######## block 1 ########
### I/O pins on the die edge, block 1

Drawn at 4 px/µm. Pins as bars across the die edge, other pins in gray.
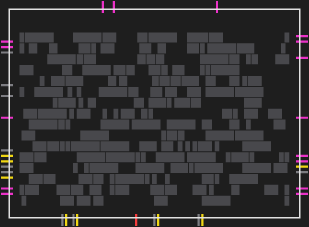
--- src/rtl/mvu_pe_simd_xnor_acc.sv ---
// Binary SIMD processing element: lane-wise XNOR, popcount, and accumulation over one synapse fold.
// Three register stages (xnor -> popcount -> accumulator/output) with optional bipolar output mapping.
module mvu_pe_simd_xnor_acc #(
   parameter int SIMD    = 8,
   parameter int SF      = 4,
   parameter int TDstI   = 16,
   parameter int BIPOLAR = 0
) (
   input  logic             aclk,
   input  logic             areset,
   input  logic             in_v,
   input  logic [SIMD-1:0]  in_act,
   input  logic [SIMD-1:0]  in_wgt,
   output logic             out_v,
   output logic [TDstI-1:0] out
);

   localparam int POP_W = $clog2(SIMD + 1);
   localparam int ACC_W = $clog2(SIMD * SF + 1);
   localparam int CNT_W = (SF > 1) ? $clog2(SF) : 1;
   localparam int BP_W  = (BIPOLAR != 0) ? 1 : 0;

   localparam logic [CNT_W-1:0] CNT_LAST = CNT_W'(SF - 1);
   localparam logic [TDstI-1:0] TOTAL_T  = TDstI'(SIMD * SF);

   generate
      if (ACC_W + BP_W > TDstI) begin : g_width_err
         $error("mvu_pe_simd_xnor_acc: TDstI too narrow for SIMD*SF (+ sign when BIPOLAR)");
      end
   endgenerate

   function automatic logic [POP_W-1:0] popcount(input logic [SIMD-1:0] vec);
      logic [POP_W-1:0] cnt;
      cnt = '0;
      for (int i = 0; i < SIMD; i++) begin
         cnt = cnt + POP_W'(vec[i]);
      end
      return cnt;
   endfunction

   // Bipolar: each match is +1 and each mismatch -1, so the sum is 2*matches - SIMD*SF.
   function automatic logic [TDstI-1:0] map_out(input logic [ACC_W-1:0] acc);
      logic [TDstI-1:0] ext;
      ext = TDstI'(acc);
      if (BP_W != 0) begin
         return (ext << 1) - TOTAL_T;
      end else begin
         return ext;
      end
   endfunction

   logic [SIMD-1:0]  xnr_q;
   logic             v1_q;
   logic [POP_W-1:0] pop_q;
   logic             v2_q;
   logic [ACC_W-1:0] acc_q, acc_d, acc_sum_s;
   logic [CNT_W-1:0] cnt_q, cnt_d;
   logic [TDstI-1:0] out_q, out_d;
   logic             out_v_q, out_v_d;

   always_ff @(posedge aclk) begin
      if (areset) begin
         xnr_q <= '0;
         v1_q  <= 1'b0;
         pop_q <= '0;
         v2_q  <= 1'b0;
      end else begin
         xnr_q <= ~(in_act ^ in_wgt);
         v1_q  <= in_v;
         pop_q <= popcount(xnr_q);
         v2_q  <= v1_q;
      end
   end

   // The first beat of a fold restarts the sum instead of adding to the previous fold's total.
   always_comb begin
      acc_sum_s = (cnt_q == '0) ? ACC_W'(pop_q) : (acc_q + ACC_W'(pop_q));
      acc_d     = acc_q;
      cnt_d     = cnt_q;
      out_d     = out_q;
      out_v_d   = 1'b0;
      if (v2_q) begin
         acc_d = acc_sum_s;
         if (cnt_q == CNT_LAST) begin
            cnt_d   = '0;
            out_v_d = 1'b1;
            out_d   = map_out(acc_sum_s);
         end else begin
            cnt_d   = cnt_q + CNT_W'(1);
         end
      end else begin
         acc_d = acc_q;
      end
   end

   always_ff @(posedge aclk) begin
      if (areset) begin
         acc_q   <= '0;
         cnt_q   <= '0;
         out_q   <= '0;
         out_v_q <= 1'b0;
      end else begin
         acc_q   <= acc_d;
         cnt_q   <= cnt_d;
         out_q   <= out_d;
         out_v_q <= out_v_d;
      end
   end

   assign out   = out_q;
   assign out_v = out_v_q;

endmodule

--- config.mk ---
export PLATFORM = sky130hd
export DESIGN_NAME = mvu_pe_simd_xnor_acc
export DESIGN_NICKNAME = d
export VERILOG_FILES = /design/src/rtl/mvu_pe_simd_xnor_acc.sv
export SDC_FILE = /design/constraint.sdc
export NUM_CORES = 1
export LEC_CHECK = 0
export CAP_MARGIN = 15
export CORE_ASPECT_RATIO = 0.7
export CORE_MARGIN = 2
export CORE_UTILIZATION = 45
export CTS_BUF_LIST = sky130_fd_sc_hd__clkbuf_4
export CTS_CLUSTER_DIAMETER = 50
export DETAILED_ROUTE_END_ITERATION = 10
export MAX_ROUTING_LAYER = met4
export PLACE_DENSITY_LB_ADDON = 0.08
export RECOVER_POWER = 50
export SLEW_MARGIN = 20
export SYNTH_ARGS = -nofsm -noshare
export SYNTH_HDL_FRONTEND = slang
export SYNTH_SLANG_ARGS = --single-unit
--- constraint.sdc ---
create_clock -name aclk -period 5.5 [get_ports aclk]
set_input_delay 1.65 -clock aclk [delete_from_list [all_inputs] [get_ports aclk]]
set_output_delay 1.65 -clock aclk [all_outputs]
set_load 0.02 [all_outputs]
==> run_results.csv <==
group,metric,value,unit
clock_network,cts_tree,"built",
timing,period_needed,2.92,ns
die,io_pins,36,
final_layout,flop-count,29,
logic_synthesis,simple_gate_share,14.1,%
final_layout,n_all_inverters,12,
setup_path,ff2ff_path_depth,10,
logic_synthesis,aoi_share,9.64,%
final_layout,final_cells,216,
final_layout,mostFrequentLayoutCell,"dfxtp_1",
timing,setup_tns,0,ns
timing,hold_viol,0,
setup_path,cp-end-kind,"output port",
logic_synthesis,yosysTopAreaCell,"dfxtp_1",
place,dp_cells,209,
detailed_routing,first_pass_iters,4,
setup_path,critPathCapture,"out[0]",
clock_network,root_buffer,"clkbuf_4",
logic_synthesis,yosys_area,1470,µm²
clock_network,path_clk_slew,0.09,ns
power_and_ir_drop,pwr-share-clk,26.6,%
power_and_ir_drop,p_seq,233,µW
final_layout,fill_cells,292,
outcome,status,"completed",
power_and_ir_drop,swShare,27.6,%
place,place.gp.congestion,0.736,
power_and_ir_drop,p_int,319,µW
power_and_ir_drop,power,441,µW
Notes on 'I/O pins on the die edge' of block 1 above:
Key: red = out_v [pins 1, direction output, edge bottom]; magenta = out [pins 16, direction output, edge 8 right, 5 left, 3 top]; yellow = in_act [pins 8, direction input, edge 4 bottom, 3 left, 1 right]
Die X: 72.2 µm
I/O Buffers: 25
Chip Height: 51.8 µm

[worst register-to-register path: stages, from the launching register on]
cell     delay [ns]
dfxtp_1        0.32
fa_1           0.53
inv_1          0.05
fa_1           0.50
fa_1           0.41
inv_1          0.06
ha_1           0.17
inv_1          0.06
fa_1           0.37
xor2_1         0.14
nor2_1         0.06
[routing by layer]
metal  global-route usage (%)  share of wire (%)
met3                     5.81                6.1
met1                     18.8                 48
met2                     25.2                 45
met4                     5.66                1.5
met5                        -                  0

######## block 2 ########
### config.mk
export PLATFORM = sky130hd
export DESIGN_NAME = alu_op_sequencer
export DESIGN_NICKNAME = d
export VERILOG_FILES = /design/src/rtl/alu_op_sequencer.sv
export SDC_FILE = /design/constraint.sdc
export NUM_CORES = 1
export LEC_CHECK = 0
export ABC_AREA = 1
export CAP_MARGIN = 20
export CORE_UTILIZATION = 44
export DETAILED_ROUTE_END_ITERATION = 10
export GPL_TIMING_DRIVEN = 0
export PLACE_DENSITY_LB_ADDON = 0.1
export SLEW_MARGIN = 20
export SYNTH_ARGS = -nofsm -noshare
export SYNTH_HDL_FRONTEND = slang
export SYNTH_SLANG_ARGS = --single-unit
export TNS_END_PERCENT = 5
### constraint.sdc
create_clock -name clk -period 2 [get_ports clk]
set_input_delay 0.4 -clock clk [delete_from_list [all_inputs] [get_ports clk]]
set_output_delay 0.4 -clock clk [all_outputs]
set_load 0.02 [all_outputs]
### src/rtl/alu_op_sequencer.sv
// alu_op_sequencer
//
// Upstream control stage for alu_datapath. Takes one operand-pair command at a
// time on a valid/ready interface and serialises it into the datapath load
// protocol: store_a, store_b, then a single-cycle start. It then waits for
// alu_done, captures result/overflow and presents them on a valid/ready
// response interface. At most one command is in flight.
//
// Parameters:
//   DATA_WIDTH      operand/result width, matches the datapath
//   TIMEOUT_CYCLES  WAIT-cycle limit before an error response (>= 1); only
//                   used when ALU_SEQ_TIMEOUT_EN is defined
//
// Build option:
//   ALU_SEQ_TIMEOUT_EN  when defined, a WAIT that sees no alu_done for
//                       TIMEOUT_CYCLES cycles ends in an error response.
//                       When undefined, resp_error is always 0 and WAIT
//                       lasts until alu_done.
//
// Ports:
//   clk, reset                  clock (rising edge), synchronous active-high reset
//   cmd_valid/cmd_ready         command handshake
//   cmd_opcode, cmd_a, cmd_b    00 ADD, 01 SUB, 10 PAR, 11 COMP; operands
//   alu_data, opcode_value      operand bus and opcode to the datapath
//   store_a, store_b, start     datapath load strobes and start pulse
//   alu_done, result, overflow  datapath completion and outputs
//   resp_valid/resp_ready       response handshake
//   resp_result, resp_overflow  captured result; overflow masked for PAR/COMP
//   resp_error                  timeout flag
//
// All outputs are registered.

module alu_op_sequencer #(
  parameter int unsigned DATA_WIDTH     = 8,
  parameter int unsigned TIMEOUT_CYCLES = 16
) (
  input  logic                  clk,
  input  logic                  reset,
  // Command interface
  input  logic                  cmd_valid,
  output logic                  cmd_ready,
  input  logic [1:0]            cmd_opcode,
  input  logic [DATA_WIDTH-1:0] cmd_a,
  input  logic [DATA_WIDTH-1:0] cmd_b,
  // Datapath interface
  output logic [DATA_WIDTH-1:0] alu_data,
  output logic [1:0]            opcode_value,
  output logic                  store_a,
  output logic                  store_b,
  output logic                  start,
  input  logic                  alu_done,
  input  logic [DATA_WIDTH-1:0] result,
  input  logic                  overflow,
  // Response interface
  output logic                  resp_valid,
  input  logic                  resp_ready,
  output logic [DATA_WIDTH-1:0] resp_result,
  output logic                  resp_overflow,
  output logic                  resp_error
);

  typedef enum logic [2:0] {
    StIdle,
    StLoadA,
    StLoadB,
    StStart,
    StWait,
    StResp
  } state_e;

  state_e state_q, state_d;

  // Registered command fields. Operand A needs no separate holding register:
  // it is only ever driven during LOAD_A, so it goes straight into alu_data_q
  // on the accept edge.
  logic [1:0]            op_q;
  logic [DATA_WIDTH-1:0] b_q;

  // Output registers and their next-state values
  logic                  cmd_ready_q, cmd_ready_d;
  logic [DATA_WIDTH-1:0] alu_data_q, alu_data_d;
  logic [1:0]            opcode_q, opcode_d;
  logic                  store_a_q, store_a_d;
  logic                  store_b_q, store_b_d;
  logic                  start_q, start_d;
  logic                  resp_valid_q, resp_valid_d;
  logic [DATA_WIDTH-1:0] resp_result_q, resp_result_d;
  logic                  resp_overflow_q, resp_overflow_d;
  logic                  resp_error_q, resp_error_d;

  logic accept;
  logic done_hit;
  logic timeout_hit;

  // cmd_ready_q is only ever high in IDLE, so this is the full handshake.
  assign accept   = (state_q == StIdle) && cmd_valid && cmd_ready_q;
  assign done_hit = (state_q == StWait) && alu_done;

`ifdef ALU_SEQ_TIMEOUT_EN
  localparam int unsigned CntW = $clog2(TIMEOUT_CYCLES + 1);

  logic [CntW-1:0] wait_cnt_q, wait_cnt_d;

  // Counts WAIT cycles without alu_done. Held at zero outside WAIT so it is
  // clear on every WAIT entry.
  always_comb begin
    wait_cnt_d = wait_cnt_q;
    if (state_q != StWait) begin
      wait_cnt_d = '0;
    end else if (!alu_done) begin
      wait_cnt_d = wait_cnt_q + 1'b1;
    end
  end

  always_ff @(posedge clk) begin
    if (reset) begin
      wait_cnt_q <= '0;
    end else begin
      wait_cnt_q <= wait_cnt_d;
    end
  end

  // The count reaches TIMEOUT_CYCLES on this edge; alu_done in the same
  // cycle takes priority and gives a normal response.
  assign timeout_hit = (state_q == StWait) && !alu_done &&
                       (wait_cnt_q == CntW'(TIMEOUT_CYCLES - 1));
`else
  logic unused_timeout_cycles;

  assign unused_timeout_cycles = (TIMEOUT_CYCLES == 0);
  assign timeout_hit           = 1'b0;
`endif

  // Next-state logic
  always_comb begin
    state_d = state_q;
    unique case (state_q)
      StIdle: begin
        if (accept) begin
          state_d = StLoadA;
        end
      end
      StLoadA: state_d = StLoadB;
      StLoadB: state_d = StStart;
      StStart: state_d = StWait;
      StWait: begin
        if (done_hit || timeout_hit) begin
          state_d = StResp;
        end
      end
      StResp: begin
        if (resp_ready) begin
          state_d = StIdle;
        end
      end
      default: state_d = StIdle;
    endcase
  end

  // Datapath-side outputs, decoded from the state being entered so that they
  // line up with the state once registered.
  always_comb begin
    cmd_ready_d  = (state_d == StIdle);
    store_a_d    = (state_d == StLoadA);
    store_b_d    = (state_d == StLoadB);
    start_d      = (state_d == StStart);
    resp_valid_d = (state_d == StResp);
    alu_data_d   = '0;
    opcode_d     = 2'b00;
    unique case (state_d)
      StLoadA: begin
        // Only reachable from IDLE on accept, so the command bus is current.
        alu_data_d = cmd_a;
        opcode_d   = cmd_opcode;
      end
      StLoadB, StStart: begin
        alu_data_d = b_q;
        opcode_d   = op_q;
      end
      StWait: begin
        opcode_d = op_q;
      end
      default: begin
      end
    endcase
  end

  // Response capture: held stable through RESP, cleared after the handshake.
  always_comb begin
    resp_result_d   = resp_result_q;
    resp_overflow_d = resp_overflow_q;
    resp_error_d    = resp_error_q;
    if (done_hit) begin
      resp_result_d   = result;
      // Overflow is meaningful only for ADD/SUB (opcode MSB clear).
      resp_overflow_d = overflow & ~op_q[1];
      resp_error_d    = 1'b0;
    end else if (timeout_hit) begin
      resp_result_d   = '0;
      resp_overflow_d = 1'b0;
      resp_error_d    = 1'b1;
    end else if ((state_q == StResp) && resp_ready) begin
      resp_result_d   = '0;
      resp_overflow_d = 1'b0;
      resp_error_d    = 1'b0;
    end
  end

  always_ff @(posedge clk) begin
    if (reset) begin
      state_q         <= StIdle;
      op_q            <= 2'b00;
      b_q             <= '0;
      cmd_ready_q     <= 1'b0;
      alu_data_q      <= '0;
      opcode_q        <= 2'b00;
      store_a_q       <= 1'b0;
      store_b_q       <= 1'b0;
      start_q         <= 1'b0;
      resp_valid_q    <= 1'b0;
      resp_result_q   <= '0;
      resp_overflow_q <= 1'b0;
      resp_error_q    <= 1'b0;
    end else begin
      state_q         <= state_d;
      if (accept) begin
        op_q <= cmd_opcode;
        b_q  <= cmd_b;
      end
      cmd_ready_q     <= cmd_ready_d;
      alu_data_q      <= alu_data_d;
      opcode_q        <= opcode_d;
      store_a_q       <= store_a_d;
      store_b_q       <= store_b_d;
      start_q         <= start_d;
      resp_valid_q    <= resp_valid_d;
      resp_result_q   <= resp_result_d;
      resp_overflow_q <= resp_overflow_d;
      resp_error_q    <= resp_error_d;
    end
  end

  assign cmd_ready     = cmd_ready_q;
  assign alu_data      = alu_data_q;
  assign opcode_value  = opcode_q;
  assign store_a       = store_a_q;
  assign store_b       = store_b_q;
  assign start         = start_q;
  assign resp_valid    = resp_valid_q;
  assign resp_result   = resp_result_q;
  assign resp_overflow = resp_overflow_q;
  assign resp_error    = resp_error_q;

endmodule

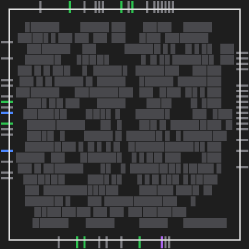
*I/O pins on the die edge, block 2*
Drawn at 4 px/µm. Pins as bars across the die edge, other pins in gray.
Key: purple = cmd_valid [pins 1, direction input, edge bottom]; green = alu_data [pins 8, direction output, edge 3 top, 3 bottom, 2 left]; blue = cmd_opcode [pins 2, direction input, edge left]
All pins by edge: 16 top, 16 right, 15 left, 10 bottom.

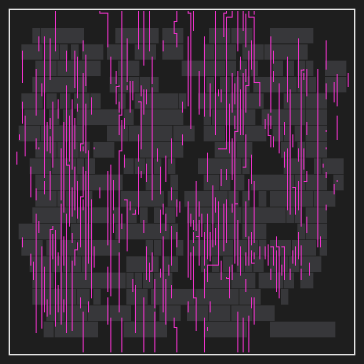
*Metal 2, block 2*
Drawn at 6 px/µm. Cells faint in the background.
The wires run mostly vertical. 214 nets have wire on it. The longest straight run is 29.6 µm.

==> run_results.csv <==
group,metric,value,unit
outcome,status,"finished, violations left",
outcome,failed_checks,"design-rule violations",
die,core_area,2830,µm²
min_path,hold_depth,2,
logic_synthesis,yosys_cells,161,
detailed_routing,highest_layer,"met4",
logic_synthesis,syn_nets,193,
global_route,grt_max_degree,13,
detailed_routing,routedWlPerCell,12.1,µm
detailed_routing,met3_length,191,µm
setup_path,path_max_fanout,2,
clock_network,cts_resized,0,
setup_path,worst-path-buf-inv,1,
power_and_ir_drop,swShare,26.1,%
timing,setup_tns,0,ns
die,die_area,3290,µm²
clock_network,cts.path.max_buffers,2,
logic_synthesis,muxShareOfSynthArea,0,%
final_layout,drive_above_1_share,11.2,%
logic_synthesis,ys_warn_count,0,
detailed_routing,drc,5,
timing,skew,0.00399,ns
power_and_ir_drop,power.share.sequential,45.2,%
timing,maxSlewViolCount,0,
logic_synthesis,ys_sh_adder,0,%
layout make-up:
type	instances	area share (%)
Clock inverter	3	3.21
Tap cell	31	1.91
Clock buffer	5	1.85
Inverter	18	3.33
Multi-Input combinational cell	100	24.4
Sequential cell	37	36.5
Buffer	6	2.10
Timing Repair Buffer	54	26.7
worst reg2reg max path, cell delays in order (launching register included):
cell	delay (ns)
dfxtp_1	0.37
nor2_1	0.13
nand2_2	0.09
nor2_4	0.24
nor2_4	0.07
nand2_2	0.08
nand2_1	0.07
nand3_1	0.07
nand2_1	0.05

######## block 3 ########
### I/O pins on the die edge, block 3

Drawn at 0.5 px/µm. Pins as bars across the die edge, other pins in gray.
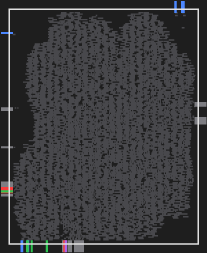
### Clock wiring as the flow saved it, block 3

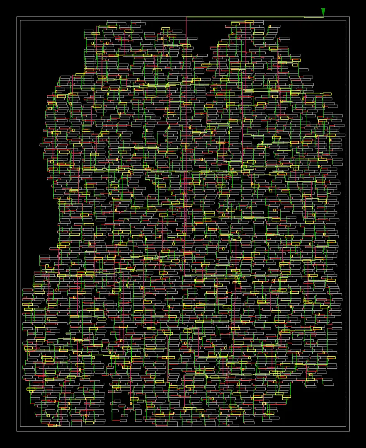
### Metal 2, block 3

Drawn at 1 px/µm. Cells faint in the background.
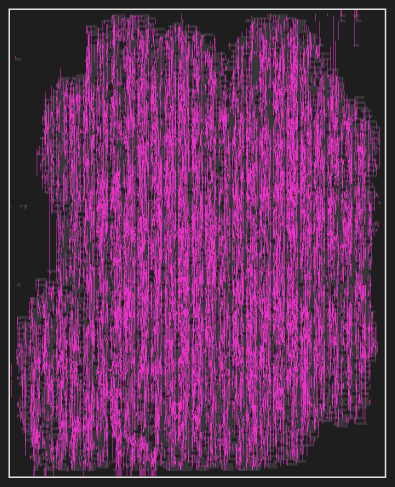
`src/rtl/instr_fetch.sv`:
```
//==============================================================================
// Module      : instr_fetch
// Description : PC, instruction memory, jump-target table and run/halt control
//               for the single-cycle 9-bit processor.
// Revision    : 1.0 - initial release
//==============================================================================
`default_nettype none

module instr_fetch #(
  parameter int PC_WIDTH  = 8,
  parameter int CNT_WIDTH = 16
) (
  input  logic                 CLK,
  input  logic                 Reset,
  input  logic                 Start,
  input  logic                 Load_en,
  input  logic                 Load_sel,
  input  logic [PC_WIDTH-1:0]  Load_addr,
  input  logic [8:0]           Load_data,
  input  logic                 Jump_en,
  input  logic [4:0]           Jump_address,
  input  logic                 Halt,
  output logic [8:0]           Instruction,
  output logic [PC_WIDTH-1:0]  PC,
  output logic                 Valid,
  output logic                 Done,
  output logic [CNT_WIDTH-1:0] Retired
);

  localparam logic [1:0] c_IDLE   = 2'd0;
  localparam logic [1:0] c_RUN    = 2'd1;
  localparam logic [1:0] c_HALTED = 2'd2;

  localparam logic [PC_WIDTH-1:0]  c_PC_ONE  = {{(PC_WIDTH-1){1'b0}}, 1'b1};
  localparam logic [CNT_WIDTH-1:0] c_CNT_ONE = {{(CNT_WIDTH-1){1'b0}}, 1'b1};

  logic [1:0]           state_q, state_d;
  logic [PC_WIDTH-1:0]  pc_q, pc_d;
  logic [CNT_WIDTH-1:0] retired_q, retired_d;

  // Neither memory is reset, so a program survives a Reset pulse.
  logic [8:0]           imem_q [2**PC_WIDTH];
  logic [PC_WIDTH-1:0]  jtab_q [32];

  logic [4:0]           w_jtab_addr;
  logic                 w_load_ok;

  generate
    if (PC_WIDTH >= 5) begin : g_jaddr_wide
      assign w_jtab_addr = Load_addr[4:0];
    end else begin : g_jaddr_narrow
      assign w_jtab_addr = {{(5-PC_WIDTH){1'b0}}, Load_addr};
    end
  endgenerate

  assign w_load_ok = Load_en & ~Reset & (state_q != c_RUN);

  always_ff @(posedge CLK) begin
    if (w_load_ok) begin
      if (!Load_sel) begin
        imem_q[Load_addr] <= Load_data;
      end else begin
        jtab_q[w_jtab_addr] <= Load_data[PC_WIDTH-1:0];
      end
    end
  end

  always_comb begin
    state_d   = state_q;
    pc_d      = pc_q;
    retired_d = retired_q;
    case (state_q)
      c_IDLE, c_HALTED: begin
        if (Start) begin
          state_d   = c_RUN;
          pc_d      = '0;
          retired_d = '0;
        end
      end
      c_RUN: begin
        if (~&retired_q) begin
          retired_d = retired_q + c_CNT_ONE;
        end
        // Halt beats a simultaneous jump; PC stays on the halt instruction.
        if (Halt) begin
          state_d = c_HALTED;
        end else if (Jump_en) begin
          pc_d = jtab_q[Jump_address];
        end else begin
          pc_d = pc_q + c_PC_ONE;
        end
      end
      default: begin
        state_d = c_IDLE;
      end
    endcase
  end

  always_ff @(posedge CLK) begin
    if (Reset) begin
      state_q   <= c_IDLE;
      pc_q      <= '0;
      retired_q <= '0;
    end else begin
      state_q   <= state_d;
      pc_q      <= pc_d;
      retired_q <= retired_d;
    end
  end

  assign Instruction = imem_q[pc_q];
  assign PC          = pc_q;
  assign Valid       = (state_q == c_RUN);
  assign Done        = (state_q == c_HALTED);
  assign Retired     = retired_q;

endmodule

`default_nettype wire

```
`config.mk`:
```
export PLATFORM = sky130hd
export DESIGN_NAME = instr_fetch
export DESIGN_NICKNAME = d
export VERILOG_FILES = /design/src/rtl/instr_fetch.sv
export SDC_FILE = /design/constraint.sdc
export NUM_CORES = 2
export LEC_CHECK = 0
export CAP_MARGIN = 20
export CORE_ASPECT_RATIO = 1.25
export CORE_MARGIN = 4
export CORE_UTILIZATION = 60
export CTS_CLUSTER_DIAMETER = 60
export DETAILED_ROUTE_END_ITERATION = 6
export PLACE_DENSITY = 0.76
export REMOVE_ABC_BUFFERS = 1
export SLEW_MARGIN = 40
export SYNTH_ARGS = -nofsm -noshare
export SYNTH_HDL_FRONTEND = slang
export SYNTH_SLANG_ARGS = --single-unit
```
`constraint.sdc`:
```
create_clock -name CLK -period 5.4 [get_ports CLK]
set_clock_uncertainty 0.1 [all_clocks]
set_input_delay 0.81 -clock CLK [delete_from_list [all_inputs] [get_ports CLK]]
set_output_delay 0.81 -clock CLK [all_outputs]
set_load 0.02 [all_outputs]
```
==> run_results.csv <==
group,metric,value,unit
logic_synthesis,synth.avg_cell_area,20.9,µm²
setup_path,critPathSlowestCell,"nor4_1",
timing,relSlewSlack,38.2,%
outcome,status,"finished, violations left",
logic_synthesis,ys_async_sr_fraction,0,%
outcome,failed_checks,"negative setup slack",
timing,hold_viol,0,
final_layout,drive_above_1_share,27.0,%
clock_network,post_cts_buffers,10,
setup_path,ff2ff_path_depth,7,
final_layout,num_antenna_cells,5,
timing,layout_setup_ws,-0.0407,ns
final_layout,sh_comb_area,19.6,%
setup_path,worst-path-buf-inv,6,
logic_synthesis,syn-cell-area,101000,µm²
timing,finalSetupViolCount,1,
timing,finalHoldWorstSlack,0.190,ns
die,die_area,175000,µm²
## Picture notes: 'I/O pins on the die edge' of block 3
Key: red = PC [pins 8, direction output, edge 5 left, 3 bottom]; purple = Valid [pins 1, direction output, edge bottom]; blue = Load_data [pins 9, direction input, edge 5 top, 3 bottom, 1 left]; green = Jump_address [pins 5, direction input, edge 4 bottom, 1 left]
All pins by edge: 30 bottom, 18 left, 10 right, 6 top.

## Picture notes: 'Clock wiring as the flow saved it' of block 3
total CTS buffers: 229
Clk power: 16.7 mW
CTS sink count: 2594
clock buffers: 271
Flops: 2594

## Picture notes: 'Metal 2' of block 3
The layer holds 50% of the routed length. The wires run mostly vertical. The layer carries 124 mm of wire. 4694 nets have wire on it.

-- sequential cells by signal, summed over array words and instances (netlist names), named ones only --
name	count
jtab_q	256
state_q	2
imem_q	2304
PC	8
Retired	16
-- cell usage in the layout (no fill, tap or decap), types with 34 or more instances in the layout --
master,count
o221ai_1,130
clkbuf_16,234
mux2i_1,328
clkinv_2,40
nor2_2,176
nor2_1,165
clkbuf_1,37
a21oi_1,90
mux4_2,548
nand2_1,52
clkdlybuf4s50_1,45
edfxtp_1,2560
buf_12,34
o22ai_1,83
clkinv_1,56
buf_4,230
nor3_1,62

######## block 4 ########
### Clock network drawn from the DEF, block 4

Drawn at 2 px/µm.
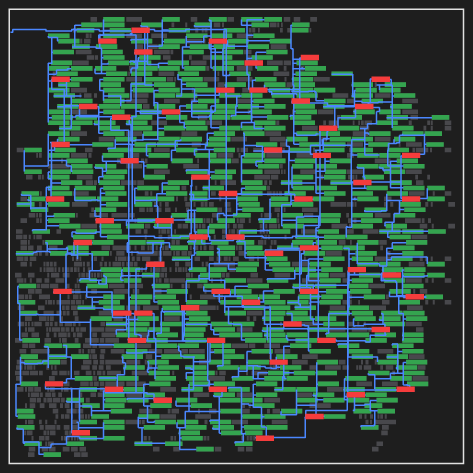
### Clock wiring as the flow saved it, block 4

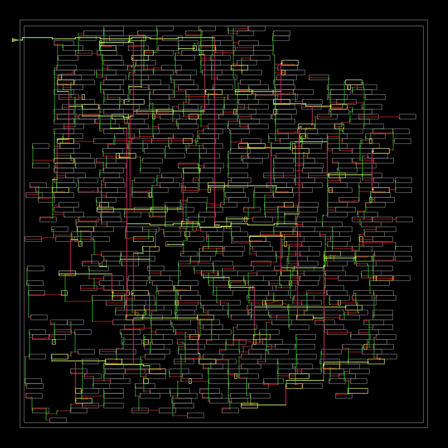
==> config.mk <==
export PLATFORM = sky130hd
export DESIGN_NAME = ble_rx_word_packer
export DESIGN_NICKNAME = d
export VERILOG_FILES = /design/src/rtl/ble_rx_word_packer.sv
export SDC_FILE = /design/constraint.sdc
export NUM_CORES = 1
export LEC_CHECK = 0
export CORE_MARGIN = 2
export CORE_UTILIZATION = 50
export DETAILED_ROUTE_END_ITERATION = 12
export GPL_TIMING_DRIVEN = 0
export HOLD_SLACK_MARGIN = 0.06
export MAX_ROUTING_LAYER = met4
export PLACE_DENSITY = 0.67
export SLEW_MARGIN = 0
export SYNTH_ARGS = -nofsm -noshare
export SYNTH_HDL_FRONTEND = slang
export SYNTH_SLANG_ARGS = --single-unit
==> constraint.sdc <==
create_clock -name clk -period 4.7 [get_ports clk]
set_input_delay 0.705 -clock clk [delete_from_list [all_inputs] [get_ports clk]]
set_output_delay 0.705 -clock clk [all_outputs]
set_load 0.01 [all_outputs]
==> src/rtl/ble_rx_word_packer.sv <==
// ble_rx_word_packer: packs a decoded BLE bit stream LSB-first into DATA-bit
// words, buffers the words in an output FIFO and reports frame completion
// through an interrupt flag or a DMA request handshake.
module ble_rx_word_packer #(
    parameter int DATA  = 32,   // packed word width, 8..64
    parameter int DEPTH = 16,   // FIFO depth in words, power of 2, >= 2
    parameter int CNT_W = 16    // frame word counter width
) (
    input  logic                   clk,
    input  logic                   reset,
    input  logic                   bit_in,
    input  logic                   bit_valid,
    input  logic                   frame_end,
    input  logic                   frame_error,
    input  logic                   rd_en,
    output logic [DATA-1:0]        rd_data,
    output logic                   fifo_empty,
    output logic                   fifo_full,
    output logic [$clog2(DEPTH):0] level,
    input  logic                   irq_en,
    input  logic                   irq_clear,
    input  logic                   dma_mode,
    input  logic                   dma_ack,
    input  logic                   dma_done,
    output logic                   irq,
    output logic                   dma_req,
    output logic                   err_out,
    output logic                   overflow,
    output logic [CNT_W-1:0]       word_count
);

    localparam int AW = $clog2(DEPTH);
    localparam int BW = $clog2(DATA);
    localparam logic [BW-1:0] LAST_BIT   = BW'(DATA - 1);
    localparam logic [AW:0]   FULL_LEVEL = (AW + 1)'(DEPTH);

    typedef enum logic [1:0] {
        S_IDLE  = 2'd0,
        S_RECV  = 2'd1,
        S_FLUSH = 2'd2,
        S_DONE  = 2'd3
    } state_t;

    state_t state;
    state_t state_next;

    // Bit packer
    logic [DATA-1:0] acc;         // partial word; bits above bit_cnt are always zero
    logic [BW-1:0]   bit_cnt;     // index of the next bit position to fill
    logic [DATA-1:0] bit_mask;
    logic [DATA-1:0] acc_with_bit;

    // FSM-decoded controls
    logic            accept_bit;
    logic            word_done;
    logic            partial_pending;
    logic            enter_recv;
    logic            enter_done;
    logic            push_req;
    logic [DATA-1:0] push_word;
    logic            err_set;

    // FIFO
    logic [DATA-1:0] mem [DEPTH];
    logic [AW-1:0]   wr_ptr;
    logic [AW-1:0]   rd_ptr;
    logic            pop_ok;
    logic            push_ok;

    // Completion handshakes
    logic            irq_flag;
    logic            dma_flag;
    logic            ack_seen;

    // ------------------------------------------------------------------
    // FSM
    // ------------------------------------------------------------------

    // State register
    always_ff @(posedge clk or posedge reset) begin
        // NOTE: sequential state is written with non-blocking (<=) so every
        // register samples pre-edge values; combinational blocks use blocking (=).
        if (reset) begin
            state <= S_IDLE;
        end else begin
            state <= state_next;
        end
    end

    // Next-state decode
    always_comb begin
        state_next = state;
        case (state)
            S_IDLE: begin
                if (bit_valid) begin
                    state_next = S_RECV;
                end
            end
            S_RECV: begin
                // A bit arriving with frame_end is already folded into
                // partial_pending, so it is packed before the end is handled.
                if (frame_end) begin
                    state_next = partial_pending ? S_FLUSH : S_DONE;
                end
            end
            S_FLUSH: begin
                state_next = S_DONE;
            end
            S_DONE: begin
                if (irq_clear || dma_done) begin
                    state_next = S_IDLE;
                end
            end
            default: begin
                state_next = S_IDLE;
            end
        endcase
    end

    // Output decode: bit acceptance, word push requests and event strobes
    always_comb begin
        // NOTE: every signal written here gets a default first, so no path
        // through the block can infer a latch.
        accept_bit      = 1'b0;
        word_done       = 1'b0;
        partial_pending = 1'b0;
        enter_recv      = 1'b0;
        enter_done      = 1'b0;
        push_req        = 1'b0;
        push_word       = acc;
        err_set         = 1'b0;

        // Bits are taken only while a frame is being received; FLUSH and
        // DONE silently drop them.
        accept_bit = bit_valid && ((state == S_IDLE) || (state == S_RECV));
        word_done  = accept_bit && (bit_cnt == LAST_BIT);

        // Something is left to flush if the counter will be non-zero after
        // this cycle's bit (if any) is taken.
        if (accept_bit) begin
            partial_pending = !word_done;
        end else begin
            partial_pending = (bit_cnt != '0);
        end

        enter_recv = (state == S_IDLE) && bit_valid;
        enter_done = (state != S_DONE) && (state_next == S_DONE);

        if (state == S_FLUSH) begin
            // acc is already zero above the last filled bit: this is the pad.
            push_req  = 1'b1;
            push_word = acc;
        end else if (word_done) begin
            push_req  = 1'b1;
            push_word = acc_with_bit;
        end

        err_set = frame_error && ((state == S_RECV) || (state == S_FLUSH));
    end

    // ------------------------------------------------------------------
    // Bit packer
    // ------------------------------------------------------------------

    assign bit_mask     = {{(DATA - 1){1'b0}}, 1'b1} << bit_cnt;
    assign acc_with_bit = bit_in ? (acc | bit_mask) : acc;

    // Accumulate bits LSB-first; clear after each full word or flush
    always_ff @(posedge clk or posedge reset) begin
        if (reset) begin
            acc     <= '0;
            bit_cnt <= '0;
        end else if (state == S_FLUSH) begin
            acc     <= '0;
            bit_cnt <= '0;
        end else if (accept_bit) begin
            if (word_done) begin
                acc     <= '0;
                bit_cnt <= '0;
            end else begin
                acc     <= acc_with_bit;
                bit_cnt <= bit_cnt + 1'b1;
            end
        end
    end

    // ------------------------------------------------------------------
    // Output FIFO
    // ------------------------------------------------------------------

    // Push/pop qualification; a full FIFO still accepts a push when a pop
    // frees the head slot in the same cycle.
    always_comb begin
        pop_ok  = rd_en && (level != '0);
        push_ok = push_req && ((level != FULL_LEVEL) || pop_ok);
    end

    assign fifo_empty = (level == '0);
    assign fifo_full  = (level == FULL_LEVEL);

    // Storage write
    always_ff @(posedge clk) begin
        // NOTE: the storage array is deliberately not reset; occupancy lives
        // in level and the pointers, so stale contents are never read.
        if (push_ok) begin
            mem[wr_ptr] <= push_word;
        end
    end

    // Pointers and occupancy; pointers wrap naturally since DEPTH is a power of 2
    always_ff @(posedge clk or posedge reset) begin
        if (reset) begin
            wr_ptr <= '0;
            rd_ptr <= '0;
            level  <= '0;
        end else begin
            if (push_ok) begin
                wr_ptr <= wr_ptr + 1'b1;
            end
            if (pop_ok) begin
                rd_ptr <= rd_ptr + 1'b1;
            end
            case ({push_ok, pop_ok})
                2'b10:   level <= level + 1'b1;
                2'b01:   level <= level - 1'b1;
                default: level <= level;
            endcase
        end
    end

    // Registered read port; holds its value when no pop occurs
    always_ff @(posedge clk or posedge reset) begin
        if (reset) begin
            rd_data <= '0;
        end else if (pop_ok) begin
            rd_data <= mem[rd_ptr];
        end
    end

    // ------------------------------------------------------------------
    // Frame status
    // ------------------------------------------------------------------

    // Per-frame word counter, saturating; restarts on the first bit of a frame
    always_ff @(posedge clk or posedge reset) begin
        if (reset) begin
            word_count <= '0;
        end else if (enter_recv) begin
            word_count <= '0;
        end else if (push_ok && (word_count != '1)) begin
            word_count <= word_count + 1'b1;
        end
    end

    // Sticky frame error; the first-bit cycle already belongs to the new frame
    always_ff @(posedge clk or posedge reset) begin
        if (reset) begin
            err_out <= 1'b0;
        end else if (enter_recv) begin
            err_out <= frame_error;
        end else if (err_set) begin
            err_out <= 1'b1;
        end
    end

    // Sticky overflow on a dropped push; only irq_clear acknowledges it
    always_ff @(posedge clk or posedge reset) begin
        if (reset) begin
            overflow <= 1'b0;
        end else if (irq_clear) begin
            overflow <= 1'b0;
        end else if (push_req && !push_ok) begin
            overflow <= 1'b1;
        end
    end

    // ------------------------------------------------------------------
    // Completion handshakes
    // ------------------------------------------------------------------

    // Interrupt flag: set on DONE entry, clear wins over a same-cycle set
    always_ff @(posedge clk or posedge reset) begin
        if (reset) begin
            irq_flag <= 1'b0;
        end else if (irq_clear) begin
            irq_flag <= 1'b0;
        end else if (enter_done) begin
            irq_flag <= 1'b1;
        end
    end

    // DMA ack latch; dma_done closes the transfer and re-arms it
    always_ff @(posedge clk or posedge reset) begin
        if (reset) begin
            ack_seen <= 1'b0;
        end else if (dma_done) begin
            ack_seen <= 1'b0;
        end else if (dma_ack) begin
            ack_seen <= 1'b1;
        end
    end

    // DMA request flag: set on DONE entry, dropped the cycle after the ack is seen
    always_ff @(posedge clk or posedge reset) begin
        if (reset) begin
            dma_flag <= 1'b0;
        end else if (enter_done) begin
            dma_flag <= 1'b1;
        end else if (ack_seen) begin
            dma_flag <= 1'b0;
        end
    end

    assign irq     = irq_flag & irq_en;
    assign dma_req = dma_flag & dma_mode;

endmodule

==> run_results.csv <==
group,metric,value,unit
final_layout,fill_cells,3700,
die,nWellTaps,664,
outcome,status,"completed",
setup_path,worst-setup-path-type,"reg2reg",
detailed_routing,wl_met1,23.8,mm
final_layout,sh_comb_area,22.0,%
timing,relSlewSlack,29.0,%
detailed_routing,met3_length,3.74,mm
global_route,antenna_found_initial,1,
setup_path,path_cells,"clkbuf_1 > clkbuf_1 > and3_1 > ha_1 > o211ai_1 > nor3_1 > clkbuf_1 > a21o_1",
final_layout,final_util,58.7,%
detailed_routing,drtIter0Drc,1453,
final_layout,clock_buffers,82,
detailed_routing,met2_length,26.9,mm
setup_path,critPathCapture,"mem[13][7]",
power_and_ir_drop,power,17.2,mW
timing,grt_setup_unrepaired,"false",
global_route,grt.busiest_layer,"met2",
global_route,grt_util_met3,3.90,%
timing,maxSlewViolCount,0,
logic_synthesis,synth-edff-count,512,
detailed_routing,wirelength,55.9,mm
logic_synthesis,syn_inst,1366,
power_and_ir_drop,ir_worst_vdd,308,µV
logic_synthesis,ys_seq_share,72.8,%
setup_path,cp-end-kind,"register",
logic_synthesis,syn-cell-area,24700,µm²
job,warnings,37,
timing,setup_tns,0,ns
## Picture notes: 'Clock network drawn from the DEF' of block 4
Key: red = cells driving clock nets [count 60]; green = flip-flops [count 617]; blue = clock wires [length 6910 µm]
Position of the flops: widely spread.

## Picture notes: 'Clock wiring as the flow saved it' of block 4
Clk power: 4.85 mW
clk latency late pin: 0.62 ns
CTS sink count: 617

## report_power, final
part           switching, mW  internal, mW  total (mW)
sequential             0.262          6.79        7.05
clock                   2.03          2.82        4.85
combinational           3.06          2.29        5.35
total                   5.35          11.9        17.2
## placed cells by master, fill, tap and decap left out, drive strengths merged, types with 20 or more instances in the layout
cell             n
a21oi           23
xnor2           21
dfrtp          105
mux2            35
clkdlybuf4s50   70
clkinv          20
clkbuf         129
buf             48
a31o            23
inv             22
a31oi           25
and2            22
o21ai           77
nand2           85
edfxtp         512
mux4           128
mux2i           33
ha              20
nor2            72

######## block 5 ########
File: src/rtl/rr_arbiter8_n.sv
// rr_arbiter8_n: round-robin arbiter for 8 requesters sharing one N-bit valid/ready channel.
// Define RR_ARB_FIXED_PRIO_EN to switch to fixed priority, where the lowest index wins.
module mux8_1_n #(
   parameter int N = 4
) (
   input  logic [N-1:0] d0,
   input  logic [N-1:0] d1,
   input  logic [N-1:0] d2,
   input  logic [N-1:0] d3,
   input  logic [N-1:0] d4,
   input  logic [N-1:0] d5,
   input  logic [N-1:0] d6,
   input  logic [N-1:0] d7,
   input  logic [2:0]   sel,
   output logic [N-1:0] y
);
   assign y = sel[2] ? (sel[1] ? (sel[0] ? d7 : d6) : (sel[0] ? d5 : d4))
                     : (sel[1] ? (sel[0] ? d3 : d2) : (sel[0] ? d1 : d0));
endmodule

module rr_arbiter8_n #(
   parameter int N = 4
) (
   input  logic         clk,
   input  logic         rst,
   input  logic [7:0]   req,
   input  logic [N-1:0] d0,
   input  logic [N-1:0] d1,
   input  logic [N-1:0] d2,
   input  logic [N-1:0] d3,
   input  logic [N-1:0] d4,
   input  logic [N-1:0] d5,
   input  logic [N-1:0] d6,
   input  logic [N-1:0] d7,
   input  logic         out_ready,
   output logic         out_valid,
   output logic [N-1:0] out_data,
   output logic [2:0]   out_sel,
   output logic [7:0]   grant,
   output logic [7:0]   ack
);
   typedef enum logic {S_IDLE, S_GRANT} state_t;
   state_t     r_state;
   logic       w_hs;
   logic       w_found;
   logic [2:0] w_start;
   logic [2:0] w_win;
   logic [2:0] w_idx;
   logic [7:0] w_mask;

   assign w_hs = out_valid & out_ready;
   assign ack  = grant & {8{w_hs}};
   // The source being acked is excluded, so it cannot win twice in a row.
   assign w_mask = (r_state == S_IDLE) ? req : (req & ~grant);

`ifdef RR_ARB_FIXED_PRIO_EN
   assign w_start = 3'd0;
`else
   logic [2:0] r_ptr;
   always_ff @(posedge clk)
      if (rst) r_ptr <= 3'd0;
      else if (w_hs) r_ptr <= out_sel + 3'd1;
   assign w_start = (r_state == S_IDLE) ? r_ptr : out_sel + 3'd1;
`endif

   always_comb begin
      w_found = 1'b0;
      w_win   = 3'd0;
      w_idx   = 3'd0;
      for (int k = 7; k >= 0; k--) begin
         w_idx = w_start + 3'(k);
         if (w_mask[w_idx]) begin
            w_found = 1'b1;
            w_win   = w_idx;
         end
      end
   end

   always_ff @(posedge clk) begin
      if (rst) begin
         r_state   <= S_IDLE;
         grant     <= 8'd0;
         out_sel   <= 3'd0;
         out_valid <= 1'b0;
      end else if (r_state == S_IDLE) begin
         if (w_found) begin
            r_state   <= S_GRANT;
            grant     <= 8'd1 << w_win;
            out_sel   <= w_win;
            out_valid <= 1'b1;
         end
      end else if (w_hs && w_found) begin
         grant   <= 8'd1 << w_win;
         out_sel <= w_win;
      end else if (w_hs || !req[out_sel]) begin
         r_state   <= S_IDLE;
         grant     <= 8'd0;
         out_valid <= 1'b0;
      end
   end

   mux8_1_n #(.N(N)) u_mux (
      .d0(d0), .d1(d1), .d2(d2), .d3(d3), .d4(d4), .d5(d5), .d6(d6), .d7(d7),
      .sel(out_sel), .y(out_data)
   );
endmodule
File: config.mk
export PLATFORM = sky130hd
export DESIGN_NAME = rr_arbiter8_n
export DESIGN_NICKNAME = d
export VERILOG_FILES = /design/src/rtl/rr_arbiter8_n.sv
export SDC_FILE = /design/constraint.sdc
export NUM_CORES = 1
export LEC_CHECK = 0
export ABC_AREA = 1
export CAP_MARGIN = 20
export CORE_ASPECT_RATIO = 0.6
export CORE_UTILIZATION = 40
export DETAILED_ROUTE_END_ITERATION = 6
export HOLD_SLACK_MARGIN = 0.15
export PLACE_DENSITY_LB_ADDON = 0.3
export SYNTH_ARGS = -nofsm -noshare
export SYNTH_HDL_FRONTEND = slang
export SYNTH_SLANG_ARGS = --single-unit
File: constraint.sdc
create_clock -name clk -period 3.3 [get_ports clk]
set_input_delay 0.66 -clock clk [delete_from_list [all_inputs] [get_ports clk]]
set_output_delay 0.66 -clock clk [all_outputs]
set_load 0.05 [all_outputs]
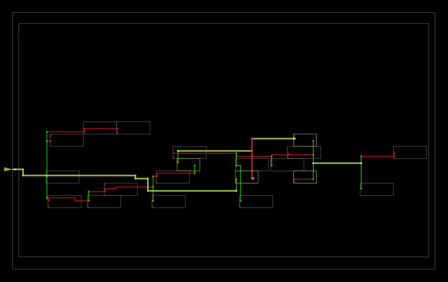
*Clock wiring as the flow saved it, block 5*
Clk power: 181 µW
Flops: 16
CTS sink count: 16
total CTS buffers: 3

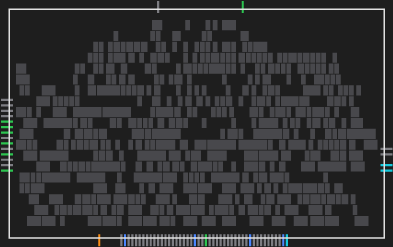
*I/O pins on the die edge, block 5*
Drawn at 4 px/µm. Pins as bars across the die edge, other pins in gray.
Key: blue = d0 [pins 4, direction input, edge bottom]; green = grant [pins 8, direction output, edge 6 left, 1 bottom, 1 top]; cyan = out_sel [pins 3, direction output, edge 2 right, 1 bottom]; orange = rst [pins 1, direction input, edge bottom]
All pins by edge: 47 bottom, 14 left, 4 right, 2 top.

==> run_results.csv <==
group,metric,value,unit
outcome,status,"completed",
final_layout,combGateArea,1410,µm²
setup_path,crit_path_start_kind,"register",
die,io_pins,67,
power_and_ir_drop,comb_power_share,82.3,%
setup_path,critPathCapture,"grant[0]",
logic_synthesis,yosys_area,2000,µm²
final_layout,drive_above_1_share,12.2,%
setup_path,ff2ff_path_depth,17,
die,fp.dieW,93.4,µm
logic_synthesis,synth.avg_cell_area,5.29,µm²
power_and_ir_drop,power.leakage,1.31,nW
global_route,grt_max_degree,25,
detailed_routing,drtIter0Drc,260,
global_route,antenna_found_initial,0,
die,die_area,5300,µm²
setup_path,worst-setup-path-type,"reg2reg",
[power by group through the flow]
stage          Combinational [mW]  Sequential [mW]  Clock, mW
2_1_floorplan                1.64            0.481          0
3_3_place_gp                 2.34            0.334          0
3_5_place_dp                 2.33            0.335          0
4_1_cts                      2.34            0.331      0.183
5_1_grt                      2.62            0.343      0.194
6_report                     2.39            0.334      0.181
[per-layer routing]
metal	GRT usage, %	up-vias	part of all wire [%]
met5	0	-	0
met3	8.54	5	11
li1	-	1329	-
met1	43.3	1172	52
met2	37.6	120	37
met4	2.86	0	0.23

######## block 6 ########
### Clock network drawn from the DEF, block 6

Drawn at 6 px/µm.
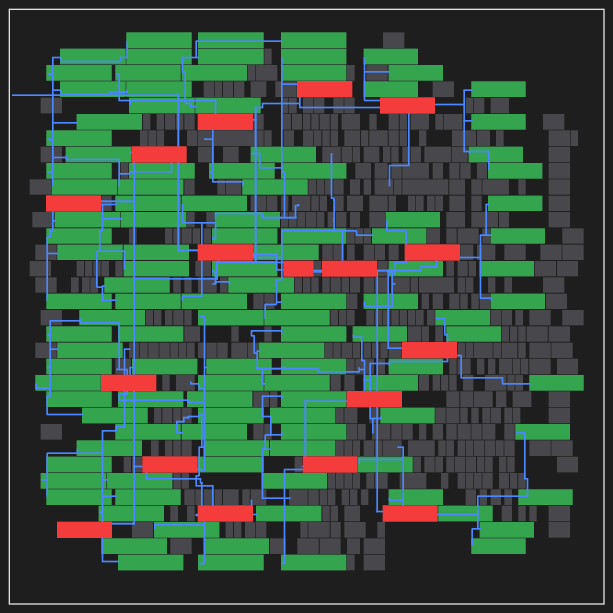
### Cells colored by class, block 6

Drawn at 4 px/µm. Fill, decap, tap and diode cells in gray.
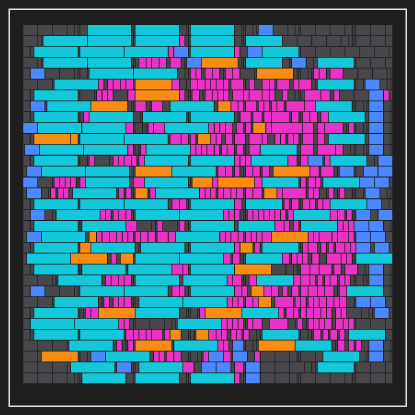
### I/O pins on the die edge, block 6

Drawn at 3 px/µm. Pins as bars across the die edge, other pins in gray.
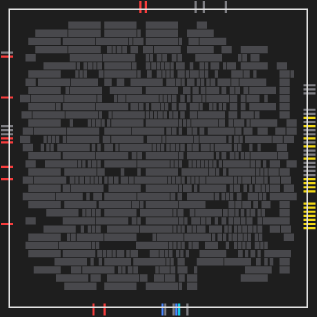
## src/rtl/iob_pfsm_timed_pkg.sv

```systemverilog
// rtl/iob_pfsm_timed_pkg.sv - shared widths, LUT field offsets and controller encodings
package iob_pfsm_timed_pkg;

    // Default configuration, used as parameter defaults by every file of the block
    localparam int DEF_STATE_W  = 2;
    localparam int DEF_INPUT_W  = 1;
    localparam int DEF_OUTPUT_W = 1;
    localparam int DEF_DWELL_W  = 8;
    localparam int DEF_CNT_W    = 16;

    // Derived LUT geometry for the default configuration
    localparam int LUT_ADDR_W = DEF_STATE_W + DEF_INPUT_W;
    localparam int LUT_DATA_W = DEF_DWELL_W + DEF_STATE_W + DEF_OUTPUT_W;

    // LUT word layout {dwell, next_state, output}, output in the LSBs
    localparam int OUT_LSB   = 0;
    localparam int NXT_LSB   = DEF_OUTPUT_W;
    localparam int DWELL_LSB = DEF_OUTPUT_W + DEF_STATE_W;

    typedef enum logic {
        HALT = 1'b0,
        RUN  = 1'b1
    } ctrl_e;

    // Same derivations for a non-default parameter set
    function automatic int lut_addr_w(input int state_w, input int input_w);
        return state_w + input_w;
    endfunction

    function automatic int lut_data_w(input int dwell_w, input int state_w, input int output_w);
        return dwell_w + state_w + output_w;
    endfunction

    function automatic int nxt_lsb(input int output_w);
        return OUT_LSB + output_w;
    endfunction

    function automatic int dwell_lsb(input int output_w, input int state_w);
        return OUT_LSB + output_w + state_w;
    endfunction

endpackage

```

## src/rtl/iob_pfsm_timed_if.sv

```systemverilog
// rtl/iob_pfsm_timed_if.sv - register-block side of the PFSM: control, LUT write and status
interface iob_pfsm_timed_if #(
    parameter int STATE_W = iob_pfsm_timed_pkg::DEF_STATE_W,
    parameter int INPUT_W = iob_pfsm_timed_pkg::DEF_INPUT_W,
    parameter int OUTPUT_W = iob_pfsm_timed_pkg::DEF_OUTPUT_W,
    parameter int DWELL_W = iob_pfsm_timed_pkg::DEF_DWELL_W,
    parameter int CNT_W   = iob_pfsm_timed_pkg::DEF_CNT_W
);
    import iob_pfsm_timed_pkg::*;

    localparam int ADDR_W = lut_addr_w(STATE_W, INPUT_W);
    localparam int DATA_W = lut_data_w(DWELL_W, STATE_W, OUTPUT_W);

    // Control driven by the register file
    logic               softreset_i;
    logic               run_i;
    logic               step_i;
    logic               bkpt_en_i;
    logic [STATE_W-1:0] bkpt_state_i;
    logic               bkpt_clr_i;
    logic               lut_we_i;
    logic [ADDR_W-1:0]  lut_addr_i;
    logic [DATA_W-1:0]  lut_wdata_i;

    // Status read back by the register file
    logic [STATE_W-1:0] state_o;
    logic [DWELL_W-1:0] dwell_o;
    logic               running_o;
    logic               bkpt_hit_o;
    logic [CNT_W-1:0]   trans_cnt_o;

    modport master (
        output softreset_i, run_i, step_i, bkpt_en_i, bkpt_state_i, bkpt_clr_i,
               lut_we_i, lut_addr_i, lut_wdata_i,
        input  state_o, dwell_o, running_o, bkpt_hit_o, trans_cnt_o
    );

    modport slave (
        input  softreset_i, run_i, step_i, bkpt_en_i, bkpt_state_i, bkpt_clr_i,
               lut_we_i, lut_addr_i, lut_wdata_i,
        output state_o, dwell_o, running_o, bkpt_hit_o, trans_cnt_o
    );

endinterface

```

## src/rtl/iob_pfsm_timed_lut.sv

```systemverilog
// rtl/iob_pfsm_timed_lut.sv - transition LUT: one synchronous write port, one asynchronous read port
module iob_pfsm_timed_lut
    import iob_pfsm_timed_pkg::*;
#(
    parameter int ADDR_W = LUT_ADDR_W,
    parameter int DATA_W = LUT_DATA_W
) (
    input  logic              clk_i,
    input  logic              we_i,
    input  logic [ADDR_W-1:0] waddr_i,
    input  logic [DATA_W-1:0] wdata_i,
    input  logic [ADDR_W-1:0] raddr_i,
    output logic [DATA_W-1:0] rdata_o
);

    logic [DATA_W-1:0] mem_q [2**ADDR_W];

    // Write lands on the edge, so a same-cycle read still returns the old word
    always_ff @(posedge clk_i) begin
        if (we_i) begin
            mem_q[waddr_i] <= wdata_i;
        end
    end

    assign rdata_o = mem_q[raddr_i];

endmodule

```

## src/rtl/iob_pfsm_timed.sv

```systemverilog
// rtl/iob_pfsm_timed.sv - LUT-programmed FSM with dwell timer, run/halt/step controller and breakpoint
module iob_pfsm_timed
    import iob_pfsm_timed_pkg::*;
#(
    parameter int STATE_W  = DEF_STATE_W,
    parameter int INPUT_W  = DEF_INPUT_W,
    parameter int OUTPUT_W = DEF_OUTPUT_W,
    parameter int DWELL_W  = DEF_DWELL_W,
    parameter int CNT_W    = DEF_CNT_W
) (
    input  logic                clk_i,
    input  logic                cke_i,
    input  logic                arst_i,
    iob_pfsm_timed_if.slave     regs_if,
    input  logic [INPUT_W-1:0]  input_i,
    output logic [OUTPUT_W-1:0] output_o
);

    localparam int ADDR_W   = lut_addr_w(STATE_W, INPUT_W);
    localparam int DATA_W   = lut_data_w(DWELL_W, STATE_W, OUTPUT_W);
    localparam int N_LSB    = nxt_lsb(OUTPUT_W);
    localparam int D_LSB    = dwell_lsb(OUTPUT_W, STATE_W);

    ctrl_e               ctrl_q, ctrl_d;
    logic [STATE_W-1:0]  state_q, state_d;
    logic [OUTPUT_W-1:0] out_q, out_d;
    logic [DWELL_W-1:0]  dwell_q, dwell_d;
    logic [CNT_W-1:0]    cnt_q, cnt_d;
    logic                hit_q, hit_d;

    logic [DATA_W-1:0]   lut_word;
    logic [STATE_W-1:0]  lut_nxt;
    logic [OUTPUT_W-1:0] lut_out;
    logic [DWELL_W-1:0]  lut_dwell;
    logic                lut_wr;
    logic                tick;
    logic                trans;
    logic                bkpt_event;

    assign lut_out   = lut_word[OUT_LSB +: OUTPUT_W];
    assign lut_nxt   = lut_word[N_LSB +: STATE_W];
    assign lut_dwell = lut_word[D_LSB +: DWELL_W];

    // Soft reset outranks a LUT write in the same cycle; a frozen clock enable blocks it too
    assign lut_wr = cke_i & regs_if.lut_we_i & ~regs_if.softreset_i;

    iob_pfsm_timed_lut #(
        .ADDR_W (ADDR_W),
        .DATA_W (DATA_W)
    ) u_lut (
        .clk_i   (clk_i),
        .we_i    (lut_wr),
        .waddr_i (regs_if.lut_addr_i),
        .wdata_i (regs_if.lut_wdata_i),
        .raddr_i ({state_q, input_i}),
        .rdata_o (lut_word)
    );

    // Controller state register; soft reset and clock enable act synchronously
    always_ff @(posedge clk_i or posedge arst_i) begin
        if (arst_i) begin
            ctrl_q <= HALT;
        end else if (cke_i) begin
            ctrl_q <= regs_if.softreset_i ? HALT : ctrl_d;
        end
    end

    // Controller next state: a breakpoint hit always lands in HALT
    always_comb begin
        ctrl_d = ctrl_q;
        case (ctrl_q)
            HALT:    if (regs_if.run_i && !hit_q) ctrl_d = RUN;
            RUN:     if (!regs_if.run_i) ctrl_d = HALT;
            default: ctrl_d = HALT;
        endcase
        if (bkpt_event) begin
            ctrl_d = HALT;
        end
    end

    // Controller outputs: tick enable, transition qualifier and breakpoint detect
    always_comb begin
        tick       = (ctrl_q == RUN) ? regs_if.run_i : regs_if.step_i;
        trans      = tick && (dwell_q == '0);
        bkpt_event = trans && regs_if.bkpt_en_i && (lut_nxt == regs_if.bkpt_state_i);
    end

    // Datapath next state: transition loads the LUT word, otherwise a tick burns one dwell count
    always_comb begin
        state_d = state_q;
        out_d   = out_q;
        dwell_d = dwell_q;
        cnt_d   = cnt_q;
        hit_d   = hit_q;
        if (trans) begin
            state_d = lut_nxt;
            out_d   = lut_out;
            dwell_d = lut_dwell;
            cnt_d   = cnt_q + CNT_W'(1);
        end else if (tick) begin
            dwell_d = dwell_q - DWELL_W'(1);
        end
        if (bkpt_event) begin
            hit_d = 1'b1;
        end else if (regs_if.bkpt_clr_i) begin
            hit_d = 1'b0;
        end
    end

    // Datapath registers
    always_ff @(posedge clk_i or posedge arst_i) begin
        if (arst_i) begin
            state_q <= '0;
            out_q   <= '0;
            dwell_q <= '0;
            cnt_q   <= '0;
            hit_q   <= 1'b0;
        end else if (cke_i) begin
            if (regs_if.softreset_i) begin
                state_q <= '0;
                out_q   <= '0;
                dwell_q <= '0;
                cnt_q   <= '0;
                hit_q   <= 1'b0;
            end else begin
                state_q <= state_d;
                out_q   <= out_d;
                dwell_q <= dwell_d;
                cnt_q   <= cnt_d;
                hit_q   <= hit_d;
            end
        end
    end

    assign output_o            = out_q;
    assign regs_if.state_o     = state_q;
    assign regs_if.dwell_o     = dwell_q;
    assign regs_if.running_o   = (ctrl_q == RUN);
    assign regs_if.bkpt_hit_o  = hit_q;
    assign regs_if.trans_cnt_o = cnt_q;

endmodule
```

## src/flat_wrapper.sv

```systemverilog
// flat-port wrapper written by rule: the top's interface ports become plain ports
module iob_pfsm_timed_flat import iob_pfsm_timed_pkg::*;
#(
    parameter int STATE_W  = DEF_STATE_W,
    parameter int INPUT_W  = DEF_INPUT_W,
    parameter int OUTPUT_W = DEF_OUTPUT_W,
    parameter int DWELL_W  = DEF_DWELL_W,
    parameter int CNT_W    = DEF_CNT_W
)
  (clk_i, cke_i, arst_i, input_i, output_o, regs_if_softreset_i, regs_if_run_i, regs_if_step_i, regs_if_bkpt_en_i, regs_if_bkpt_state_i, regs_if_bkpt_clr_i, regs_if_lut_we_i, regs_if_lut_addr_i, regs_if_lut_wdata_i, regs_if_state_o, regs_if_dwell_o, regs_if_running_o, regs_if_bkpt_hit_o, regs_if_trans_cnt_o);
  iob_pfsm_timed_if #(.STATE_W(STATE_W), .INPUT_W(INPUT_W), .OUTPUT_W(OUTPUT_W), .DWELL_W(DWELL_W), .CNT_W(CNT_W)) regs_if_i ();
  input  logic clk_i;
  input  logic cke_i;
  input  logic arst_i;
  input  logic [INPUT_W-1:0] input_i;
  output logic [OUTPUT_W-1:0] output_o;
  input wire logic [$bits(regs_if_i.softreset_i)-1:0] regs_if_softreset_i;
  input wire logic [$bits(regs_if_i.run_i)-1:0] regs_if_run_i;
  input wire logic [$bits(regs_if_i.step_i)-1:0] regs_if_step_i;
  input wire logic [$bits(regs_if_i.bkpt_en_i)-1:0] regs_if_bkpt_en_i;
  input wire logic [$bits(regs_if_i.bkpt_state_i)-1:0] regs_if_bkpt_state_i;
  input wire logic [$bits(regs_if_i.bkpt_clr_i)-1:0] regs_if_bkpt_clr_i;
  input wire logic [$bits(regs_if_i.lut_we_i)-1:0] regs_if_lut_we_i;
  input wire logic [$bits(regs_if_i.lut_addr_i)-1:0] regs_if_lut_addr_i;
  input wire logic [$bits(regs_if_i.lut_wdata_i)-1:0] regs_if_lut_wdata_i;
  output wire logic [$bits(regs_if_i.state_o)-1:0] regs_if_state_o;
  output wire logic [$bits(regs_if_i.dwell_o)-1:0] regs_if_dwell_o;
  output wire logic [$bits(regs_if_i.running_o)-1:0] regs_if_running_o;
  output wire logic [$bits(regs_if_i.bkpt_hit_o)-1:0] regs_if_bkpt_hit_o;
  output wire logic [$bits(regs_if_i.trans_cnt_o)-1:0] regs_if_trans_cnt_o;
  assign regs_if_i.softreset_i = regs_if_softreset_i;
  assign regs_if_i.run_i = regs_if_run_i;
  assign regs_if_i.step_i = regs_if_step_i;
  assign regs_if_i.bkpt_en_i = regs_if_bkpt_en_i;
  assign regs_if_i.bkpt_state_i = regs_if_bkpt_state_i;
  assign regs_if_i.bkpt_clr_i = regs_if_bkpt_clr_i;
  assign regs_if_i.lut_we_i = regs_if_lut_we_i;
  assign regs_if_i.lut_addr_i = regs_if_lut_addr_i;
  assign regs_if_i.lut_wdata_i = regs_if_lut_wdata_i;
  assign regs_if_state_o = regs_if_i.state_o;
  assign regs_if_dwell_o = regs_if_i.dwell_o;
  assign regs_if_running_o = regs_if_i.running_o;
  assign regs_if_bkpt_hit_o = regs_if_i.bkpt_hit_o;
  assign regs_if_trans_cnt_o = regs_if_i.trans_cnt_o;
  iob_pfsm_timed #(.STATE_W(STATE_W), .INPUT_W(INPUT_W), .OUTPUT_W(OUTPUT_W), .DWELL_W(DWELL_W), .CNT_W(CNT_W)) u_core (.clk_i(clk_i), .cke_i(cke_i), .arst_i(arst_i), .regs_if(regs_if_i), .input_i(input_i), .output_o(output_o));
endmodule
```

## config.mk

```make
export PLATFORM = sky130hd
export DESIGN_NAME = iob_pfsm_timed_flat
export DESIGN_NICKNAME = d
export VERILOG_FILES = /design/src/rtl/iob_pfsm_timed_pkg.sv /design/src/rtl/iob_pfsm_timed_if.sv /design/src/rtl/iob_pfsm_timed_lut.sv /design/src/rtl/iob_pfsm_timed.sv /design/src/flat_wrapper.sv
export SDC_FILE = /design/constraint.sdc
export NUM_CORES = 1
export LEC_CHECK = 0
export ABC_AREA = 1
export ABC_CLOCK_PERIOD_IN_PS = 4180
export CORE_MARGIN = 3
export CORE_UTILIZATION = 61
export CTS_CLUSTER_SIZE = 20
export DETAILED_ROUTE_END_ITERATION = 7
export PLACE_DENSITY = 0.93
export SLEW_MARGIN = 20
export SYNTH_ARGS = -nofsm -noshare
export SYNTH_HDL_FRONTEND = slang
export SYNTH_SLANG_ARGS = --single-unit
```

## constraint.sdc

```tcl
create_clock -name clk_i -period 4.18 [get_ports clk_i]
set_input_delay 0.836 -clock clk_i [delete_from_list [all_inputs] [get_ports clk_i]]
set_output_delay 0.836 -clock clk_i [all_outputs]
set_load 0.01 [all_outputs]
```

==> run_results.csv <==
group,metric,value,unit
final_layout,nMultiInputCombCells,315,
final_layout,clock_buffers,17,
final_layout,largestClassByArea,"registers",
setup_path,critPathSlowestCell,"dfrtp_1",
timing,timing.fmax,324,MHz
clock_network,cts.sinks,117,
global_route,grt_usage,28.9,%
logic_synthesis,syn-cell-area,5260,µm²
die,die_area,9780,µm²
logic_synthesis,synth-seq-cells,117,
logic_synthesis,ys_async_sr_fraction,24.8,%
final_layout,final_cell_mix,"131 x nand2_1, 88 x edfxtp_1, 54 x clkdlybuf4s50_1",
timing,setup_tns,0,ns
logic_synthesis,synth-main-ff-cell,"edfxtp_1",
setup_path,worst-path-buf-inv,1,
place,pre_cts_ws,1.12,ns
setup_path,critPathTopFamily,"flip-flops",
final_layout,final-nonclk-buf-share,8.58,%
logic_synthesis,synth-edff-count,88,
detailed_routing,ant_nets,0,
logic_synthesis,top_cell,"nand2_1",
logic_synthesis,topCellsByArea,"edfxtp_1 50%, dfrtp_1 14%, nand2_1 9.3%",
logic_synthesis,yosys_area,5260,µm²
setup_path,crit_path_start_kind,"register",
power_and_ir_drop,p_int,2.34,mW
outcome,status,"completed",
global_route,antenna_found_initial,0,
setup_path,path_max_fanout,28,
## Picture notes: 'Clock network drawn from the DEF' of block 6
Key: green = flip-flops [count 117]; red = cells driving clock nets [count 17]; blue = clock wires [length 1370 µm]
Position of the flops: widely spread.
Clock Skew: 0.00406 ns
clock share of power: 40.6%
Clk power: 1.36 mW
clk latency late pin: 0.52 ns

## Picture notes: 'Cells colored by class' of block 6
Key: orange = clock drivers and dummy loads [cells 32, share of their area 8.9%]; blue = other buffers and delay cells [cells 55, share of their area 8.8%]; magenta = all other logic [cells 370, share of their area 29%]; cyan = flops [cells 117, share of their area 54%]
core area: 8300 µm²
# rows: 33
Final Util: 77.0%
flop share of the area: 52.7%

## Picture notes: 'I/O pins on the die edge' of block 6
Key: yellow = regs_if_trans_cnt_o [pins 16, direction output, edge right]; cyan = regs_if_bkpt_en_i [pins 1, direction input, edge bottom]; blue = regs_if_bkpt_state_i [pins 2, direction input, edge bottom]; red = regs_if_lut_wdata_i [pins 11, direction input, edge 7 left, 2 bottom, 2 top]
All pins by edge: 31 right, 11 left, 8 bottom, 5 top.

## layer usage
metal	vias up	global-route usage, %	routed length (µm)
met5	-	0	0
met4	0	10.8	550
met3	48	7.29	1270
met2	292	47.3	6320
met1	1983	37.7	5240
li1	1854	-	-
## power groups by stage
stage | Combinational (mW) | Clock, mW | Sequential [mW]
finish | 0.605 | 1.36 | 1.38
global placement | 0.559 | 0 | 1.39
detailed placement | 0.583 | 0 | 1.40
CTS | 0.597 | 1.36 | 1.38
floorplan | 0.370 | 0 | 1.39
global route | 0.660 | 1.41 | 1.39

######## block 7 ########
File: config.mk
export PLATFORM = sky130hd
export DESIGN_NAME = alu_operand_stage_flat
export DESIGN_NICKNAME = d
export VERILOG_FILES = /design/src/rtl/alu_operand_pkg.sv /design/src/rtl/alu_operand_stage_if.sv /design/src/rtl/alu_regfile.sv /design/src/rtl/alu_operand_stage.sv /design/src/flat_wrapper.sv
export SDC_FILE = /design/constraint.sdc
export NUM_CORES = 2
export LEC_CHECK = 0
export ABC_CLOCK_PERIOD_IN_PS = 2730
export CORE_ASPECT_RATIO = 2
export CORE_MARGIN = 2
export CORE_UTILIZATION = 40
export CTS_BUF_LIST = sky130_fd_sc_hd__clkbuf_4 sky130_fd_sc_hd__clkbuf_8
export DETAILED_ROUTE_END_ITERATION = 10
export GPL_ROUTABILITY_DRIVEN = 0
export PLACE_DENSITY = 0.58
export REMOVE_ABC_BUFFERS = 1
export SYNTH_ARGS = -nofsm -noshare
export SYNTH_HDL_FRONTEND = slang
export SYNTH_HIERARCHICAL = 1
export SYNTH_SLANG_ARGS = --single-unit
File: constraint.sdc
create_clock -name clk -period 2.73 [get_ports clk]
set_clock_uncertainty 0.05 [all_clocks]
set_input_delay 0.819 -clock clk [delete_from_list [all_inputs] [get_ports clk]]
set_output_delay 0.819 -clock clk [all_outputs]
set_load 0.01 [all_outputs]
File: src/rtl/alu_operand_pkg.sv
// ----------------------------------------------------------------------------
// alu_operand_pkg
// Shared constants for the ALU operand stage: Beta instruction field
// positions, opcode and function-field encodings, ALU function codes, the
// registered output bundle type and a literal sign-extension helper.
// Optional feature macro used by the stage: ALU_OPERAND_BYPASS_EN.
// ----------------------------------------------------------------------------
package alu_operand_pkg;

    localparam int DATA_W = 32;
    localparam int REG_AW = 5;

    // Instruction field slices
    localparam int OPC_HI = 31;
    localparam int OPC_LO = 26;
    localparam int RC_HI  = 25;
    localparam int RC_LO  = 21;
    localparam int RA_HI  = 20;
    localparam int RA_LO  = 16;
    localparam int RB_HI  = 15;
    localparam int RB_LO  = 11;
    localparam int LIT_HI = 15;
    localparam int LIT_LO = 0;

    // ALU function codes
    localparam logic [5:0] ALUFN_ADD   = 6'b000000;
    localparam logic [5:0] ALUFN_SUB   = 6'b000001;
    localparam logic [5:0] ALUFN_MUL   = 6'b000010;
    localparam logic [5:0] ALUFN_CMPEQ = 6'b110011;
    localparam logic [5:0] ALUFN_CMPLT = 6'b110101;
    localparam logic [5:0] ALUFN_CMPLE = 6'b110111;
    localparam logic [5:0] ALUFN_AND   = 6'b011000;
    localparam logic [5:0] ALUFN_OR    = 6'b011110;
    localparam logic [5:0] ALUFN_XOR   = 6'b010110;
    localparam logic [5:0] ALUFN_SHL   = 6'b100000;
    localparam logic [5:0] ALUFN_SHR   = 6'b100001;
    localparam logic [5:0] ALUFN_SRA   = 6'b100011;

    // Low four opcode bits of the OP (10xxxx) / OPC (11xxxx) classes
    localparam logic [3:0] FN_ADD   = 4'h0;
    localparam logic [3:0] FN_SUB   = 4'h1;
    localparam logic [3:0] FN_MUL   = 4'h2;
    localparam logic [3:0] FN_CMPEQ = 4'h4;
    localparam logic [3:0] FN_CMPLT = 4'h5;
    localparam logic [3:0] FN_CMPLE = 4'h6;
    localparam logic [3:0] FN_AND   = 4'h8;
    localparam logic [3:0] FN_OR    = 4'h9;
    localparam logic [3:0] FN_XOR   = 4'hA;
    localparam logic [3:0] FN_SHL   = 4'hC;
    localparam logic [3:0] FN_SHR   = 4'hD;
    localparam logic [3:0] FN_SRA   = 4'hE;

    // Memory-class opcodes (address computed as Ra + sext(literal))
    localparam logic [5:0] OP_LD  = 6'b011000;
    localparam logic [5:0] OP_ST  = 6'b011001;
    localparam logic [5:0] OP_LDR = 6'b011111;

    typedef struct packed {
        logic [5:0]        alufn;
        logic [DATA_W-1:0] a;
        logic [DATA_W-1:0] b;
        logic [REG_AW-1:0] rc;
        logic              wr_en;
        logic              illegal;
    } alu_bundle_t;

    function automatic logic [DATA_W-1:0] sext16(input logic [15:0] lit);
        return {{(DATA_W-16){lit[15]}}, lit};
    endfunction

endpackage

File: src/rtl/alu_operand_stage_if.sv
// ----------------------------------------------------------------------------
// alu_operand_stage_if
// Instruction-in / bundle-out handshake bus of the ALU operand stage.
//   slave  : view of the stage (consumes instructions, produces bundles)
//   master : view of the upstream/downstream environment
// Signals: in_valid, in_ready, in_instr, out_valid, out_ready, out_alufn,
//          out_a, out_b, out_rc, out_wr_en, out_illegal.
// ----------------------------------------------------------------------------
interface alu_operand_stage_if;
    logic        in_valid;
    logic        in_ready;
    logic [31:0] in_instr;
    logic        out_valid;
    logic        out_ready;
    logic [5:0]  out_alufn;
    logic [31:0] out_a;
    logic [31:0] out_b;
    logic [4:0]  out_rc;
    logic        out_wr_en;
    logic        out_illegal;

    modport slave (
        input  in_valid, in_instr, out_ready,
        output in_ready, out_valid, out_alufn, out_a, out_b, out_rc,
               out_wr_en, out_illegal
    );

    modport master (
        output in_valid, in_instr, out_ready,
        input  in_ready, out_valid, out_alufn, out_a, out_b, out_rc,
               out_wr_en, out_illegal
    );
endinterface

File: src/rtl/alu_regfile.sv
// ----------------------------------------------------------------------------
// alu_regfile
// NREGS x DATA_W register file, two combinational read ports, one write
// port. The last register (R31) is hard-wired to zero: writes to it are
// dropped and reads of it return 0. Asynchronous active-low reset clears
// every register.
// Ports: clk, rst_n, ra_addr/ra_data, rb_addr/rb_data, we/wa/wd.
// ----------------------------------------------------------------------------
module alu_regfile #(
    parameter int DATA_W = 32,
    parameter int NREGS  = 32,
    localparam int AW    = $clog2(NREGS)
) (
    input  logic              clk,
    input  logic              rst_n,
    input  logic [AW-1:0]     ra_addr,
    input  logic [AW-1:0]     rb_addr,
    output logic [DATA_W-1:0] ra_data,
    output logic [DATA_W-1:0] rb_data,
    input  logic              we,
    input  logic [AW-1:0]     wa,
    input  logic [DATA_W-1:0] wd
);
    localparam logic [AW-1:0] ZERO_IDX = AW'(NREGS - 1);

    logic [DATA_W-1:0] regs_reg [NREGS];
    logic [AW-1:0]     rd_addr [2];
    logic [DATA_W-1:0] rd_data [2];

    always_ff @(posedge clk or negedge rst_n) begin
        if (!rst_n) begin
            for (int i = 0; i < NREGS; i++) begin
                regs_reg[i] <= '0;
            end
        end else if (we && (wa != ZERO_IDX)) begin
            regs_reg[wa] <= wd;
        end
    end

    assign rd_addr[0] = ra_addr;
    assign rd_addr[1] = rb_addr;

    // The zero register is also masked on read so it never depends on
    // the storage element behind it.
    generate
        for (genvar gi = 0; gi < 2; gi++) begin : g_rd
            assign rd_data[gi] = (rd_addr[gi] == ZERO_IDX) ? '0 : regs_reg[rd_addr[gi]];
        end
    endgenerate

    assign ra_data = rd_data[0];
    assign rb_data = rd_data[1];
endmodule

File: src/rtl/alu_operand_stage.sv
// ----------------------------------------------------------------------------
// alu_operand_stage
// Decode / operand-fetch stage in front of the ALU. Accepts one Beta
// instruction per handshake, reads Ra/Rb from the register file, decodes the
// opcode into an ALU function code, selects operand b (Rb or sign-extended
// literal) and presents a registered bundle to the ALU. ALU results return
// through the wb_* write port.
// Ports: clk, rst_n (async active-low), bus (alu_operand_stage_if.slave),
//        wb_en / wb_addr / wb_data.
// Optional feature macro: ALU_OPERAND_BYPASS_EN -- forward a same-cycle
// write-back into the operands being read. Without it the operands see the
// pre-write register value.
// ----------------------------------------------------------------------------
module alu_operand_stage
    import alu_operand_pkg::*;
#(
    parameter int DATA_W = 32,
    parameter int NREGS  = 32
) (
    input  logic                      clk,
    input  logic                      rst_n,
    alu_operand_stage_if.slave        bus,
    input  logic                      wb_en,
    input  logic [4:0]                wb_addr,
    input  logic [31:0]               wb_data
);
    localparam logic [4:0] ZERO_IDX = 5'(NREGS - 1);

    logic [5:0]        opcode;
    logic [3:0]        fn;
    logic [4:0]        ra_idx;
    logic [4:0]        rb_idx;
    logic [4:0]        rc_idx;
    logic [31:0]       lit_ext;
    logic [31:0]       ra_rf;
    logic [31:0]       rb_rf;
    logic [31:0]       ra_val;
    logic [31:0]       rb_val;
    logic [5:0]        fn_alufn;
    logic              fn_ok;
    logic              load;
    alu_bundle_t       bundle_next;
    alu_bundle_t       bundle_reg;
    logic              valid_reg;

    assign opcode  = bus.in_instr[OPC_HI:OPC_LO];
    assign fn      = opcode[3:0];
    assign ra_idx  = bus.in_instr[RA_HI:RA_LO];
    assign rb_idx  = bus.in_instr[RB_HI:RB_LO];
    assign rc_idx  = bus.in_instr[RC_HI:RC_LO];
    assign lit_ext = sext16(bus.in_instr[LIT_HI:LIT_LO]);

    alu_regfile #(
        .DATA_W (DATA_W),
        .NREGS  (NREGS)
    ) u_regfile (
        .clk     (clk),
        .rst_n   (rst_n),
        .ra_addr (ra_idx),
        .rb_addr (rb_idx),
        .ra_data (ra_rf),
        .rb_data (rb_rf),
        .we      (wb_en),
        .wa      (wb_addr),
        .wd      (wb_data)
    );

`ifdef ALU_OPERAND_BYPASS_EN
    assign ra_val = (wb_en && (wb_addr == ra_idx) && (ra_idx != ZERO_IDX)) ? wb_data : ra_rf;
    assign rb_val = (wb_en && (wb_addr == rb_idx) && (rb_idx != ZERO_IDX)) ? wb_data : rb_rf;
`else
    assign ra_val = ra_rf;
    assign rb_val = rb_rf;
`endif

    // Function field shared by the OP and OPC classes; holes are illegal.
    always_comb begin
        fn_ok    = 1'b1;
        fn_alufn = ALUFN_ADD;
        case (fn)
            FN_ADD:   fn_alufn = ALUFN_ADD;
            FN_SUB:   fn_alufn = ALUFN_SUB;
            FN_MUL:   fn_alufn = ALUFN_MUL;
            FN_CMPEQ: fn_alufn = ALUFN_CMPEQ;
            FN_CMPLT: fn_alufn = ALUFN_CMPLT;
            FN_CMPLE: fn_alufn = ALUFN_CMPLE;
            FN_AND:   fn_alufn = ALUFN_AND;
            FN_OR:    fn_alufn = ALUFN_OR;
            FN_XOR:   fn_alufn = ALUFN_XOR;
            FN_SHL:   fn_alufn = ALUFN_SHL;
            FN_SHR:   fn_alufn = ALUFN_SHR;
            FN_SRA:   fn_alufn = ALUFN_SRA;
            default:  fn_ok    = 1'b0;
        endcase
    end

    always_comb begin
        bundle_next = '0;
        if (opcode[5] && fn_ok) begin
            // opcode[4] separates OP (register b) from OPC (literal b)
            bundle_next.alufn = fn_alufn;
            bundle_next.a     = ra_val;
            bundle_next.b     = opcode[4] ? lit_ext : rb_val;
            bundle_next.rc    = rc_idx;
            bundle_next.wr_en = 1'b1;
        end else if ((opcode == OP_LD) || (opcode == OP_LDR) || (opcode == OP_ST)) begin
            // Memory ops only need the effective address Ra + literal
            bundle_next.alufn = ALUFN_ADD;
            bundle_next.a     = ra_val;
            bundle_next.b     = lit_ext;
            bundle_next.rc    = rc_idx;
            bundle_next.wr_en = (opcode != OP_ST);
        end else begin
            bundle_next.illegal = 1'b1;
        end
    end

    // One-entry pipeline register; in_ready looks straight through to
    // out_ready so a drain and a load can share a cycle.
    assign bus.in_ready = !valid_reg || bus.out_ready;
    assign load         = bus.in_valid && bus.in_ready;

    always_ff @(posedge clk or negedge rst_n) begin
        if (!rst_n) begin
            valid_reg  <= 1'b0;
            bundle_reg <= '0;
        end else if (load) begin
            valid_reg  <= 1'b1;
            bundle_reg <= bundle_next;
        end else if (bus.out_ready) begin
            valid_reg  <= 1'b0;
        end
    end

    assign bus.out_valid   = valid_reg;
    assign bus.out_alufn   = bundle_reg.alufn;
    assign bus.out_a       = bundle_reg.a;
    assign bus.out_b       = bundle_reg.b;
    assign bus.out_rc      = bundle_reg.rc;
    assign bus.out_wr_en   = bundle_reg.wr_en;
    assign bus.out_illegal = bundle_reg.illegal;
endmodule

File: src/flat_wrapper.sv
// flat-port wrapper written by rule: the top's interface ports become plain ports
module alu_operand_stage_flat import alu_operand_pkg::*;
#(
    parameter int DATA_W = 32,
    parameter int NREGS  = 32
)
  (clk, rst_n, wb_en, wb_addr, wb_data, bus_in_valid, bus_in_instr, bus_out_ready, bus_in_ready, bus_out_valid, bus_out_alufn, bus_out_a, bus_out_b, bus_out_rc, bus_out_wr_en, bus_out_illegal);
  alu_operand_stage_if bus_i ();
  input  logic clk;
  input  logic rst_n;
  input  logic wb_en;
  input  logic [4:0] wb_addr;
  input  logic [31:0] wb_data;
  input wire logic [$bits(bus_i.in_valid)-1:0] bus_in_valid;
  input wire logic [$bits(bus_i.in_instr)-1:0] bus_in_instr;
  input wire logic [$bits(bus_i.out_ready)-1:0] bus_out_ready;
  output wire logic [$bits(bus_i.in_ready)-1:0] bus_in_ready;
  output wire logic [$bits(bus_i.out_valid)-1:0] bus_out_valid;
  output wire logic [$bits(bus_i.out_alufn)-1:0] bus_out_alufn;
  output wire logic [$bits(bus_i.out_a)-1:0] bus_out_a;
  output wire logic [$bits(bus_i.out_b)-1:0] bus_out_b;
  output wire logic [$bits(bus_i.out_rc)-1:0] bus_out_rc;
  output wire logic [$bits(bus_i.out_wr_en)-1:0] bus_out_wr_en;
  output wire logic [$bits(bus_i.out_illegal)-1:0] bus_out_illegal;
  assign bus_i.in_valid = bus_in_valid;
  assign bus_i.in_instr = bus_in_instr;
  assign bus_i.out_ready = bus_out_ready;
  assign bus_in_ready = bus_i.in_ready;
  assign bus_out_valid = bus_i.out_valid;
  assign bus_out_alufn = bus_i.out_alufn;
  assign bus_out_a = bus_i.out_a;
  assign bus_out_b = bus_i.out_b;
  assign bus_out_rc = bus_i.out_rc;
  assign bus_out_wr_en = bus_i.out_wr_en;
  assign bus_out_illegal = bus_i.out_illegal;
  alu_operand_stage #(.DATA_W(DATA_W), .NREGS(NREGS)) u_core (.clk(clk), .rst_n(rst_n), .bus(bus_i), .wb_en(wb_en), .wb_addr(wb_addr), .wb_data(wb_data));
endmodule
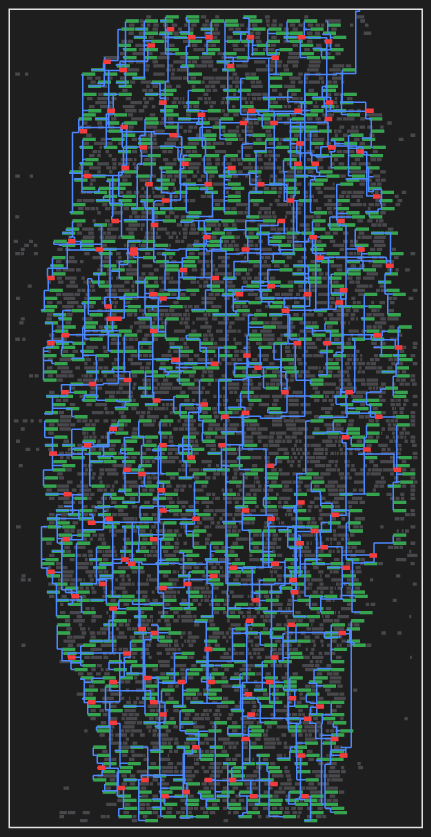
*Clock network drawn from the DEF, block 7*
Drawn at 1.5 px/µm.
Key: red = cells driving clock nets [count 170]; green = flip-flops [count 1102]; blue = clock wires [length 16200 µm]
Position of the flops: widely spread.
clk latency late pin: 0.90 ns
clock share of power: 32.7%
Clk power: 15.5 mW

==> run_results.csv <==
group,metric,value,unit
global_route,use_met1,34.1,%
logic_synthesis,aoi_share,6.55,%
final_layout,fin_nets,4511,
setup_path,cp_num_cells,1,
logic_synthesis,synth.avg_cell_area,14.5,µm²
job,warnings,25,
logic_synthesis,logic_family,"multiplexers",
place,pre_cts_ws,-0.681,ns
clock_network,post_cts_buffers,3,
power_and_ir_drop,largestPowerGroup,"registers",
logic_synthesis,topCellsByArea,"dfrtp_1 47%, mux2_2 20%, mux4_2 15%",
global_route,grt_util_met3,4.23,%
setup_path,path_max_fanout,2,
power_and_ir_drop,comb_power_share,21.3,%
setup_path,crit_path_start_kind,"register",
global_route,grt.busiest_layer,"met2",
power_and_ir_drop,swShare,28.3,%
outcome,status,"completed",
die,fp_util,40.3,%
global_route,grt_usage,28.9,%
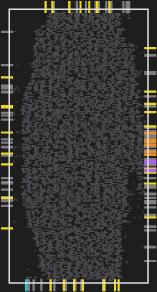
*I/O pins on the die edge, block 7*
Drawn at 0.5 px/µm. Pins as bars across the die edge, other pins in gray.
Key: cyan = rst_n [pins 1, direction input, edge bottom]; yellow = bus_out_a [pins 32, direction output, edge 9 right, 8 bottom, 8 left, 7 top]; purple = wb_addr [pins 5, direction input, edge right]; orange = bus_out_alufn [pins 6, direction output, edge right]

==> layout make-up <==
| type | count | area [µm²] | share of cell area, % |
|---|---|---|---|
| Multi-Input combinational cell | 2438 | 28800 | 40.9 |
| Clock buffer | 255 | 3220 | 4.57 |
| Antenna cell | 3 | 7.51 | 0.0107 |
| Tap cell | 1900 | 2380 | 3.37 |
| Sequential cell | 1102 | 27600 | 39.1 |
| Timing Repair Buffer | 702 | 7920 | 11.2 |
| Clock inverter | 31 | 468 | 0.664 |
| Inverter | 23 | 90.1 | 0.128 |

######## block 8 ########
`src/rtl/bf_control_fsm_pkg.sv`:
```
// Shared opcodes, widths and controller state encoding for the BF sequencer.
// Optional feature macro: BF_SINGLE_STEP_EN (adds the STALL state).
`default_nettype none

package bf_control_fsm_pkg;

    localparam logic [7:0] OP_INC   = 8'h2B;
    localparam logic [7:0] OP_DEC   = 8'h2D;
    localparam logic [7:0] OP_RIGHT = 8'h3E;
    localparam logic [7:0] OP_LEFT  = 8'h3C;
    localparam logic [7:0] OP_OUT   = 8'h2E;
    localparam logic [7:0] OP_IN    = 8'h2C;
    localparam logic [7:0] OP_JZ    = 8'h5B;
    localparam logic [7:0] OP_JNZ   = 8'h5D;
    localparam logic [7:0] OP_END   = 8'h00;

    localparam int PC_W = 8;

    // Each scan direction is step -> wait (ROM latency) -> check.
    typedef enum logic [3:0] {
        ST_IDLE        = 4'd0,
        ST_FETCH       = 4'd1,
        ST_DECODE      = 4'd2,
        ST_IO_OUT      = 4'd3,
        ST_IO_IN       = 4'd4,
        ST_SCAN_F      = 4'd5,
        ST_SCAN_F_WAIT = 4'd6,
        ST_SCAN_F_CHK  = 4'd7,
        ST_SCAN_B      = 4'd8,
        ST_SCAN_B_WAIT = 4'd9,
        ST_SCAN_B_CHK  = 4'd10,
        ST_HALT        = 4'd11,
        ST_ERROR       = 4'd12
`ifdef BF_SINGLE_STEP_EN
        ,
        ST_STALL       = 4'd13
`endif
    } state_t;

endpackage

`default_nettype wire

```
`src/rtl/bf_bracket_scan.sv`:
```
// Bracket-nesting depth counter used while the controller scans for a match.
`default_nettype none

module bf_bracket_scan
    import bf_control_fsm_pkg::*;
#(
    parameter int DEPTH_W = 8
) (
    input  logic       clk,
    input  logic       reset,
    input  logic       clear,
    input  logic       phase,
    input  logic       dir,
    input  logic [7:0] instr,
    output logic       match,
    output logic       overflow
);

    logic [DEPTH_W-1:0] depth;
    logic [7:0]         open_op;
    logic [7:0]         close_op;
    logic               is_open;
    logic               is_close;
    logic               depth_zero;
    logic               depth_full;

    // Scanning backwards swaps which bracket nests and which closes.
    always_comb begin
        open_op    = dir ? OP_JNZ : OP_JZ;
        close_op   = dir ? OP_JZ  : OP_JNZ;
        is_open    = phase && (instr == open_op);
        is_close   = phase && (instr == close_op);
        depth_zero = (depth == '0);
        depth_full = &depth;
        match      = is_close && depth_zero;
        overflow   = is_open && depth_full;
    end

    always_ff @(posedge clk) begin
        if (reset || clear) begin
            depth <= '0;
        end else if (is_open && !depth_full) begin
            depth <= depth + 1'b1;
        end else if (is_close && !depth_zero) begin
            depth <= depth - 1'b1;
        end
    end

endmodule

`default_nettype wire

```
`src/rtl/bf_control_fsm.sv`:
```
// BF machine sequencer: fetch/decode, bracket scanning and host I/O handshakes.
// Optional feature macro: BF_SINGLE_STEP_EN (step input, STALL after each retire).
`default_nettype none

module bf_control_fsm
    import bf_control_fsm_pkg::*;
#(
    parameter int DEPTH_W = 8
) (
    input  logic       clk,
    input  logic       reset,
    input  logic       start,
    input  logic [7:0] instr,
    input  logic       data_zero,
`ifdef BF_SINGLE_STEP_EN
    input  logic       step,
`endif
    output logic       pc_we,
    output logic       pc_dec_inc,
    output logic       dp_we,
    output logic       dp_dec_inc,
    output logic       d_we,
    output logic       d_dec_inc,
    output logic       d_src_sel,
    output logic       out_valid,
    input  logic       out_ready,
    output logic       in_ready,
    input  logic       in_valid,
    output logic       busy,
    output logic       done,
    output logic       err
);

`ifdef BF_SINGLE_STEP_EN
    localparam state_t RETIRE_ST = ST_STALL;
`else
    localparam state_t RETIRE_ST = ST_FETCH;
`endif

    state_t          state;
    state_t          state_next;
    logic [PC_W-1:0] pc_shadow;
    logic            scan_clear;
    logic            scan_phase;
    logic            scan_dir;
    logic            match;
    logic            overflow;

    bf_bracket_scan #(
        .DEPTH_W (DEPTH_W)
    ) u_scan (
        .clk      (clk),
        .reset    (reset),
        .clear    (scan_clear),
        .phase    (scan_phase),
        .dir      (scan_dir),
        .instr    (instr),
        .match    (match),
        .overflow (overflow)
    );

    always_ff @(posedge clk) begin
        if (reset) begin
            state <= ST_IDLE;
        end else begin
            state <= state_next;
        end
    end

    // Mirror of the datapath PC, needed to catch a backward scan wrapping past 0.
    always_ff @(posedge clk) begin
        if (reset) begin
            pc_shadow <= '0;
        end else if (pc_we) begin
            pc_shadow <= pc_dec_inc ? pc_shadow - 1'b1 : pc_shadow + 1'b1;
        end
    end

    always_comb begin
        state_next = state;
        pc_we      = 1'b0;
        pc_dec_inc = 1'b0;
        dp_we      = 1'b0;
        dp_dec_inc = 1'b0;
        d_we       = 1'b0;
        d_dec_inc  = 1'b0;
        d_src_sel  = 1'b0;
        out_valid  = 1'b0;
        in_ready   = 1'b0;
        busy       = !(state inside {ST_IDLE, ST_HALT, ST_ERROR});
        done       = (state == ST_HALT);
        err        = (state == ST_ERROR);
        scan_clear = !(state inside {ST_SCAN_F, ST_SCAN_F_WAIT, ST_SCAN_F_CHK,
                                     ST_SCAN_B, ST_SCAN_B_WAIT, ST_SCAN_B_CHK});
        scan_phase = (state inside {ST_SCAN_F_CHK, ST_SCAN_B_CHK});
        scan_dir   = (state inside {ST_SCAN_B, ST_SCAN_B_WAIT, ST_SCAN_B_CHK});

        case (state)
            ST_IDLE, ST_HALT, ST_ERROR: begin
                if (start) state_next = ST_FETCH;
            end
            ST_FETCH: state_next = ST_DECODE;
            ST_DECODE: begin
                case (instr)
                    OP_INC, OP_DEC: begin
                        d_we       = 1'b1;
                        d_dec_inc  = (instr == OP_DEC);
                        pc_we      = 1'b1;
                        state_next = RETIRE_ST;
                    end
                    OP_RIGHT, OP_LEFT: begin
                        dp_we      = 1'b1;
                        dp_dec_inc = (instr == OP_LEFT);
                        pc_we      = 1'b1;
                        state_next = RETIRE_ST;
                    end
                    OP_OUT: state_next = ST_IO_OUT;
                    OP_IN:  state_next = ST_IO_IN;
                    OP_END: state_next = ST_HALT;
                    OP_JZ: begin
                        if (data_zero) begin
                            state_next = ST_SCAN_F;
                        end else begin
                            pc_we      = 1'b1;
                            state_next = RETIRE_ST;
                        end
                    end
                    OP_JNZ: begin
                        if (data_zero) begin
                            pc_we      = 1'b1;
                            state_next = RETIRE_ST;
                        end else begin
                            state_next = ST_SCAN_B;
                        end
                    end
                    default: begin
                        pc_we      = 1'b1;
                        state_next = RETIRE_ST;
                    end
                endcase
            end
            ST_IO_OUT: begin
                out_valid = 1'b1;
                if (out_ready) begin
                    pc_we      = 1'b1;
                    state_next = RETIRE_ST;
                end
            end
            ST_IO_IN: begin
                in_ready  = 1'b1;
                d_src_sel = 1'b1;
                if (in_valid) begin
                    d_we       = 1'b1;
                    pc_we      = 1'b1;
                    state_next = RETIRE_ST;
                end
            end
            ST_SCAN_F: begin
                pc_we      = 1'b1;
                state_next = ST_SCAN_F_WAIT;
            end
            ST_SCAN_F_WAIT: state_next = ST_SCAN_F_CHK;
            ST_SCAN_F_CHK: begin
                if (instr == OP_END || overflow) begin
                    state_next = ST_ERROR;
                end else begin
                    // A match steps past the closing bracket and retires the '['.
                    pc_we      = 1'b1;
                    state_next = match ? RETIRE_ST : ST_SCAN_F_WAIT;
                end
            end
            ST_SCAN_B: begin
                if (pc_shadow == '0) begin
                    state_next = ST_ERROR;
                end else begin
                    pc_we      = 1'b1;
                    pc_dec_inc = 1'b1;
                    state_next = ST_SCAN_B_WAIT;
                end
            end
            ST_SCAN_B_WAIT: state_next = ST_SCAN_B_CHK;
            ST_SCAN_B_CHK: begin
                if (instr == OP_END || overflow) begin
                    state_next = ST_ERROR;
                end else if (match) begin
                    pc_we      = 1'b1;
                    state_next = RETIRE_ST;
                end else if (pc_shadow == '0) begin
                    state_next = ST_ERROR;
                end else begin
                    pc_we      = 1'b1;
                    pc_dec_inc = 1'b1;
                    state_next = ST_SCAN_B_WAIT;
                end
            end
`ifdef BF_SINGLE_STEP_EN
            ST_STALL: begin
                if (step) state_next = ST_FETCH;
            end
`endif
            default: state_next = ST_IDLE;
        endcase

        // A reset cycle must never commit a write or keep a handshake open.
        if (reset) begin
            pc_we     = 1'b0;
            dp_we     = 1'b0;
            d_we      = 1'b0;
            d_src_sel = 1'b0;
            out_valid = 1'b0;
            in_ready  = 1'b0;
        end
    end

endmodule

`default_nettype wire
```
`config.mk`:
```
export PLATFORM = sky130hd
export DESIGN_NAME = bf_control_fsm
export DESIGN_NICKNAME = d
export VERILOG_FILES = /design/src/rtl/bf_control_fsm_pkg.sv /design/src/rtl/bf_bracket_scan.sv /design/src/rtl/bf_control_fsm.sv
export SDC_FILE = /design/constraint.sdc
export NUM_CORES = 1
export LEC_CHECK = 0
export CAP_MARGIN = 20
export CORE_AREA = 2 2 63 65
export DETAILED_ROUTE_END_ITERATION = 6
export DIE_AREA = 0 0 65 67
export GPL_TIMING_DRIVEN = 0
export PLACE_DENSITY = 0.89
export SLEW_MARGIN = 10
export SYNTH_ARGS = -nofsm -noshare
export SYNTH_HDL_FRONTEND = slang
export SYNTH_SLANG_ARGS = --single-unit
```
`constraint.sdc`:
```
create_clock -name clk -period 9.4 [get_ports clk]
set_input_delay 1.88 -clock clk [delete_from_list [all_inputs] [get_ports clk]]
set_output_delay 1.88 -clock clk [all_outputs]
set_load 0.01 [all_outputs]
```
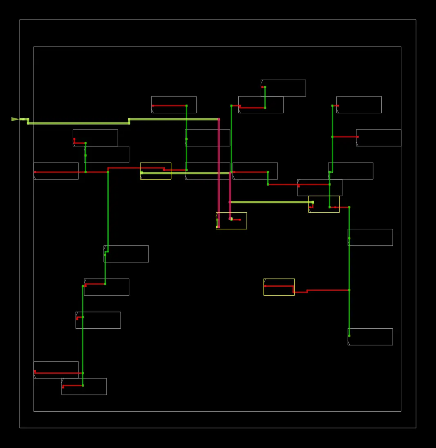
*Clock wiring as the flow saved it, block 8*
Clock Skew: 0.00224 ns
CTS sink count: 20

==> run_results.csv <==
group,metric,value,unit
setup_path,path_max_fanout,8,
outcome,status,"completed",
logic_synthesis,ys_sh_adder,9.62,%
final_layout,regArea,400,µm²
timing,layout_worst_path_cycle_share,69.2,%
die,nWellTaps,48,
place,hpwl,3.80,mm
power_and_ir_drop,power,369,µW
setup_path,cp-end-kind,"output port",
setup_path,crit_path_start,"instr[1]",
power_and_ir_drop,p_seq,103,µW
clock_network,root_buffer,"clkbuf_8",
clock_network,cts_tree,"built",
power_and_ir_drop,ir_worst_vdd,93.1,µV
timing,relSlewSlack,58.2,%
detailed_routing,wl_met1,2.04,mm
place,portBuffers,24,
final_layout,fin_nets,317,
logic_synthesis,ys_warn_count,0,
timing,setup_tns,0,ns
final_layout,clock_buffers,4,
logic_synthesis,simple_gate_share,30.4,%
timing,maxSlewViolCount,0,
place,placed_area,2280,µm²
logic_synthesis,syn_inst,260,
timing,finalHoldWorstSlack,0.472,ns
global_route,grt_pass1_wl,8.17,mm
global_route,gr-total-overflow,0,
setup_path,arrival,4.63,ns
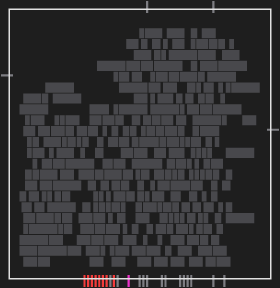
*I/O pins on the die edge, block 8*
Drawn at 4 px/µm. Pins as bars across the die edge, other pins in gray.
Key: magenta = d_dec_inc [pins 1, direction output, edge bottom]; red = instr [pins 8, direction input, edge bottom]

## synth_stat cells, types with 8 or more instances
library cell  instances  area (µm²)
xnor2_1               9        78.8
ha_1                 12         150
mux2i_1              10         100
clkbuf_1              9        33.8
nor3_1                9        45.0
nor2_1               33         124
inv_1                 8        30.0
o21ai_0               8        40.0
a21oi_1              20         100
nand2b_1             10        62.6
dfxtp_1              20         400
nand2_1              18        67.6
## critical path, cell delays in order
cell             delay, ns
clkdlybuf4s50_1       0.56
nand2b_1              0.13
clkbuf_1              0.29
a21oi_1               0.08
o211ai_1              0.45
nand4_1               0.33
inv_1                 0.32
clkdlybuf4s50_1       0.59

######## block 9 ########
$ cat src/rtl/uart_tx_fifo.sv
// uart_tx_fifo: FIFO-buffered 8N1 UART transmitter, LSB first, gapless back-to-back frames
module uart_tx_fifo #(
  parameter int CLK_PER_BIT = 868,
  parameter int FIFO_DEPTH  = 16
) (
  input  logic                          clk,
  input  logic                          reset,
  input  logic                          in_valid,
  input  logic [7:0]                    in_data,
  output logic                          in_ready,
  output logic [$clog2(FIFO_DEPTH):0]   fifo_count,
  output logic                          busy,
  output logic                          txd
);
  localparam int AW = $clog2(FIFO_DEPTH);
  localparam int CW = CLK_PER_BIT > 1 ? $clog2(CLK_PER_BIT) : 1;
  localparam logic [1:0] IDLE  = 2'd0;
  localparam logic [1:0] START = 2'd1;
  localparam logic [1:0] DATA  = 2'd2;
  localparam logic [1:0] STOP  = 2'd3;
  logic [7:0]    mem_q [FIFO_DEPTH];
  logic [AW-1:0] wp_q, rp_q;
  logic [AW:0]   cnt_q, cnt_d;
  logic [1:0]    state_q, state_d;
  logic [CW-1:0] cyc_q, cyc_d;
  logic [2:0]    bit_q, bit_d;
  logic [7:0]    sh_q, sh_d;
  logic          txd_q, txd_d;
  logic          push, pop, bit_end;
  assign in_ready   = cnt_q != (AW+1)'(FIFO_DEPTH);
  assign push       = in_valid && in_ready;
  assign bit_end    = cyc_q == CW'(CLK_PER_BIT - 1);
  assign pop        = (state_q == IDLE || (state_q == STOP && bit_end)) && cnt_q != '0;
  assign cnt_d      = cnt_q + (AW+1)'(push) - (AW+1)'(pop);
  assign fifo_count = cnt_q;
  assign busy       = state_q != IDLE || cnt_q != '0;
  assign txd        = txd_q;
  // Bit-timing FSM: a pop always restarts a frame, otherwise advance on bit boundaries
  always_comb begin
    state_d = state_q;
    cyc_d   = (state_q == IDLE || bit_end) ? '0 : cyc_q + 1'b1;
    bit_d   = bit_q;
    sh_d    = sh_q;
    txd_d   = txd_q;
    if (pop) begin
      state_d = START;
      sh_d    = mem_q[rp_q];
      txd_d   = 1'b0;
    end else if (bit_end && state_q == START) begin
      state_d = DATA;
      bit_d   = '0;
      txd_d   = sh_q[0];
    end else if (bit_end && state_q == DATA) begin
      state_d = bit_q == 3'd7 ? STOP : DATA;
      bit_d   = bit_q + 1'b1;
      sh_d    = sh_q >> 1;
      txd_d   = bit_q == 3'd7 ? 1'b1 : sh_q[1];
    end else if (bit_end && state_q == STOP) begin
      state_d = IDLE;
      txd_d   = 1'b1;
    end
  end
  // FIFO storage is not reset; occupancy and pointers define what is valid
  always_ff @(posedge clk) begin
    if (push) mem_q[wp_q] <= in_data;
  end
  // State, counters, pointers and the registered line
  always_ff @(posedge clk or posedge reset) begin
    if (reset) begin
      state_q <= IDLE;
      cyc_q   <= '0;
      bit_q   <= '0;
      sh_q    <= '0;
      txd_q   <= 1'b1;
      wp_q    <= '0;
      rp_q    <= '0;
      cnt_q   <= '0;
    end else begin
      state_q <= state_d;
      cyc_q   <= cyc_d;
      bit_q   <= bit_d;
      sh_q    <= sh_d;
      txd_q   <= txd_d;
      wp_q    <= push ? wp_q + 1'b1 : wp_q;
      rp_q    <= pop ? rp_q + 1'b1 : rp_q;
      cnt_q   <= cnt_d;
    end
  end
endmodule

$ cat config.mk
export PLATFORM = sky130hd
export DESIGN_NAME = uart_tx_fifo
export DESIGN_NICKNAME = d
export VERILOG_FILES = /design/src/rtl/uart_tx_fifo.sv
export SDC_FILE = /design/constraint.sdc
export NUM_CORES = 1
export LEC_CHECK = 0
export CAP_MARGIN = 20
export CORE_UTILIZATION = 64
export CTS_BUF_LIST = sky130_fd_sc_hd__clkbuf_4
export CTS_CLUSTER_DIAMETER = 40
export DETAILED_ROUTE_END_ITERATION = 6
export GPL_ROUTABILITY_DRIVEN = 0
export PLACE_DENSITY_LB_ADDON = 0.05
export SLEW_MARGIN = 20
export SYNTH_ARGS = -nofsm -noshare
export SYNTH_HDL_FRONTEND = slang
export SYNTH_SLANG_ARGS = --single-unit
$ cat constraint.sdc
create_clock -name clk -period 3.62 [get_ports clk]
set_input_delay 0.724 -clock clk [delete_from_list [all_inputs] [get_ports clk]]
set_output_delay 0.724 -clock clk [all_outputs]
set_load 0.02 [all_outputs]
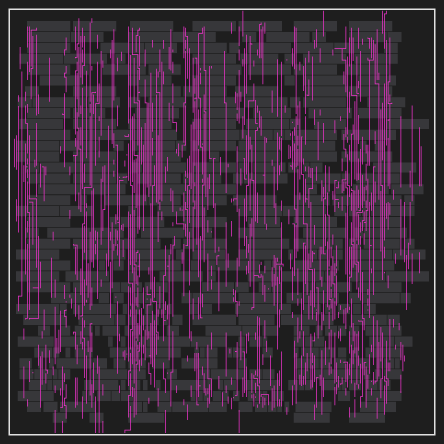
*Metal 2, block 9*
Drawn at 4 px/µm. Cells faint in the background.
The longest straight run is 56.1 µm. The wires run mostly vertical. The layer holds 50% of the routed length.
met2 usage: 39.6%
WL final: 12.6 mm
via count: 3575

==> run_results.csv <==
group,metric,value,unit
outcome,status,"completed",
setup_path,cp_data_required_time,2.90,ns
global_route,grt_max_degree,36,
clock_network,root_buffer,"clkbuf_4",
die,die_area,11200,µm²
clock_network,h-tree-depth,4,
detailed_routing,viasPerCell,6.14,
global_route,grt_pass1_wl,19.8,mm
timing,finalSetupViolCount,0,
power_and_ir_drop,pg_clk,1.08,mW
logic_synthesis,synth_cell_types,52,
logic_synthesis,top_cell,"edfxtp_1",
detailed_routing,met3_length,662,µm
logic_synthesis,yosysTopAreaCellShare,55.5,%
final_layout,largest_reg_flops,128,
timing,layout_worst_path_cycle_share,83.0,%
detailed_routing,routedWlPerCell,21.7,µm
final_layout,top_register,"mem_q",
final_layout,clock_tree_area_fraction,3.86,%
global_route,grt_pass1_vias,3606,
power_and_ir_drop,cellPowerDensity,539,nW/µm²
global_route,use_met1,34.5,%
clock_network,cts_resized,0,
timing,grt_setup_unrepaired,"false",
logic_synthesis,synth-seq-cells,165,
final_layout,flop-count,165,
[stage by stage]
stage	hold WS [ns]	cell area (µm²)
floorplan	0.447	6930
CTS	0.490	7550
finish	0.485	7550
global placement	0.460	7260
detailed placement	0.468	7260
global route	0.519	7550
[worst paths after layout]
check                         startpoint            end  slack (ns)  cells past startpoint
max                        fifo_count[2]           busy        0.61                      5
min                             cyc_q[0]       cyc_q[0]        0.48                      1
max reg2reg                fifo_count[2]  fifo_count[4]        0.73                     14
min reg2reg                     cyc_q[0]       cyc_q[0]        0.48                      1
max in group asynchronous          reset            txd        2.37                      3
min in group asynchronous          reset  fifo_count[0]        0.56                      2

######## block 10 ########
### A small window of the routed layout, block 10

Window x 0 to 30, y 17 to 47 µm. Cells in gray, sequential cells in the stronger gray; small squares are vias.
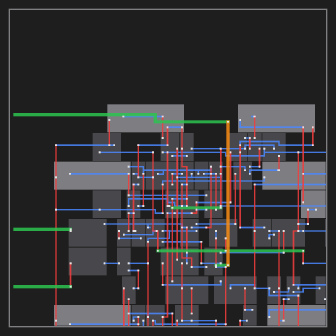
## src/rtl/conv_encoder.sv

```systemverilog
// ---------------------------------------------------------------------------
// conv_encoder
//
// Rate-1/2 feed-forward convolutional encoder. Takes one information bit per
// in_valid/in_ready handshake and emits its two coded bits serially (p0 then
// p1), one per clock, on out/valid_out. After a frame's last bit it can append
// K-1 zero tail bits so a downstream Viterbi decoder terminates in state 0.
//
// Parameters:
//   K        constraint length (3..9); the shift register holds K-1 bits
//   G0, G1   generator polynomials, K bits each, MSB taps the current input
//   TAIL_EN  1 = append K-1 zero tail bits after in_last, 0 = no tail
//
// Ports:
//   Clk        in   clock, rising edge
//   reset      in   synchronous, active-high; clears all state
//   in         in   information bit
//   in_valid   in   in is valid this cycle
//   in_last    in   accepted bit is the last of its frame
//   in_ready   out  encoder can accept a bit this cycle (from registers only)
//   out        out  coded bit (registered)
//   valid_out  out  out is valid (registered)
//   out_last   out  final coded bit of a frame (registered)
// ---------------------------------------------------------------------------
module conv_encoder #(
    parameter int           K       = 3,
    parameter logic [K-1:0] G0      = 3'b111,
    parameter logic [K-1:0] G1      = 3'b101,
    parameter bit           TAIL_EN = 1'b1
) (
    input  logic Clk,
    input  logic reset,
    input  logic in,
    input  logic in_valid,
    input  logic in_last,
    output logic in_ready,
    output logic out,
    output logic valid_out,
    output logic out_last
);

    localparam int            TW        = $clog2(K);
    localparam logic [TW-1:0] TAIL_LOAD = TW'(K - 1);

    // States are named after what is on the output this cycle.
    typedef enum logic [1:0] {
        IDLE  = 2'd0,
        SHOW0 = 2'd1,
        SHOW1 = 2'd2
    } state_t;

    state_t          r_state;
    state_t          w_state_next;
    logic [K-2:0]    r_sr;
    logic [K-2:0]    w_sr_next;
    logic [TW-1:0]   r_tail_cnt;
    logic [TW-1:0]   w_tail_cnt_next;
    logic            r_p1;
    logic            w_p1_next;
    logic            r_bit_last;        // coded pair in flight is the frame's final one
    logic            w_bit_last_next;
    logic            r_out;
    logic            w_out_next;
    logic            r_valid_out;
    logic            w_valid_out_next;
    logic            r_out_last;
    logic            w_out_last_next;

    logic            w_accept;
    logic            w_tail_step;
    logic            w_bit;
    logic [K-1:0]    w_vec;
    logic            w_p0;
    logic            w_p1;

    // tail_cnt is loaded when the in_last bit is accepted, so it is already
    // non-zero through that bit's SHOW0/SHOW1; that alone keeps in_ready low
    // from the last data bit until the final tail SHOW1, without a separate
    // "tail pending" flag.
    assign in_ready = (r_state == IDLE) ||
                      ((r_state == SHOW1) && (r_tail_cnt == '0));

    assign w_accept    = in_valid && in_ready;
    assign w_tail_step = (r_state == SHOW1) && (r_tail_cnt != '0);

    // Bit being encoded: the accepted input, or a zero tail bit.
    assign w_bit = w_accept ? in : 1'b0;
    assign w_vec = {w_bit, r_sr};
    assign w_p0  = ^(w_vec & G0);
    assign w_p1  = ^(w_vec & G1);

    always_comb begin
        w_state_next     = r_state;
        w_sr_next        = r_sr;
        w_tail_cnt_next  = r_tail_cnt;
        w_p1_next        = r_p1;
        w_bit_last_next  = r_bit_last;
        w_out_next       = 1'b0;
        w_valid_out_next = 1'b0;
        w_out_last_next  = 1'b0;

        case (r_state)
            IDLE, SHOW1: begin
                if (w_accept || w_tail_step) begin
                    w_state_next     = SHOW0;
                    w_out_next       = w_p0;
                    w_valid_out_next = 1'b1;
                    w_p1_next        = w_p1;
                    // Newest bit enters at the top; sr[K-2] is the most recent.
                    w_sr_next        = {w_bit, r_sr[K-2:1]};
                    if (w_accept) begin
                        w_tail_cnt_next = (in_last && TAIL_EN) ? TAIL_LOAD : '0;
                        w_bit_last_next = in_last && !TAIL_EN;
                    end else begin
                        w_tail_cnt_next = r_tail_cnt - TW'(1);
                        w_bit_last_next = (r_tail_cnt == TW'(1));
                    end
                end else begin
                    w_state_next    = IDLE;
                    w_bit_last_next = 1'b0;
                end
            end
            SHOW0: begin
                w_state_next     = SHOW1;
                w_out_next       = r_p1;
                w_valid_out_next = 1'b1;
                w_out_last_next  = r_bit_last;
            end
            default: begin
                w_state_next = IDLE;
            end
        endcase
    end

    always_ff @(posedge Clk) begin
        if (reset) begin
            r_state     <= IDLE;
            r_sr        <= '0;
            r_tail_cnt  <= '0;
            r_p1        <= 1'b0;
            r_bit_last  <= 1'b0;
            r_out       <= 1'b0;
            r_valid_out <= 1'b0;
            r_out_last  <= 1'b0;
        end else begin
            r_state     <= w_state_next;
            r_sr        <= w_sr_next;
            r_tail_cnt  <= w_tail_cnt_next;
            r_p1        <= w_p1_next;
            r_bit_last  <= w_bit_last_next;
            r_out       <= w_out_next;
            r_valid_out <= w_valid_out_next;
            r_out_last  <= w_out_last_next;
        end
    end

    assign out       = r_out;
    assign valid_out = r_valid_out;
    assign out_last  = r_out_last;

endmodule

```

## config.mk

```make
export PLATFORM = sky130hd
export DESIGN_NAME = conv_encoder
export DESIGN_NICKNAME = d
export VERILOG_FILES = /design/src/rtl/conv_encoder.sv
export SDC_FILE = /design/constraint.sdc
export NUM_CORES = 1
export LEC_CHECK = 0
export ABC_AREA = 1
export CORE_AREA = 4 4 41 43
export CTS_BUF_LIST = sky130_fd_sc_hd__clkbuf_4
export DETAILED_ROUTE_END_ITERATION = 7
export DIE_AREA = 0 0 45 47
export PLACE_DENSITY_LB_ADDON = 0.12
export SKIP_LAST_GASP = 1
export SLEW_MARGIN = 10
export SYNTH_ARGS = -nofsm -noshare
export SYNTH_HDL_FRONTEND = slang
export SYNTH_SLANG_ARGS = --single-unit
```

## constraint.sdc

```tcl
create_clock -name Clk -period 3.06 [get_ports Clk]
set_clock_uncertainty 0.1 [all_clocks]
set_input_delay 0.612 -clock Clk [delete_from_list [all_inputs] [get_ports Clk]]
set_output_delay 0.612 -clock Clk [all_outputs]
set_load 0.02 [all_outputs]
```

==> run_results.csv <==
group,metric,value,unit
detailed_routing,wl_met1,446,µm
final_layout,combGateArea,284,µm²
setup_path,crit_path_start,"r_tail_cnt[0]",
clock_network,cts_resized,0,
logic_synthesis,logic_family,"simple AND/OR/NAND/NOR gates",
outcome,status,"completed",
place,place.gp.congestion,0.752,
power_and_ir_drop,power.share.sequential,49.2,%
final_layout,nMultiInputCombCells,46,
setup_path,path_max_fanout,4,
clock_network,root_buffer,"clkbuf_4",
power_and_ir_drop,swShare,27.1,%
min_path,hp-start,"r_bit_last",
final_layout,clock_buffers,4,
setup_path,arrival,1.67,ns
setup_path,critPathSlowestCell,"clkdlybuf4s50_1",
setup_path,worst-setup-path-type,"reg2out",
global_route,gr-usage-met2,17.8,%
final_layout,final-nonclk-buf-share,11.8,%
final_layout,n_all_buffers,8,
final_layout,final_cell_mix,"11 x dfxtp_1, 9 x inv_1, 9 x nand2_1",
logic_synthesis,yosys_cells,69,
global_route,grt_pass1_wl,1.65,mm
final_layout,largestClassByArea,"logic gates",
About 'A small window of the routed layout' of block 10:
Key: orange = met4; green = met3; red = met2; blue = met1
Most frequent: nand2_1 (8), nand3_1 (6), dfxtp_1 (6). Sequential cells in the window: 6. 45 logic cells have their middle in the window. Netlist names of flops here include r_sr (2), r_state (2).

-- registers in the layout, indices dropped and copies added (netlist names) --
name,flops
r_p1,1
out,1
r_tail_cnt,2
r_state,2
out_last,1
r_sr,2
r_bit_last,1
valid_out,1
-- power groups by stage --
stage	clock network (mW)	registers, mW	logic [mW]
global placement	0	0.163	0.0568
CTS	0.115	0.159	0.0572
global route	0.118	0.160	0.0636
detailed placement	0	0.163	0.0570
finish	0.108	0.159	0.0564
floorplan	0	0.161	0.0405

######## block 11 ########
`src/rtl/sbox_ti_sched.sv`:
```
// Scheduler for a shared 4-stage masked S-box: round-robin data/key arbitration, stage valid/tag
// tracking, stall handling and an xorshift mask generator. Optional reseed port: SBOX_TI_PRNG_RESEED_EN.
module sbox_ti_sched #(
    parameter logic [31:0] SEED = 32'hA5C3_0F1E
) (
    input  logic        CLK,
    input  logic        RST,
    input  logic        d_req,
    output logic        d_gnt,
    input  logic        k_req,
    output logic        k_gnt,
    output logic        sel_key,
    output logic [3:0]  pipe_en,
    output logic [23:0] rnd,
    output logic        out_vld,
    output logic        out_tag,
    input  logic        out_rdy,
    output logic        busy
`ifdef SBOX_TI_PRNG_RESEED_EN
    ,
    input  logic        seed_ld,
    input  logic [31:0] seed
`endif
);

    logic [3:0]  v;
    logic [3:0]  t;
    logic        prio_key;
    logic [31:0] x;
    logic [31:0] x_step;
    logic [31:0] s1;
    logic [31:0] s2;
    logic        adv;
    logic        key_wins;

    // prio_key = 1 means the key requester was not granted last and wins the next tie
    always_comb begin
        adv      = !(v[3] && !out_rdy);
        key_wins = k_req && (!d_req || prio_key);
        d_gnt    = adv && !RST && d_req && !key_wins;
        k_gnt    = adv && !RST && key_wins;
        sel_key  = k_gnt;
        pipe_en  = {adv && v[2], adv && v[1], adv && v[0], adv && (d_gnt || k_gnt)};
        out_vld  = v[3];
        out_tag  = t[3];
        busy     = |v;
        rnd      = x[23:0];
        s1       = x ^ (x << 13);
        s2       = s1 ^ (s1 >> 17);
        x_step   = s2 ^ (s2 << 5);
    end

    always_ff @(posedge CLK) begin
        if (RST) begin
            v        <= 4'b0000;
            t        <= 4'b0000;
            prio_key <= 1'b0;
            x        <= SEED;
        end else begin
            if (adv) begin
                v <= {v[2:0], d_gnt || k_gnt};
                t <= {t[2:0], k_gnt};
            end
            if (d_gnt) begin
                prio_key <= 1'b1;
            end else if (k_gnt) begin
                prio_key <= 1'b0;
            end
            // xorshift is a bijection on nonzero words, so stepping never reaches zero
`ifdef SBOX_TI_PRNG_RESEED_EN
            if (seed_ld) begin
                x <= (seed == 32'h0) ? SEED : seed;
            end else if (pipe_en[2]) begin
                x <= x_step;
            end
`else
            if (pipe_en[2]) begin
                x <= x_step;
            end
`endif
        end
    end

endmodule
```
`config.mk`:
```
export PLATFORM = sky130hd
export DESIGN_NAME = sbox_ti_sched
export DESIGN_NICKNAME = d
export VERILOG_FILES = /design/src/rtl/sbox_ti_sched.sv
export SDC_FILE = /design/constraint.sdc
export NUM_CORES = 1
export LEC_CHECK = 0
export CAP_MARGIN = 10
export CORE_ASPECT_RATIO = 2
export CORE_MARGIN = 2
export CORE_UTILIZATION = 30
export CTS_CLUSTER_DIAMETER = 80
export CTS_CLUSTER_SIZE = 10
export DETAILED_ROUTE_END_ITERATION = 6
export GPL_TIMING_DRIVEN = 1
export PLACE_DENSITY_LB_ADDON = 0.25
export SETUP_SLACK_MARGIN = 0.2
export SLEW_MARGIN = 5
export SYNTH_ARGS = -nofsm -noshare
export SYNTH_HDL_FRONTEND = slang
export SYNTH_SLANG_ARGS = --single-unit
export TNS_END_PERCENT = 50
```
`constraint.sdc`:
```
create_clock -name CLK -period 2.4 [get_ports CLK]
set_input_delay 0.36 -clock CLK [delete_from_list [all_inputs] [get_ports CLK]]
set_output_delay 0.36 -clock CLK [all_outputs]
set_load 0.05 [all_outputs]
```
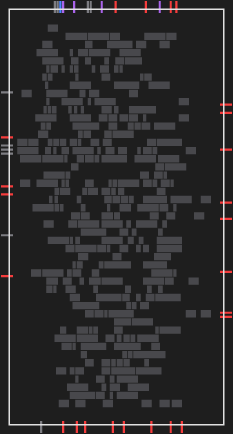
*I/O pins on the die edge, block 11*
Drawn at 3 px/µm. Pins as bars across the die edge, other pins in gray.
Key: purple = pipe_en [pins 4, direction output, edge top]; red = rnd [pins 24, direction output, edge 8 right, 8 bottom, 4 top, 4 left]; blue = d_gnt [pins 1, direction output, edge top]
All pins by edge: 13 top, 9 bottom, 9 left, 8 right.
Chip Height: 138 µm
Die X: 71.0 µm

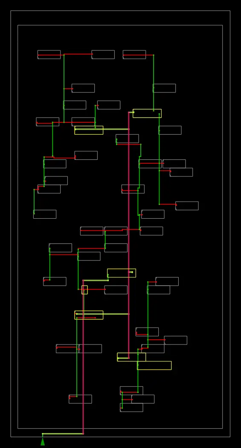
*Clock wiring as the flow saved it, block 11*
clock buffers: 5
clk latency late pin: 0.29 ns
Clock Skew: 0.00962 ns

==> run_results.csv <==
group,metric,value,unit
outcome,status,"completed",
place,hpwl,4.43,mm
clock_network,path_clk_slew,0.06,ns
power_and_ir_drop,cellPowerDensity,811,nW/µm²
final_layout,clock_tree_area_fraction,5.01,%
setup_path,cp_data_required_time,2.04,ns
logic_synthesis,syn_nets,294,
setup_path,critPathSlowestCell,"clkdlybuf4s50_1",
global_route,use_met1,14.2,%
global_route,grt_usage,12.9,%
final_layout,regArea,821,µm²
clock_network,post_cts_buffers,0,
min_path,hp-start,"t[1]",
detailed_routing,wirelength,5.95,mm
global_route,grt_pass1_wl,9.71,mm
logic_synthesis,yosys_area,2690,µm²
setup_path,worst-path-buf-inv,1,
logic_synthesis,yosysTopAreaCell,"dfxtp_1",
setup_path,path_cells,"clkdlybuf4s50_1",
clock_network,cts.sinks,41,
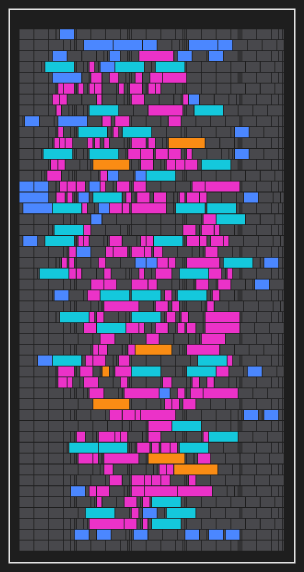
*Cells colored by class, block 11*
Drawn at 4 px/µm. Fill, decap, tap and diode cells in gray.
Key: magenta = all other logic [cells 198, share of their area 51%]; orange = clock drivers and dummy loads [cells 7, share of their area 5.2%]; blue = other buffers and delay cells [cells 48, share of their area 17%]; cyan = flops [cells 41, share of their area 27%]
# rows: 48
Final Util: 37.0%
fin area: 3200 µm²

## power by group
part           internal (mW)  total, mW  switching (mW)
Combinational          0.488      0.961           0.472
Sequential             0.752      0.878           0.126
Clock                  0.483      0.752           0.270
## state kept, by name (all words and copies together) (netlist names)
signal / cells
prio_key: 1
v: 4
x: 32
t: 4
## through the flow
step	area [µm²]	hold slack (ns)	instances	utilization (%)	power, mW
after floorplan	2700	0.432	289	-	1.69
after global placement	3040	0.440	387	35.1	1.86
after detailed placement	3040	0.448	387	35.1	1.87
after CTS	3200	0.457	394	37.0	2.63
after global routing	3200	0.474	394	37.0	2.72
final	3200	0.452	394	37.0	2.59

######## block 12 ########
File: config.mk
export PLATFORM = sky130hd
export DESIGN_NAME = vram_arbiter
export DESIGN_NICKNAME = d
export VERILOG_FILES = /design/src/rtl/vram_arb_pkg.sv /design/src/rtl/vram_arb_pick.sv /design/src/rtl/vram_arbiter.sv
export SDC_FILE = /design/constraint.sdc
export NUM_CORES = 1
export LEC_CHECK = 0
export CORE_UTILIZATION = 40
export DETAILED_ROUTE_END_ITERATION = 7
export GPL_TIMING_DRIVEN = 0
export PLACE_DENSITY = 0.8
export REMOVE_ABC_BUFFERS = 1
export SLEW_MARGIN = 30
export SYNTH_ARGS = -nofsm -noshare
export SYNTH_HDL_FRONTEND = slang
export SYNTH_HIERARCHICAL = 1
export SYNTH_SLANG_ARGS = --single-unit
File: constraint.sdc
create_clock -name clock -period 2.2 [get_ports clock]
set_input_delay 0.55 -clock clock [delete_from_list [all_inputs] [get_ports clock]]
set_output_delay 0.55 -clock clock [all_outputs]
set_load 0.01 [all_outputs]
File: src/rtl/vram_arb_pkg.sv
// rtl/vram_arb_pkg.sv - grant encoding and default widths shared by the VRAM arbiter files
package vram_arb_pkg;

    localparam int AW_DEF      = 14;
    localparam int DW_DEF      = 8;
    localparam int MAXWAIT_DEF = 15;

    typedef enum logic [1:0] {
        GNT_NONE = 2'd0,
        GNT_VID  = 2'd1,
        GNT_CPU  = 2'd2,
        GNT_DMA  = 2'd3
    } gnt_t;

endpackage

File: src/rtl/vram_arb_pick.sv
// rtl/vram_arb_pick.sv - combinational priority selector for one RAM slot
module vram_arb_pick
    import vram_arb_pkg::*;
(
    input  logic vidPend,
    input  logic cpuPend,
    input  logic dmaPend,
    input  logic aged,
    output gnt_t gnt
);

    // Video always wins; an aged DMA request jumps ahead of the CPU.
    always_comb begin
        gnt = GNT_NONE;
        if (vidPend) begin
            gnt = GNT_VID;
        end else if (aged && dmaPend) begin
            gnt = GNT_DMA;
        end else if (cpuPend) begin
            gnt = GNT_CPU;
        end else if (dmaPend) begin
            gnt = GNT_DMA;
        end
    end

endmodule

File: src/rtl/vram_arbiter.sv
// rtl/vram_arbiter.sv - shares one single-port video RAM between video fetch, CPU and loader DMA
module vram_arbiter
    import vram_arb_pkg::*;
#(
    parameter int AW          = AW_DEF,
    parameter int DW          = DW_DEF,
    parameter int DMA_MAXWAIT = MAXWAIT_DEF
) (
    input  logic          reset,
    input  logic          clock,
    input  logic          vid_req,
    input  logic [AW-1:0] vid_a,
    output logic [DW-1:0] vid_q,
    output logic          vid_valid,
    input  logic          cpu_req,
    input  logic          cpu_we,
    input  logic [AW-1:0] cpu_a,
    input  logic [DW-1:0] cpu_d,
    output logic [DW-1:0] cpu_q,
    output logic          cpu_ack,
    output logic          cpu_wait_n,
    input  logic          dma_req,
    input  logic [AW-1:0] dma_a,
    input  logic [DW-1:0] dma_d,
    output logic          dma_ack,
    output logic [AW-1:0] mem_a,
    output logic [DW-1:0] mem_d,
    output logic          mem_we,
    input  logic [DW-1:0] mem_q
);

    localparam logic [3:0] AGE_MAX = 4'(DMA_MAXWAIT);

    logic       cpuDone;
    logic       dmaDone;
    logic       cpuAckSeen;
    logic [3:0] age;
    logic       cpuPend;
    logic       dmaPend;
    logic       grantWe;
    gnt_t       gnt;
    gnt_t       s1Gnt;
    gnt_t       s2Gnt;
    logic       s1We;
    logic       s2We;

    assign cpuPend = cpu_req && !cpuDone;
    assign dmaPend = dma_req && !dmaDone;

    vram_arb_pick uPick (
        .vidPend (vid_req),
        .cpuPend (cpuPend),
        .dmaPend (dmaPend),
        .aged    (age == AGE_MAX),
        .gnt     (gnt)
    );

    assign grantWe    = (gnt == GNT_DMA) || ((gnt == GNT_CPU) && cpu_we);
    assign cpu_wait_n = !(cpu_req && !(cpuAckSeen || cpu_ack));

    // Handshake bookkeeping: a held request is serviced once, re-armed only after req drops.
    always_ff @(posedge clock or negedge reset) begin
        if (!reset) begin
            cpuDone    <= 1'b0;
            dmaDone    <= 1'b0;
            cpuAckSeen <= 1'b0;
            age        <= '0;
        end else begin
            if (gnt == GNT_CPU) begin
                cpuDone <= 1'b1;
            end else if (!cpu_req) begin
                cpuDone <= 1'b0;
            end
            if (gnt == GNT_DMA) begin
                dmaDone <= 1'b1;
            end else if (!dma_req) begin
                dmaDone <= 1'b0;
            end
            if (!cpu_req) begin
                cpuAckSeen <= 1'b0;
            end else if (cpu_ack) begin
                cpuAckSeen <= 1'b1;
            end
            if (!dma_req || (gnt == GNT_DMA)) begin
                age <= '0;
            end else if (dmaPend && (gnt == GNT_CPU) && (age != AGE_MAX)) begin
                age <= age + 4'd1;
            end
        end
    end

    // Slot pipeline: issue at the grant edge, RAM samples one edge later, result two edges later.
    // A write always lands one edge before any later slot's read samples, so no forwarding is needed.
    always_ff @(posedge clock or negedge reset) begin
        if (!reset) begin
            mem_a     <= '0;
            mem_d     <= '0;
            mem_we    <= 1'b0;
            s1Gnt     <= GNT_NONE;
            s2Gnt     <= GNT_NONE;
            s1We      <= 1'b0;
            s2We      <= 1'b0;
            vid_q     <= '0;
            vid_valid <= 1'b0;
            cpu_q     <= '0;
            cpu_ack   <= 1'b0;
            dma_ack   <= 1'b0;
        end else begin
            mem_we <= grantWe;
            unique case (gnt)
                GNT_VID: mem_a <= vid_a;
                GNT_CPU: begin
                    mem_a <= cpu_a;
                    mem_d <= cpu_d;
                end
                GNT_DMA: begin
                    mem_a <= dma_a;
                    mem_d <= dma_d;
                end
                default: ;
            endcase

            s1Gnt <= gnt;
            s1We  <= grantWe;
            s2Gnt <= s1Gnt;
            s2We  <= s1We;

            vid_valid <= (s2Gnt == GNT_VID);
            cpu_ack   <= (s2Gnt == GNT_CPU);
            dma_ack   <= (s2Gnt == GNT_DMA);
            if (s2Gnt == GNT_VID) begin
                vid_q <= mem_q;
            end
            if ((s2Gnt == GNT_CPU) && !s2We) begin
                cpu_q <= mem_q;
            end
        end
    end

endmodule
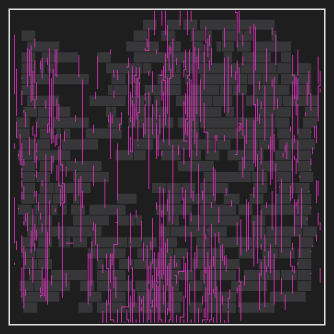
*Metal 2, block 12*
Drawn at 4 px/µm. Cells faint in the background.
The layer carries 2680 µm of wire. The wires run mostly vertical.

==> run_results.csv <==
group,metric,value,unit
timing,layout_setup_ws,0.0544,ns
final_layout,largest_reg_flops,14,
clock_network,h-tree-depth,2,
final_layout,top_register,"mem_a",
final_layout,final_util,66.3,%
job,maxCapViolCount,0,
detailed_routing,ant_nets,0,
clock_network,post_cts_buffers,1,
timing,timing.fmax,466,MHz
detailed_routing,drc,0,
logic_synthesis,synth-edff-count,0,
logic_synthesis,ys_warn_count,6,
logic_synthesis,common_cells,"54 x dfrtp_1, 16 x mux2_2, 13 x nor2_1",
logic_synthesis,yosys_area,2340,µm²
logic_synthesis,synth-main-ff-cell,"dfrtp_1",
die,row_count,27,
clock_network,cts.path.max_buffers,2,
outcome,status,"completed",
clock_network,cts_hold_buffers,0,
power_and_ir_drop,ir_worst_vdd,384,µV
timing,relSlewSlack,50.9,%
power_and_ir_drop,cellPowerDensity,734,nW/µm²
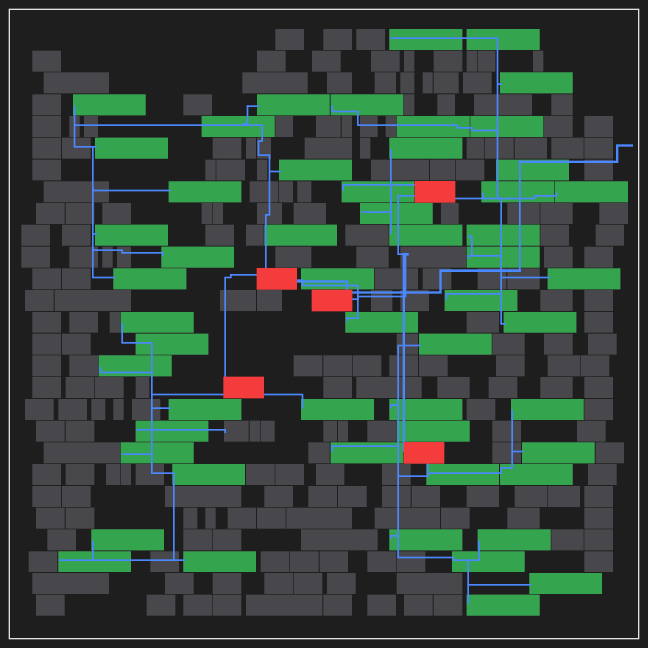
*Clock network drawn from the DEF, block 12*
Drawn at 8 px/µm.
Key: green = flip-flops [count 54]; red = cells driving clock nets [count 5]; blue = clock wires [length 588 µm]
Position of the flops: widely spread. There are 6 routed clock nets.

where the power goes:
part	switching [mW]	internal (mW)
clock	0.333	0.230
combinational	0.312	0.578
sequential	0.0909	1.17
total	0.736	1.98
cell type report:
cell class,count,area (µm²)
Multi-Input combinational cell,90,932
Fill cell,448,1880
Tap cell,72,90.1
Clock buffer,5,68.8
Sequential cell,54,1350
Timing Repair Buffer,120,1220
Inverter,3,11.3
Clock inverter,3,25.0
critical path, cell delays in order:
cell and delay (ns):
clkdlybuf4s50_1 0.53, nor2b_2 0.26, a21o_2 0.43, mux4_2 0.55


==> notes/layouts.md <==
Pictures saved along the way, in no particular order.

Metal 2.
shot_01.png
Drawn at 4 px/µm. Cells faint in the background.
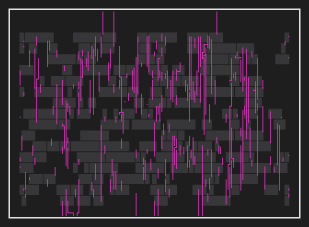
shot_02.png
Drawn at 1.5 px/µm. Cells faint in the background.
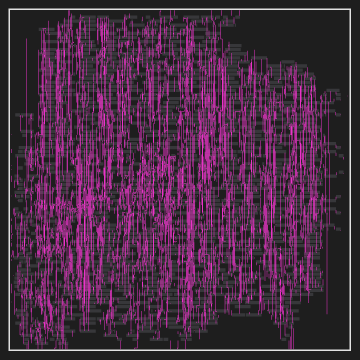
shot_03.png
Drawn at 8 px/µm. Cells faint in the background.
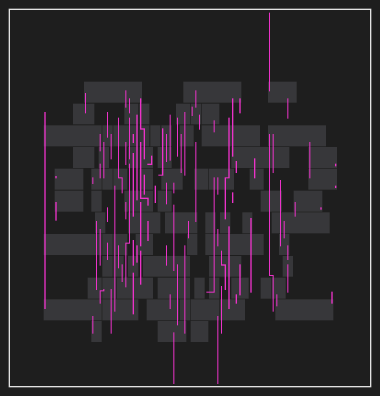
shot_04.png
Drawn at 6 px/µm. Cells faint in the background.
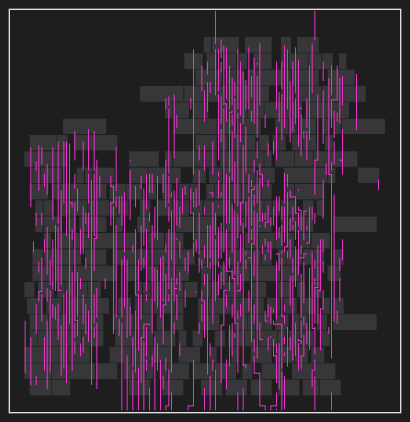
shot_05.png
Drawn at 4 px/µm. Cells faint in the background.
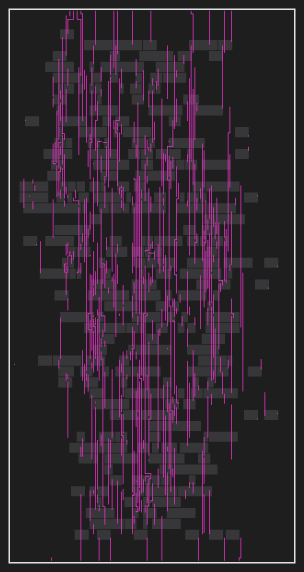
shot_06.png
Drawn at 1 px/µm. Cells faint in the background.
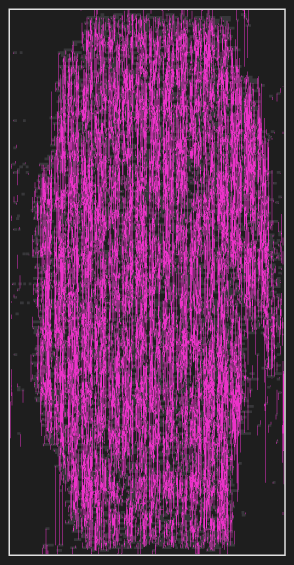
- largest die: shot_06.png
For block 11, see shot_05.png.
For block 8, see shot_04.png.
For block 10, see shot_03.png.
For block 1, see shot_01.png.
For block 4, see shot_02.png.
For block 7, see shot_06.png.


==> notes/layouts.md <==
Pictures saved along the way, in no particular order.

I/O pins on the die edge.
image #1
Drawn at 2 px/µm. Pins as bars across the die edge, other pins in gray.
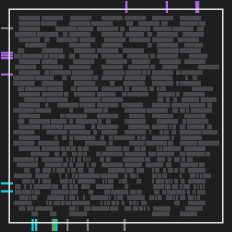
image #2
Drawn at 4 px/µm. Pins as bars across the die edge, other pins in gray.
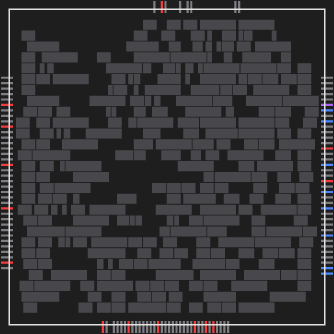
image #3
Drawn at 1 px/µm. Pins as bars across the die edge, other pins in gray.
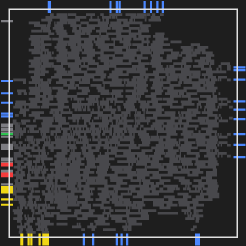
image #3 -> block 4
image #1 -> block 9
image #2 -> block 12
- largest die: image #3

No activity file was given, so power comes from the tool's default toggle rates.
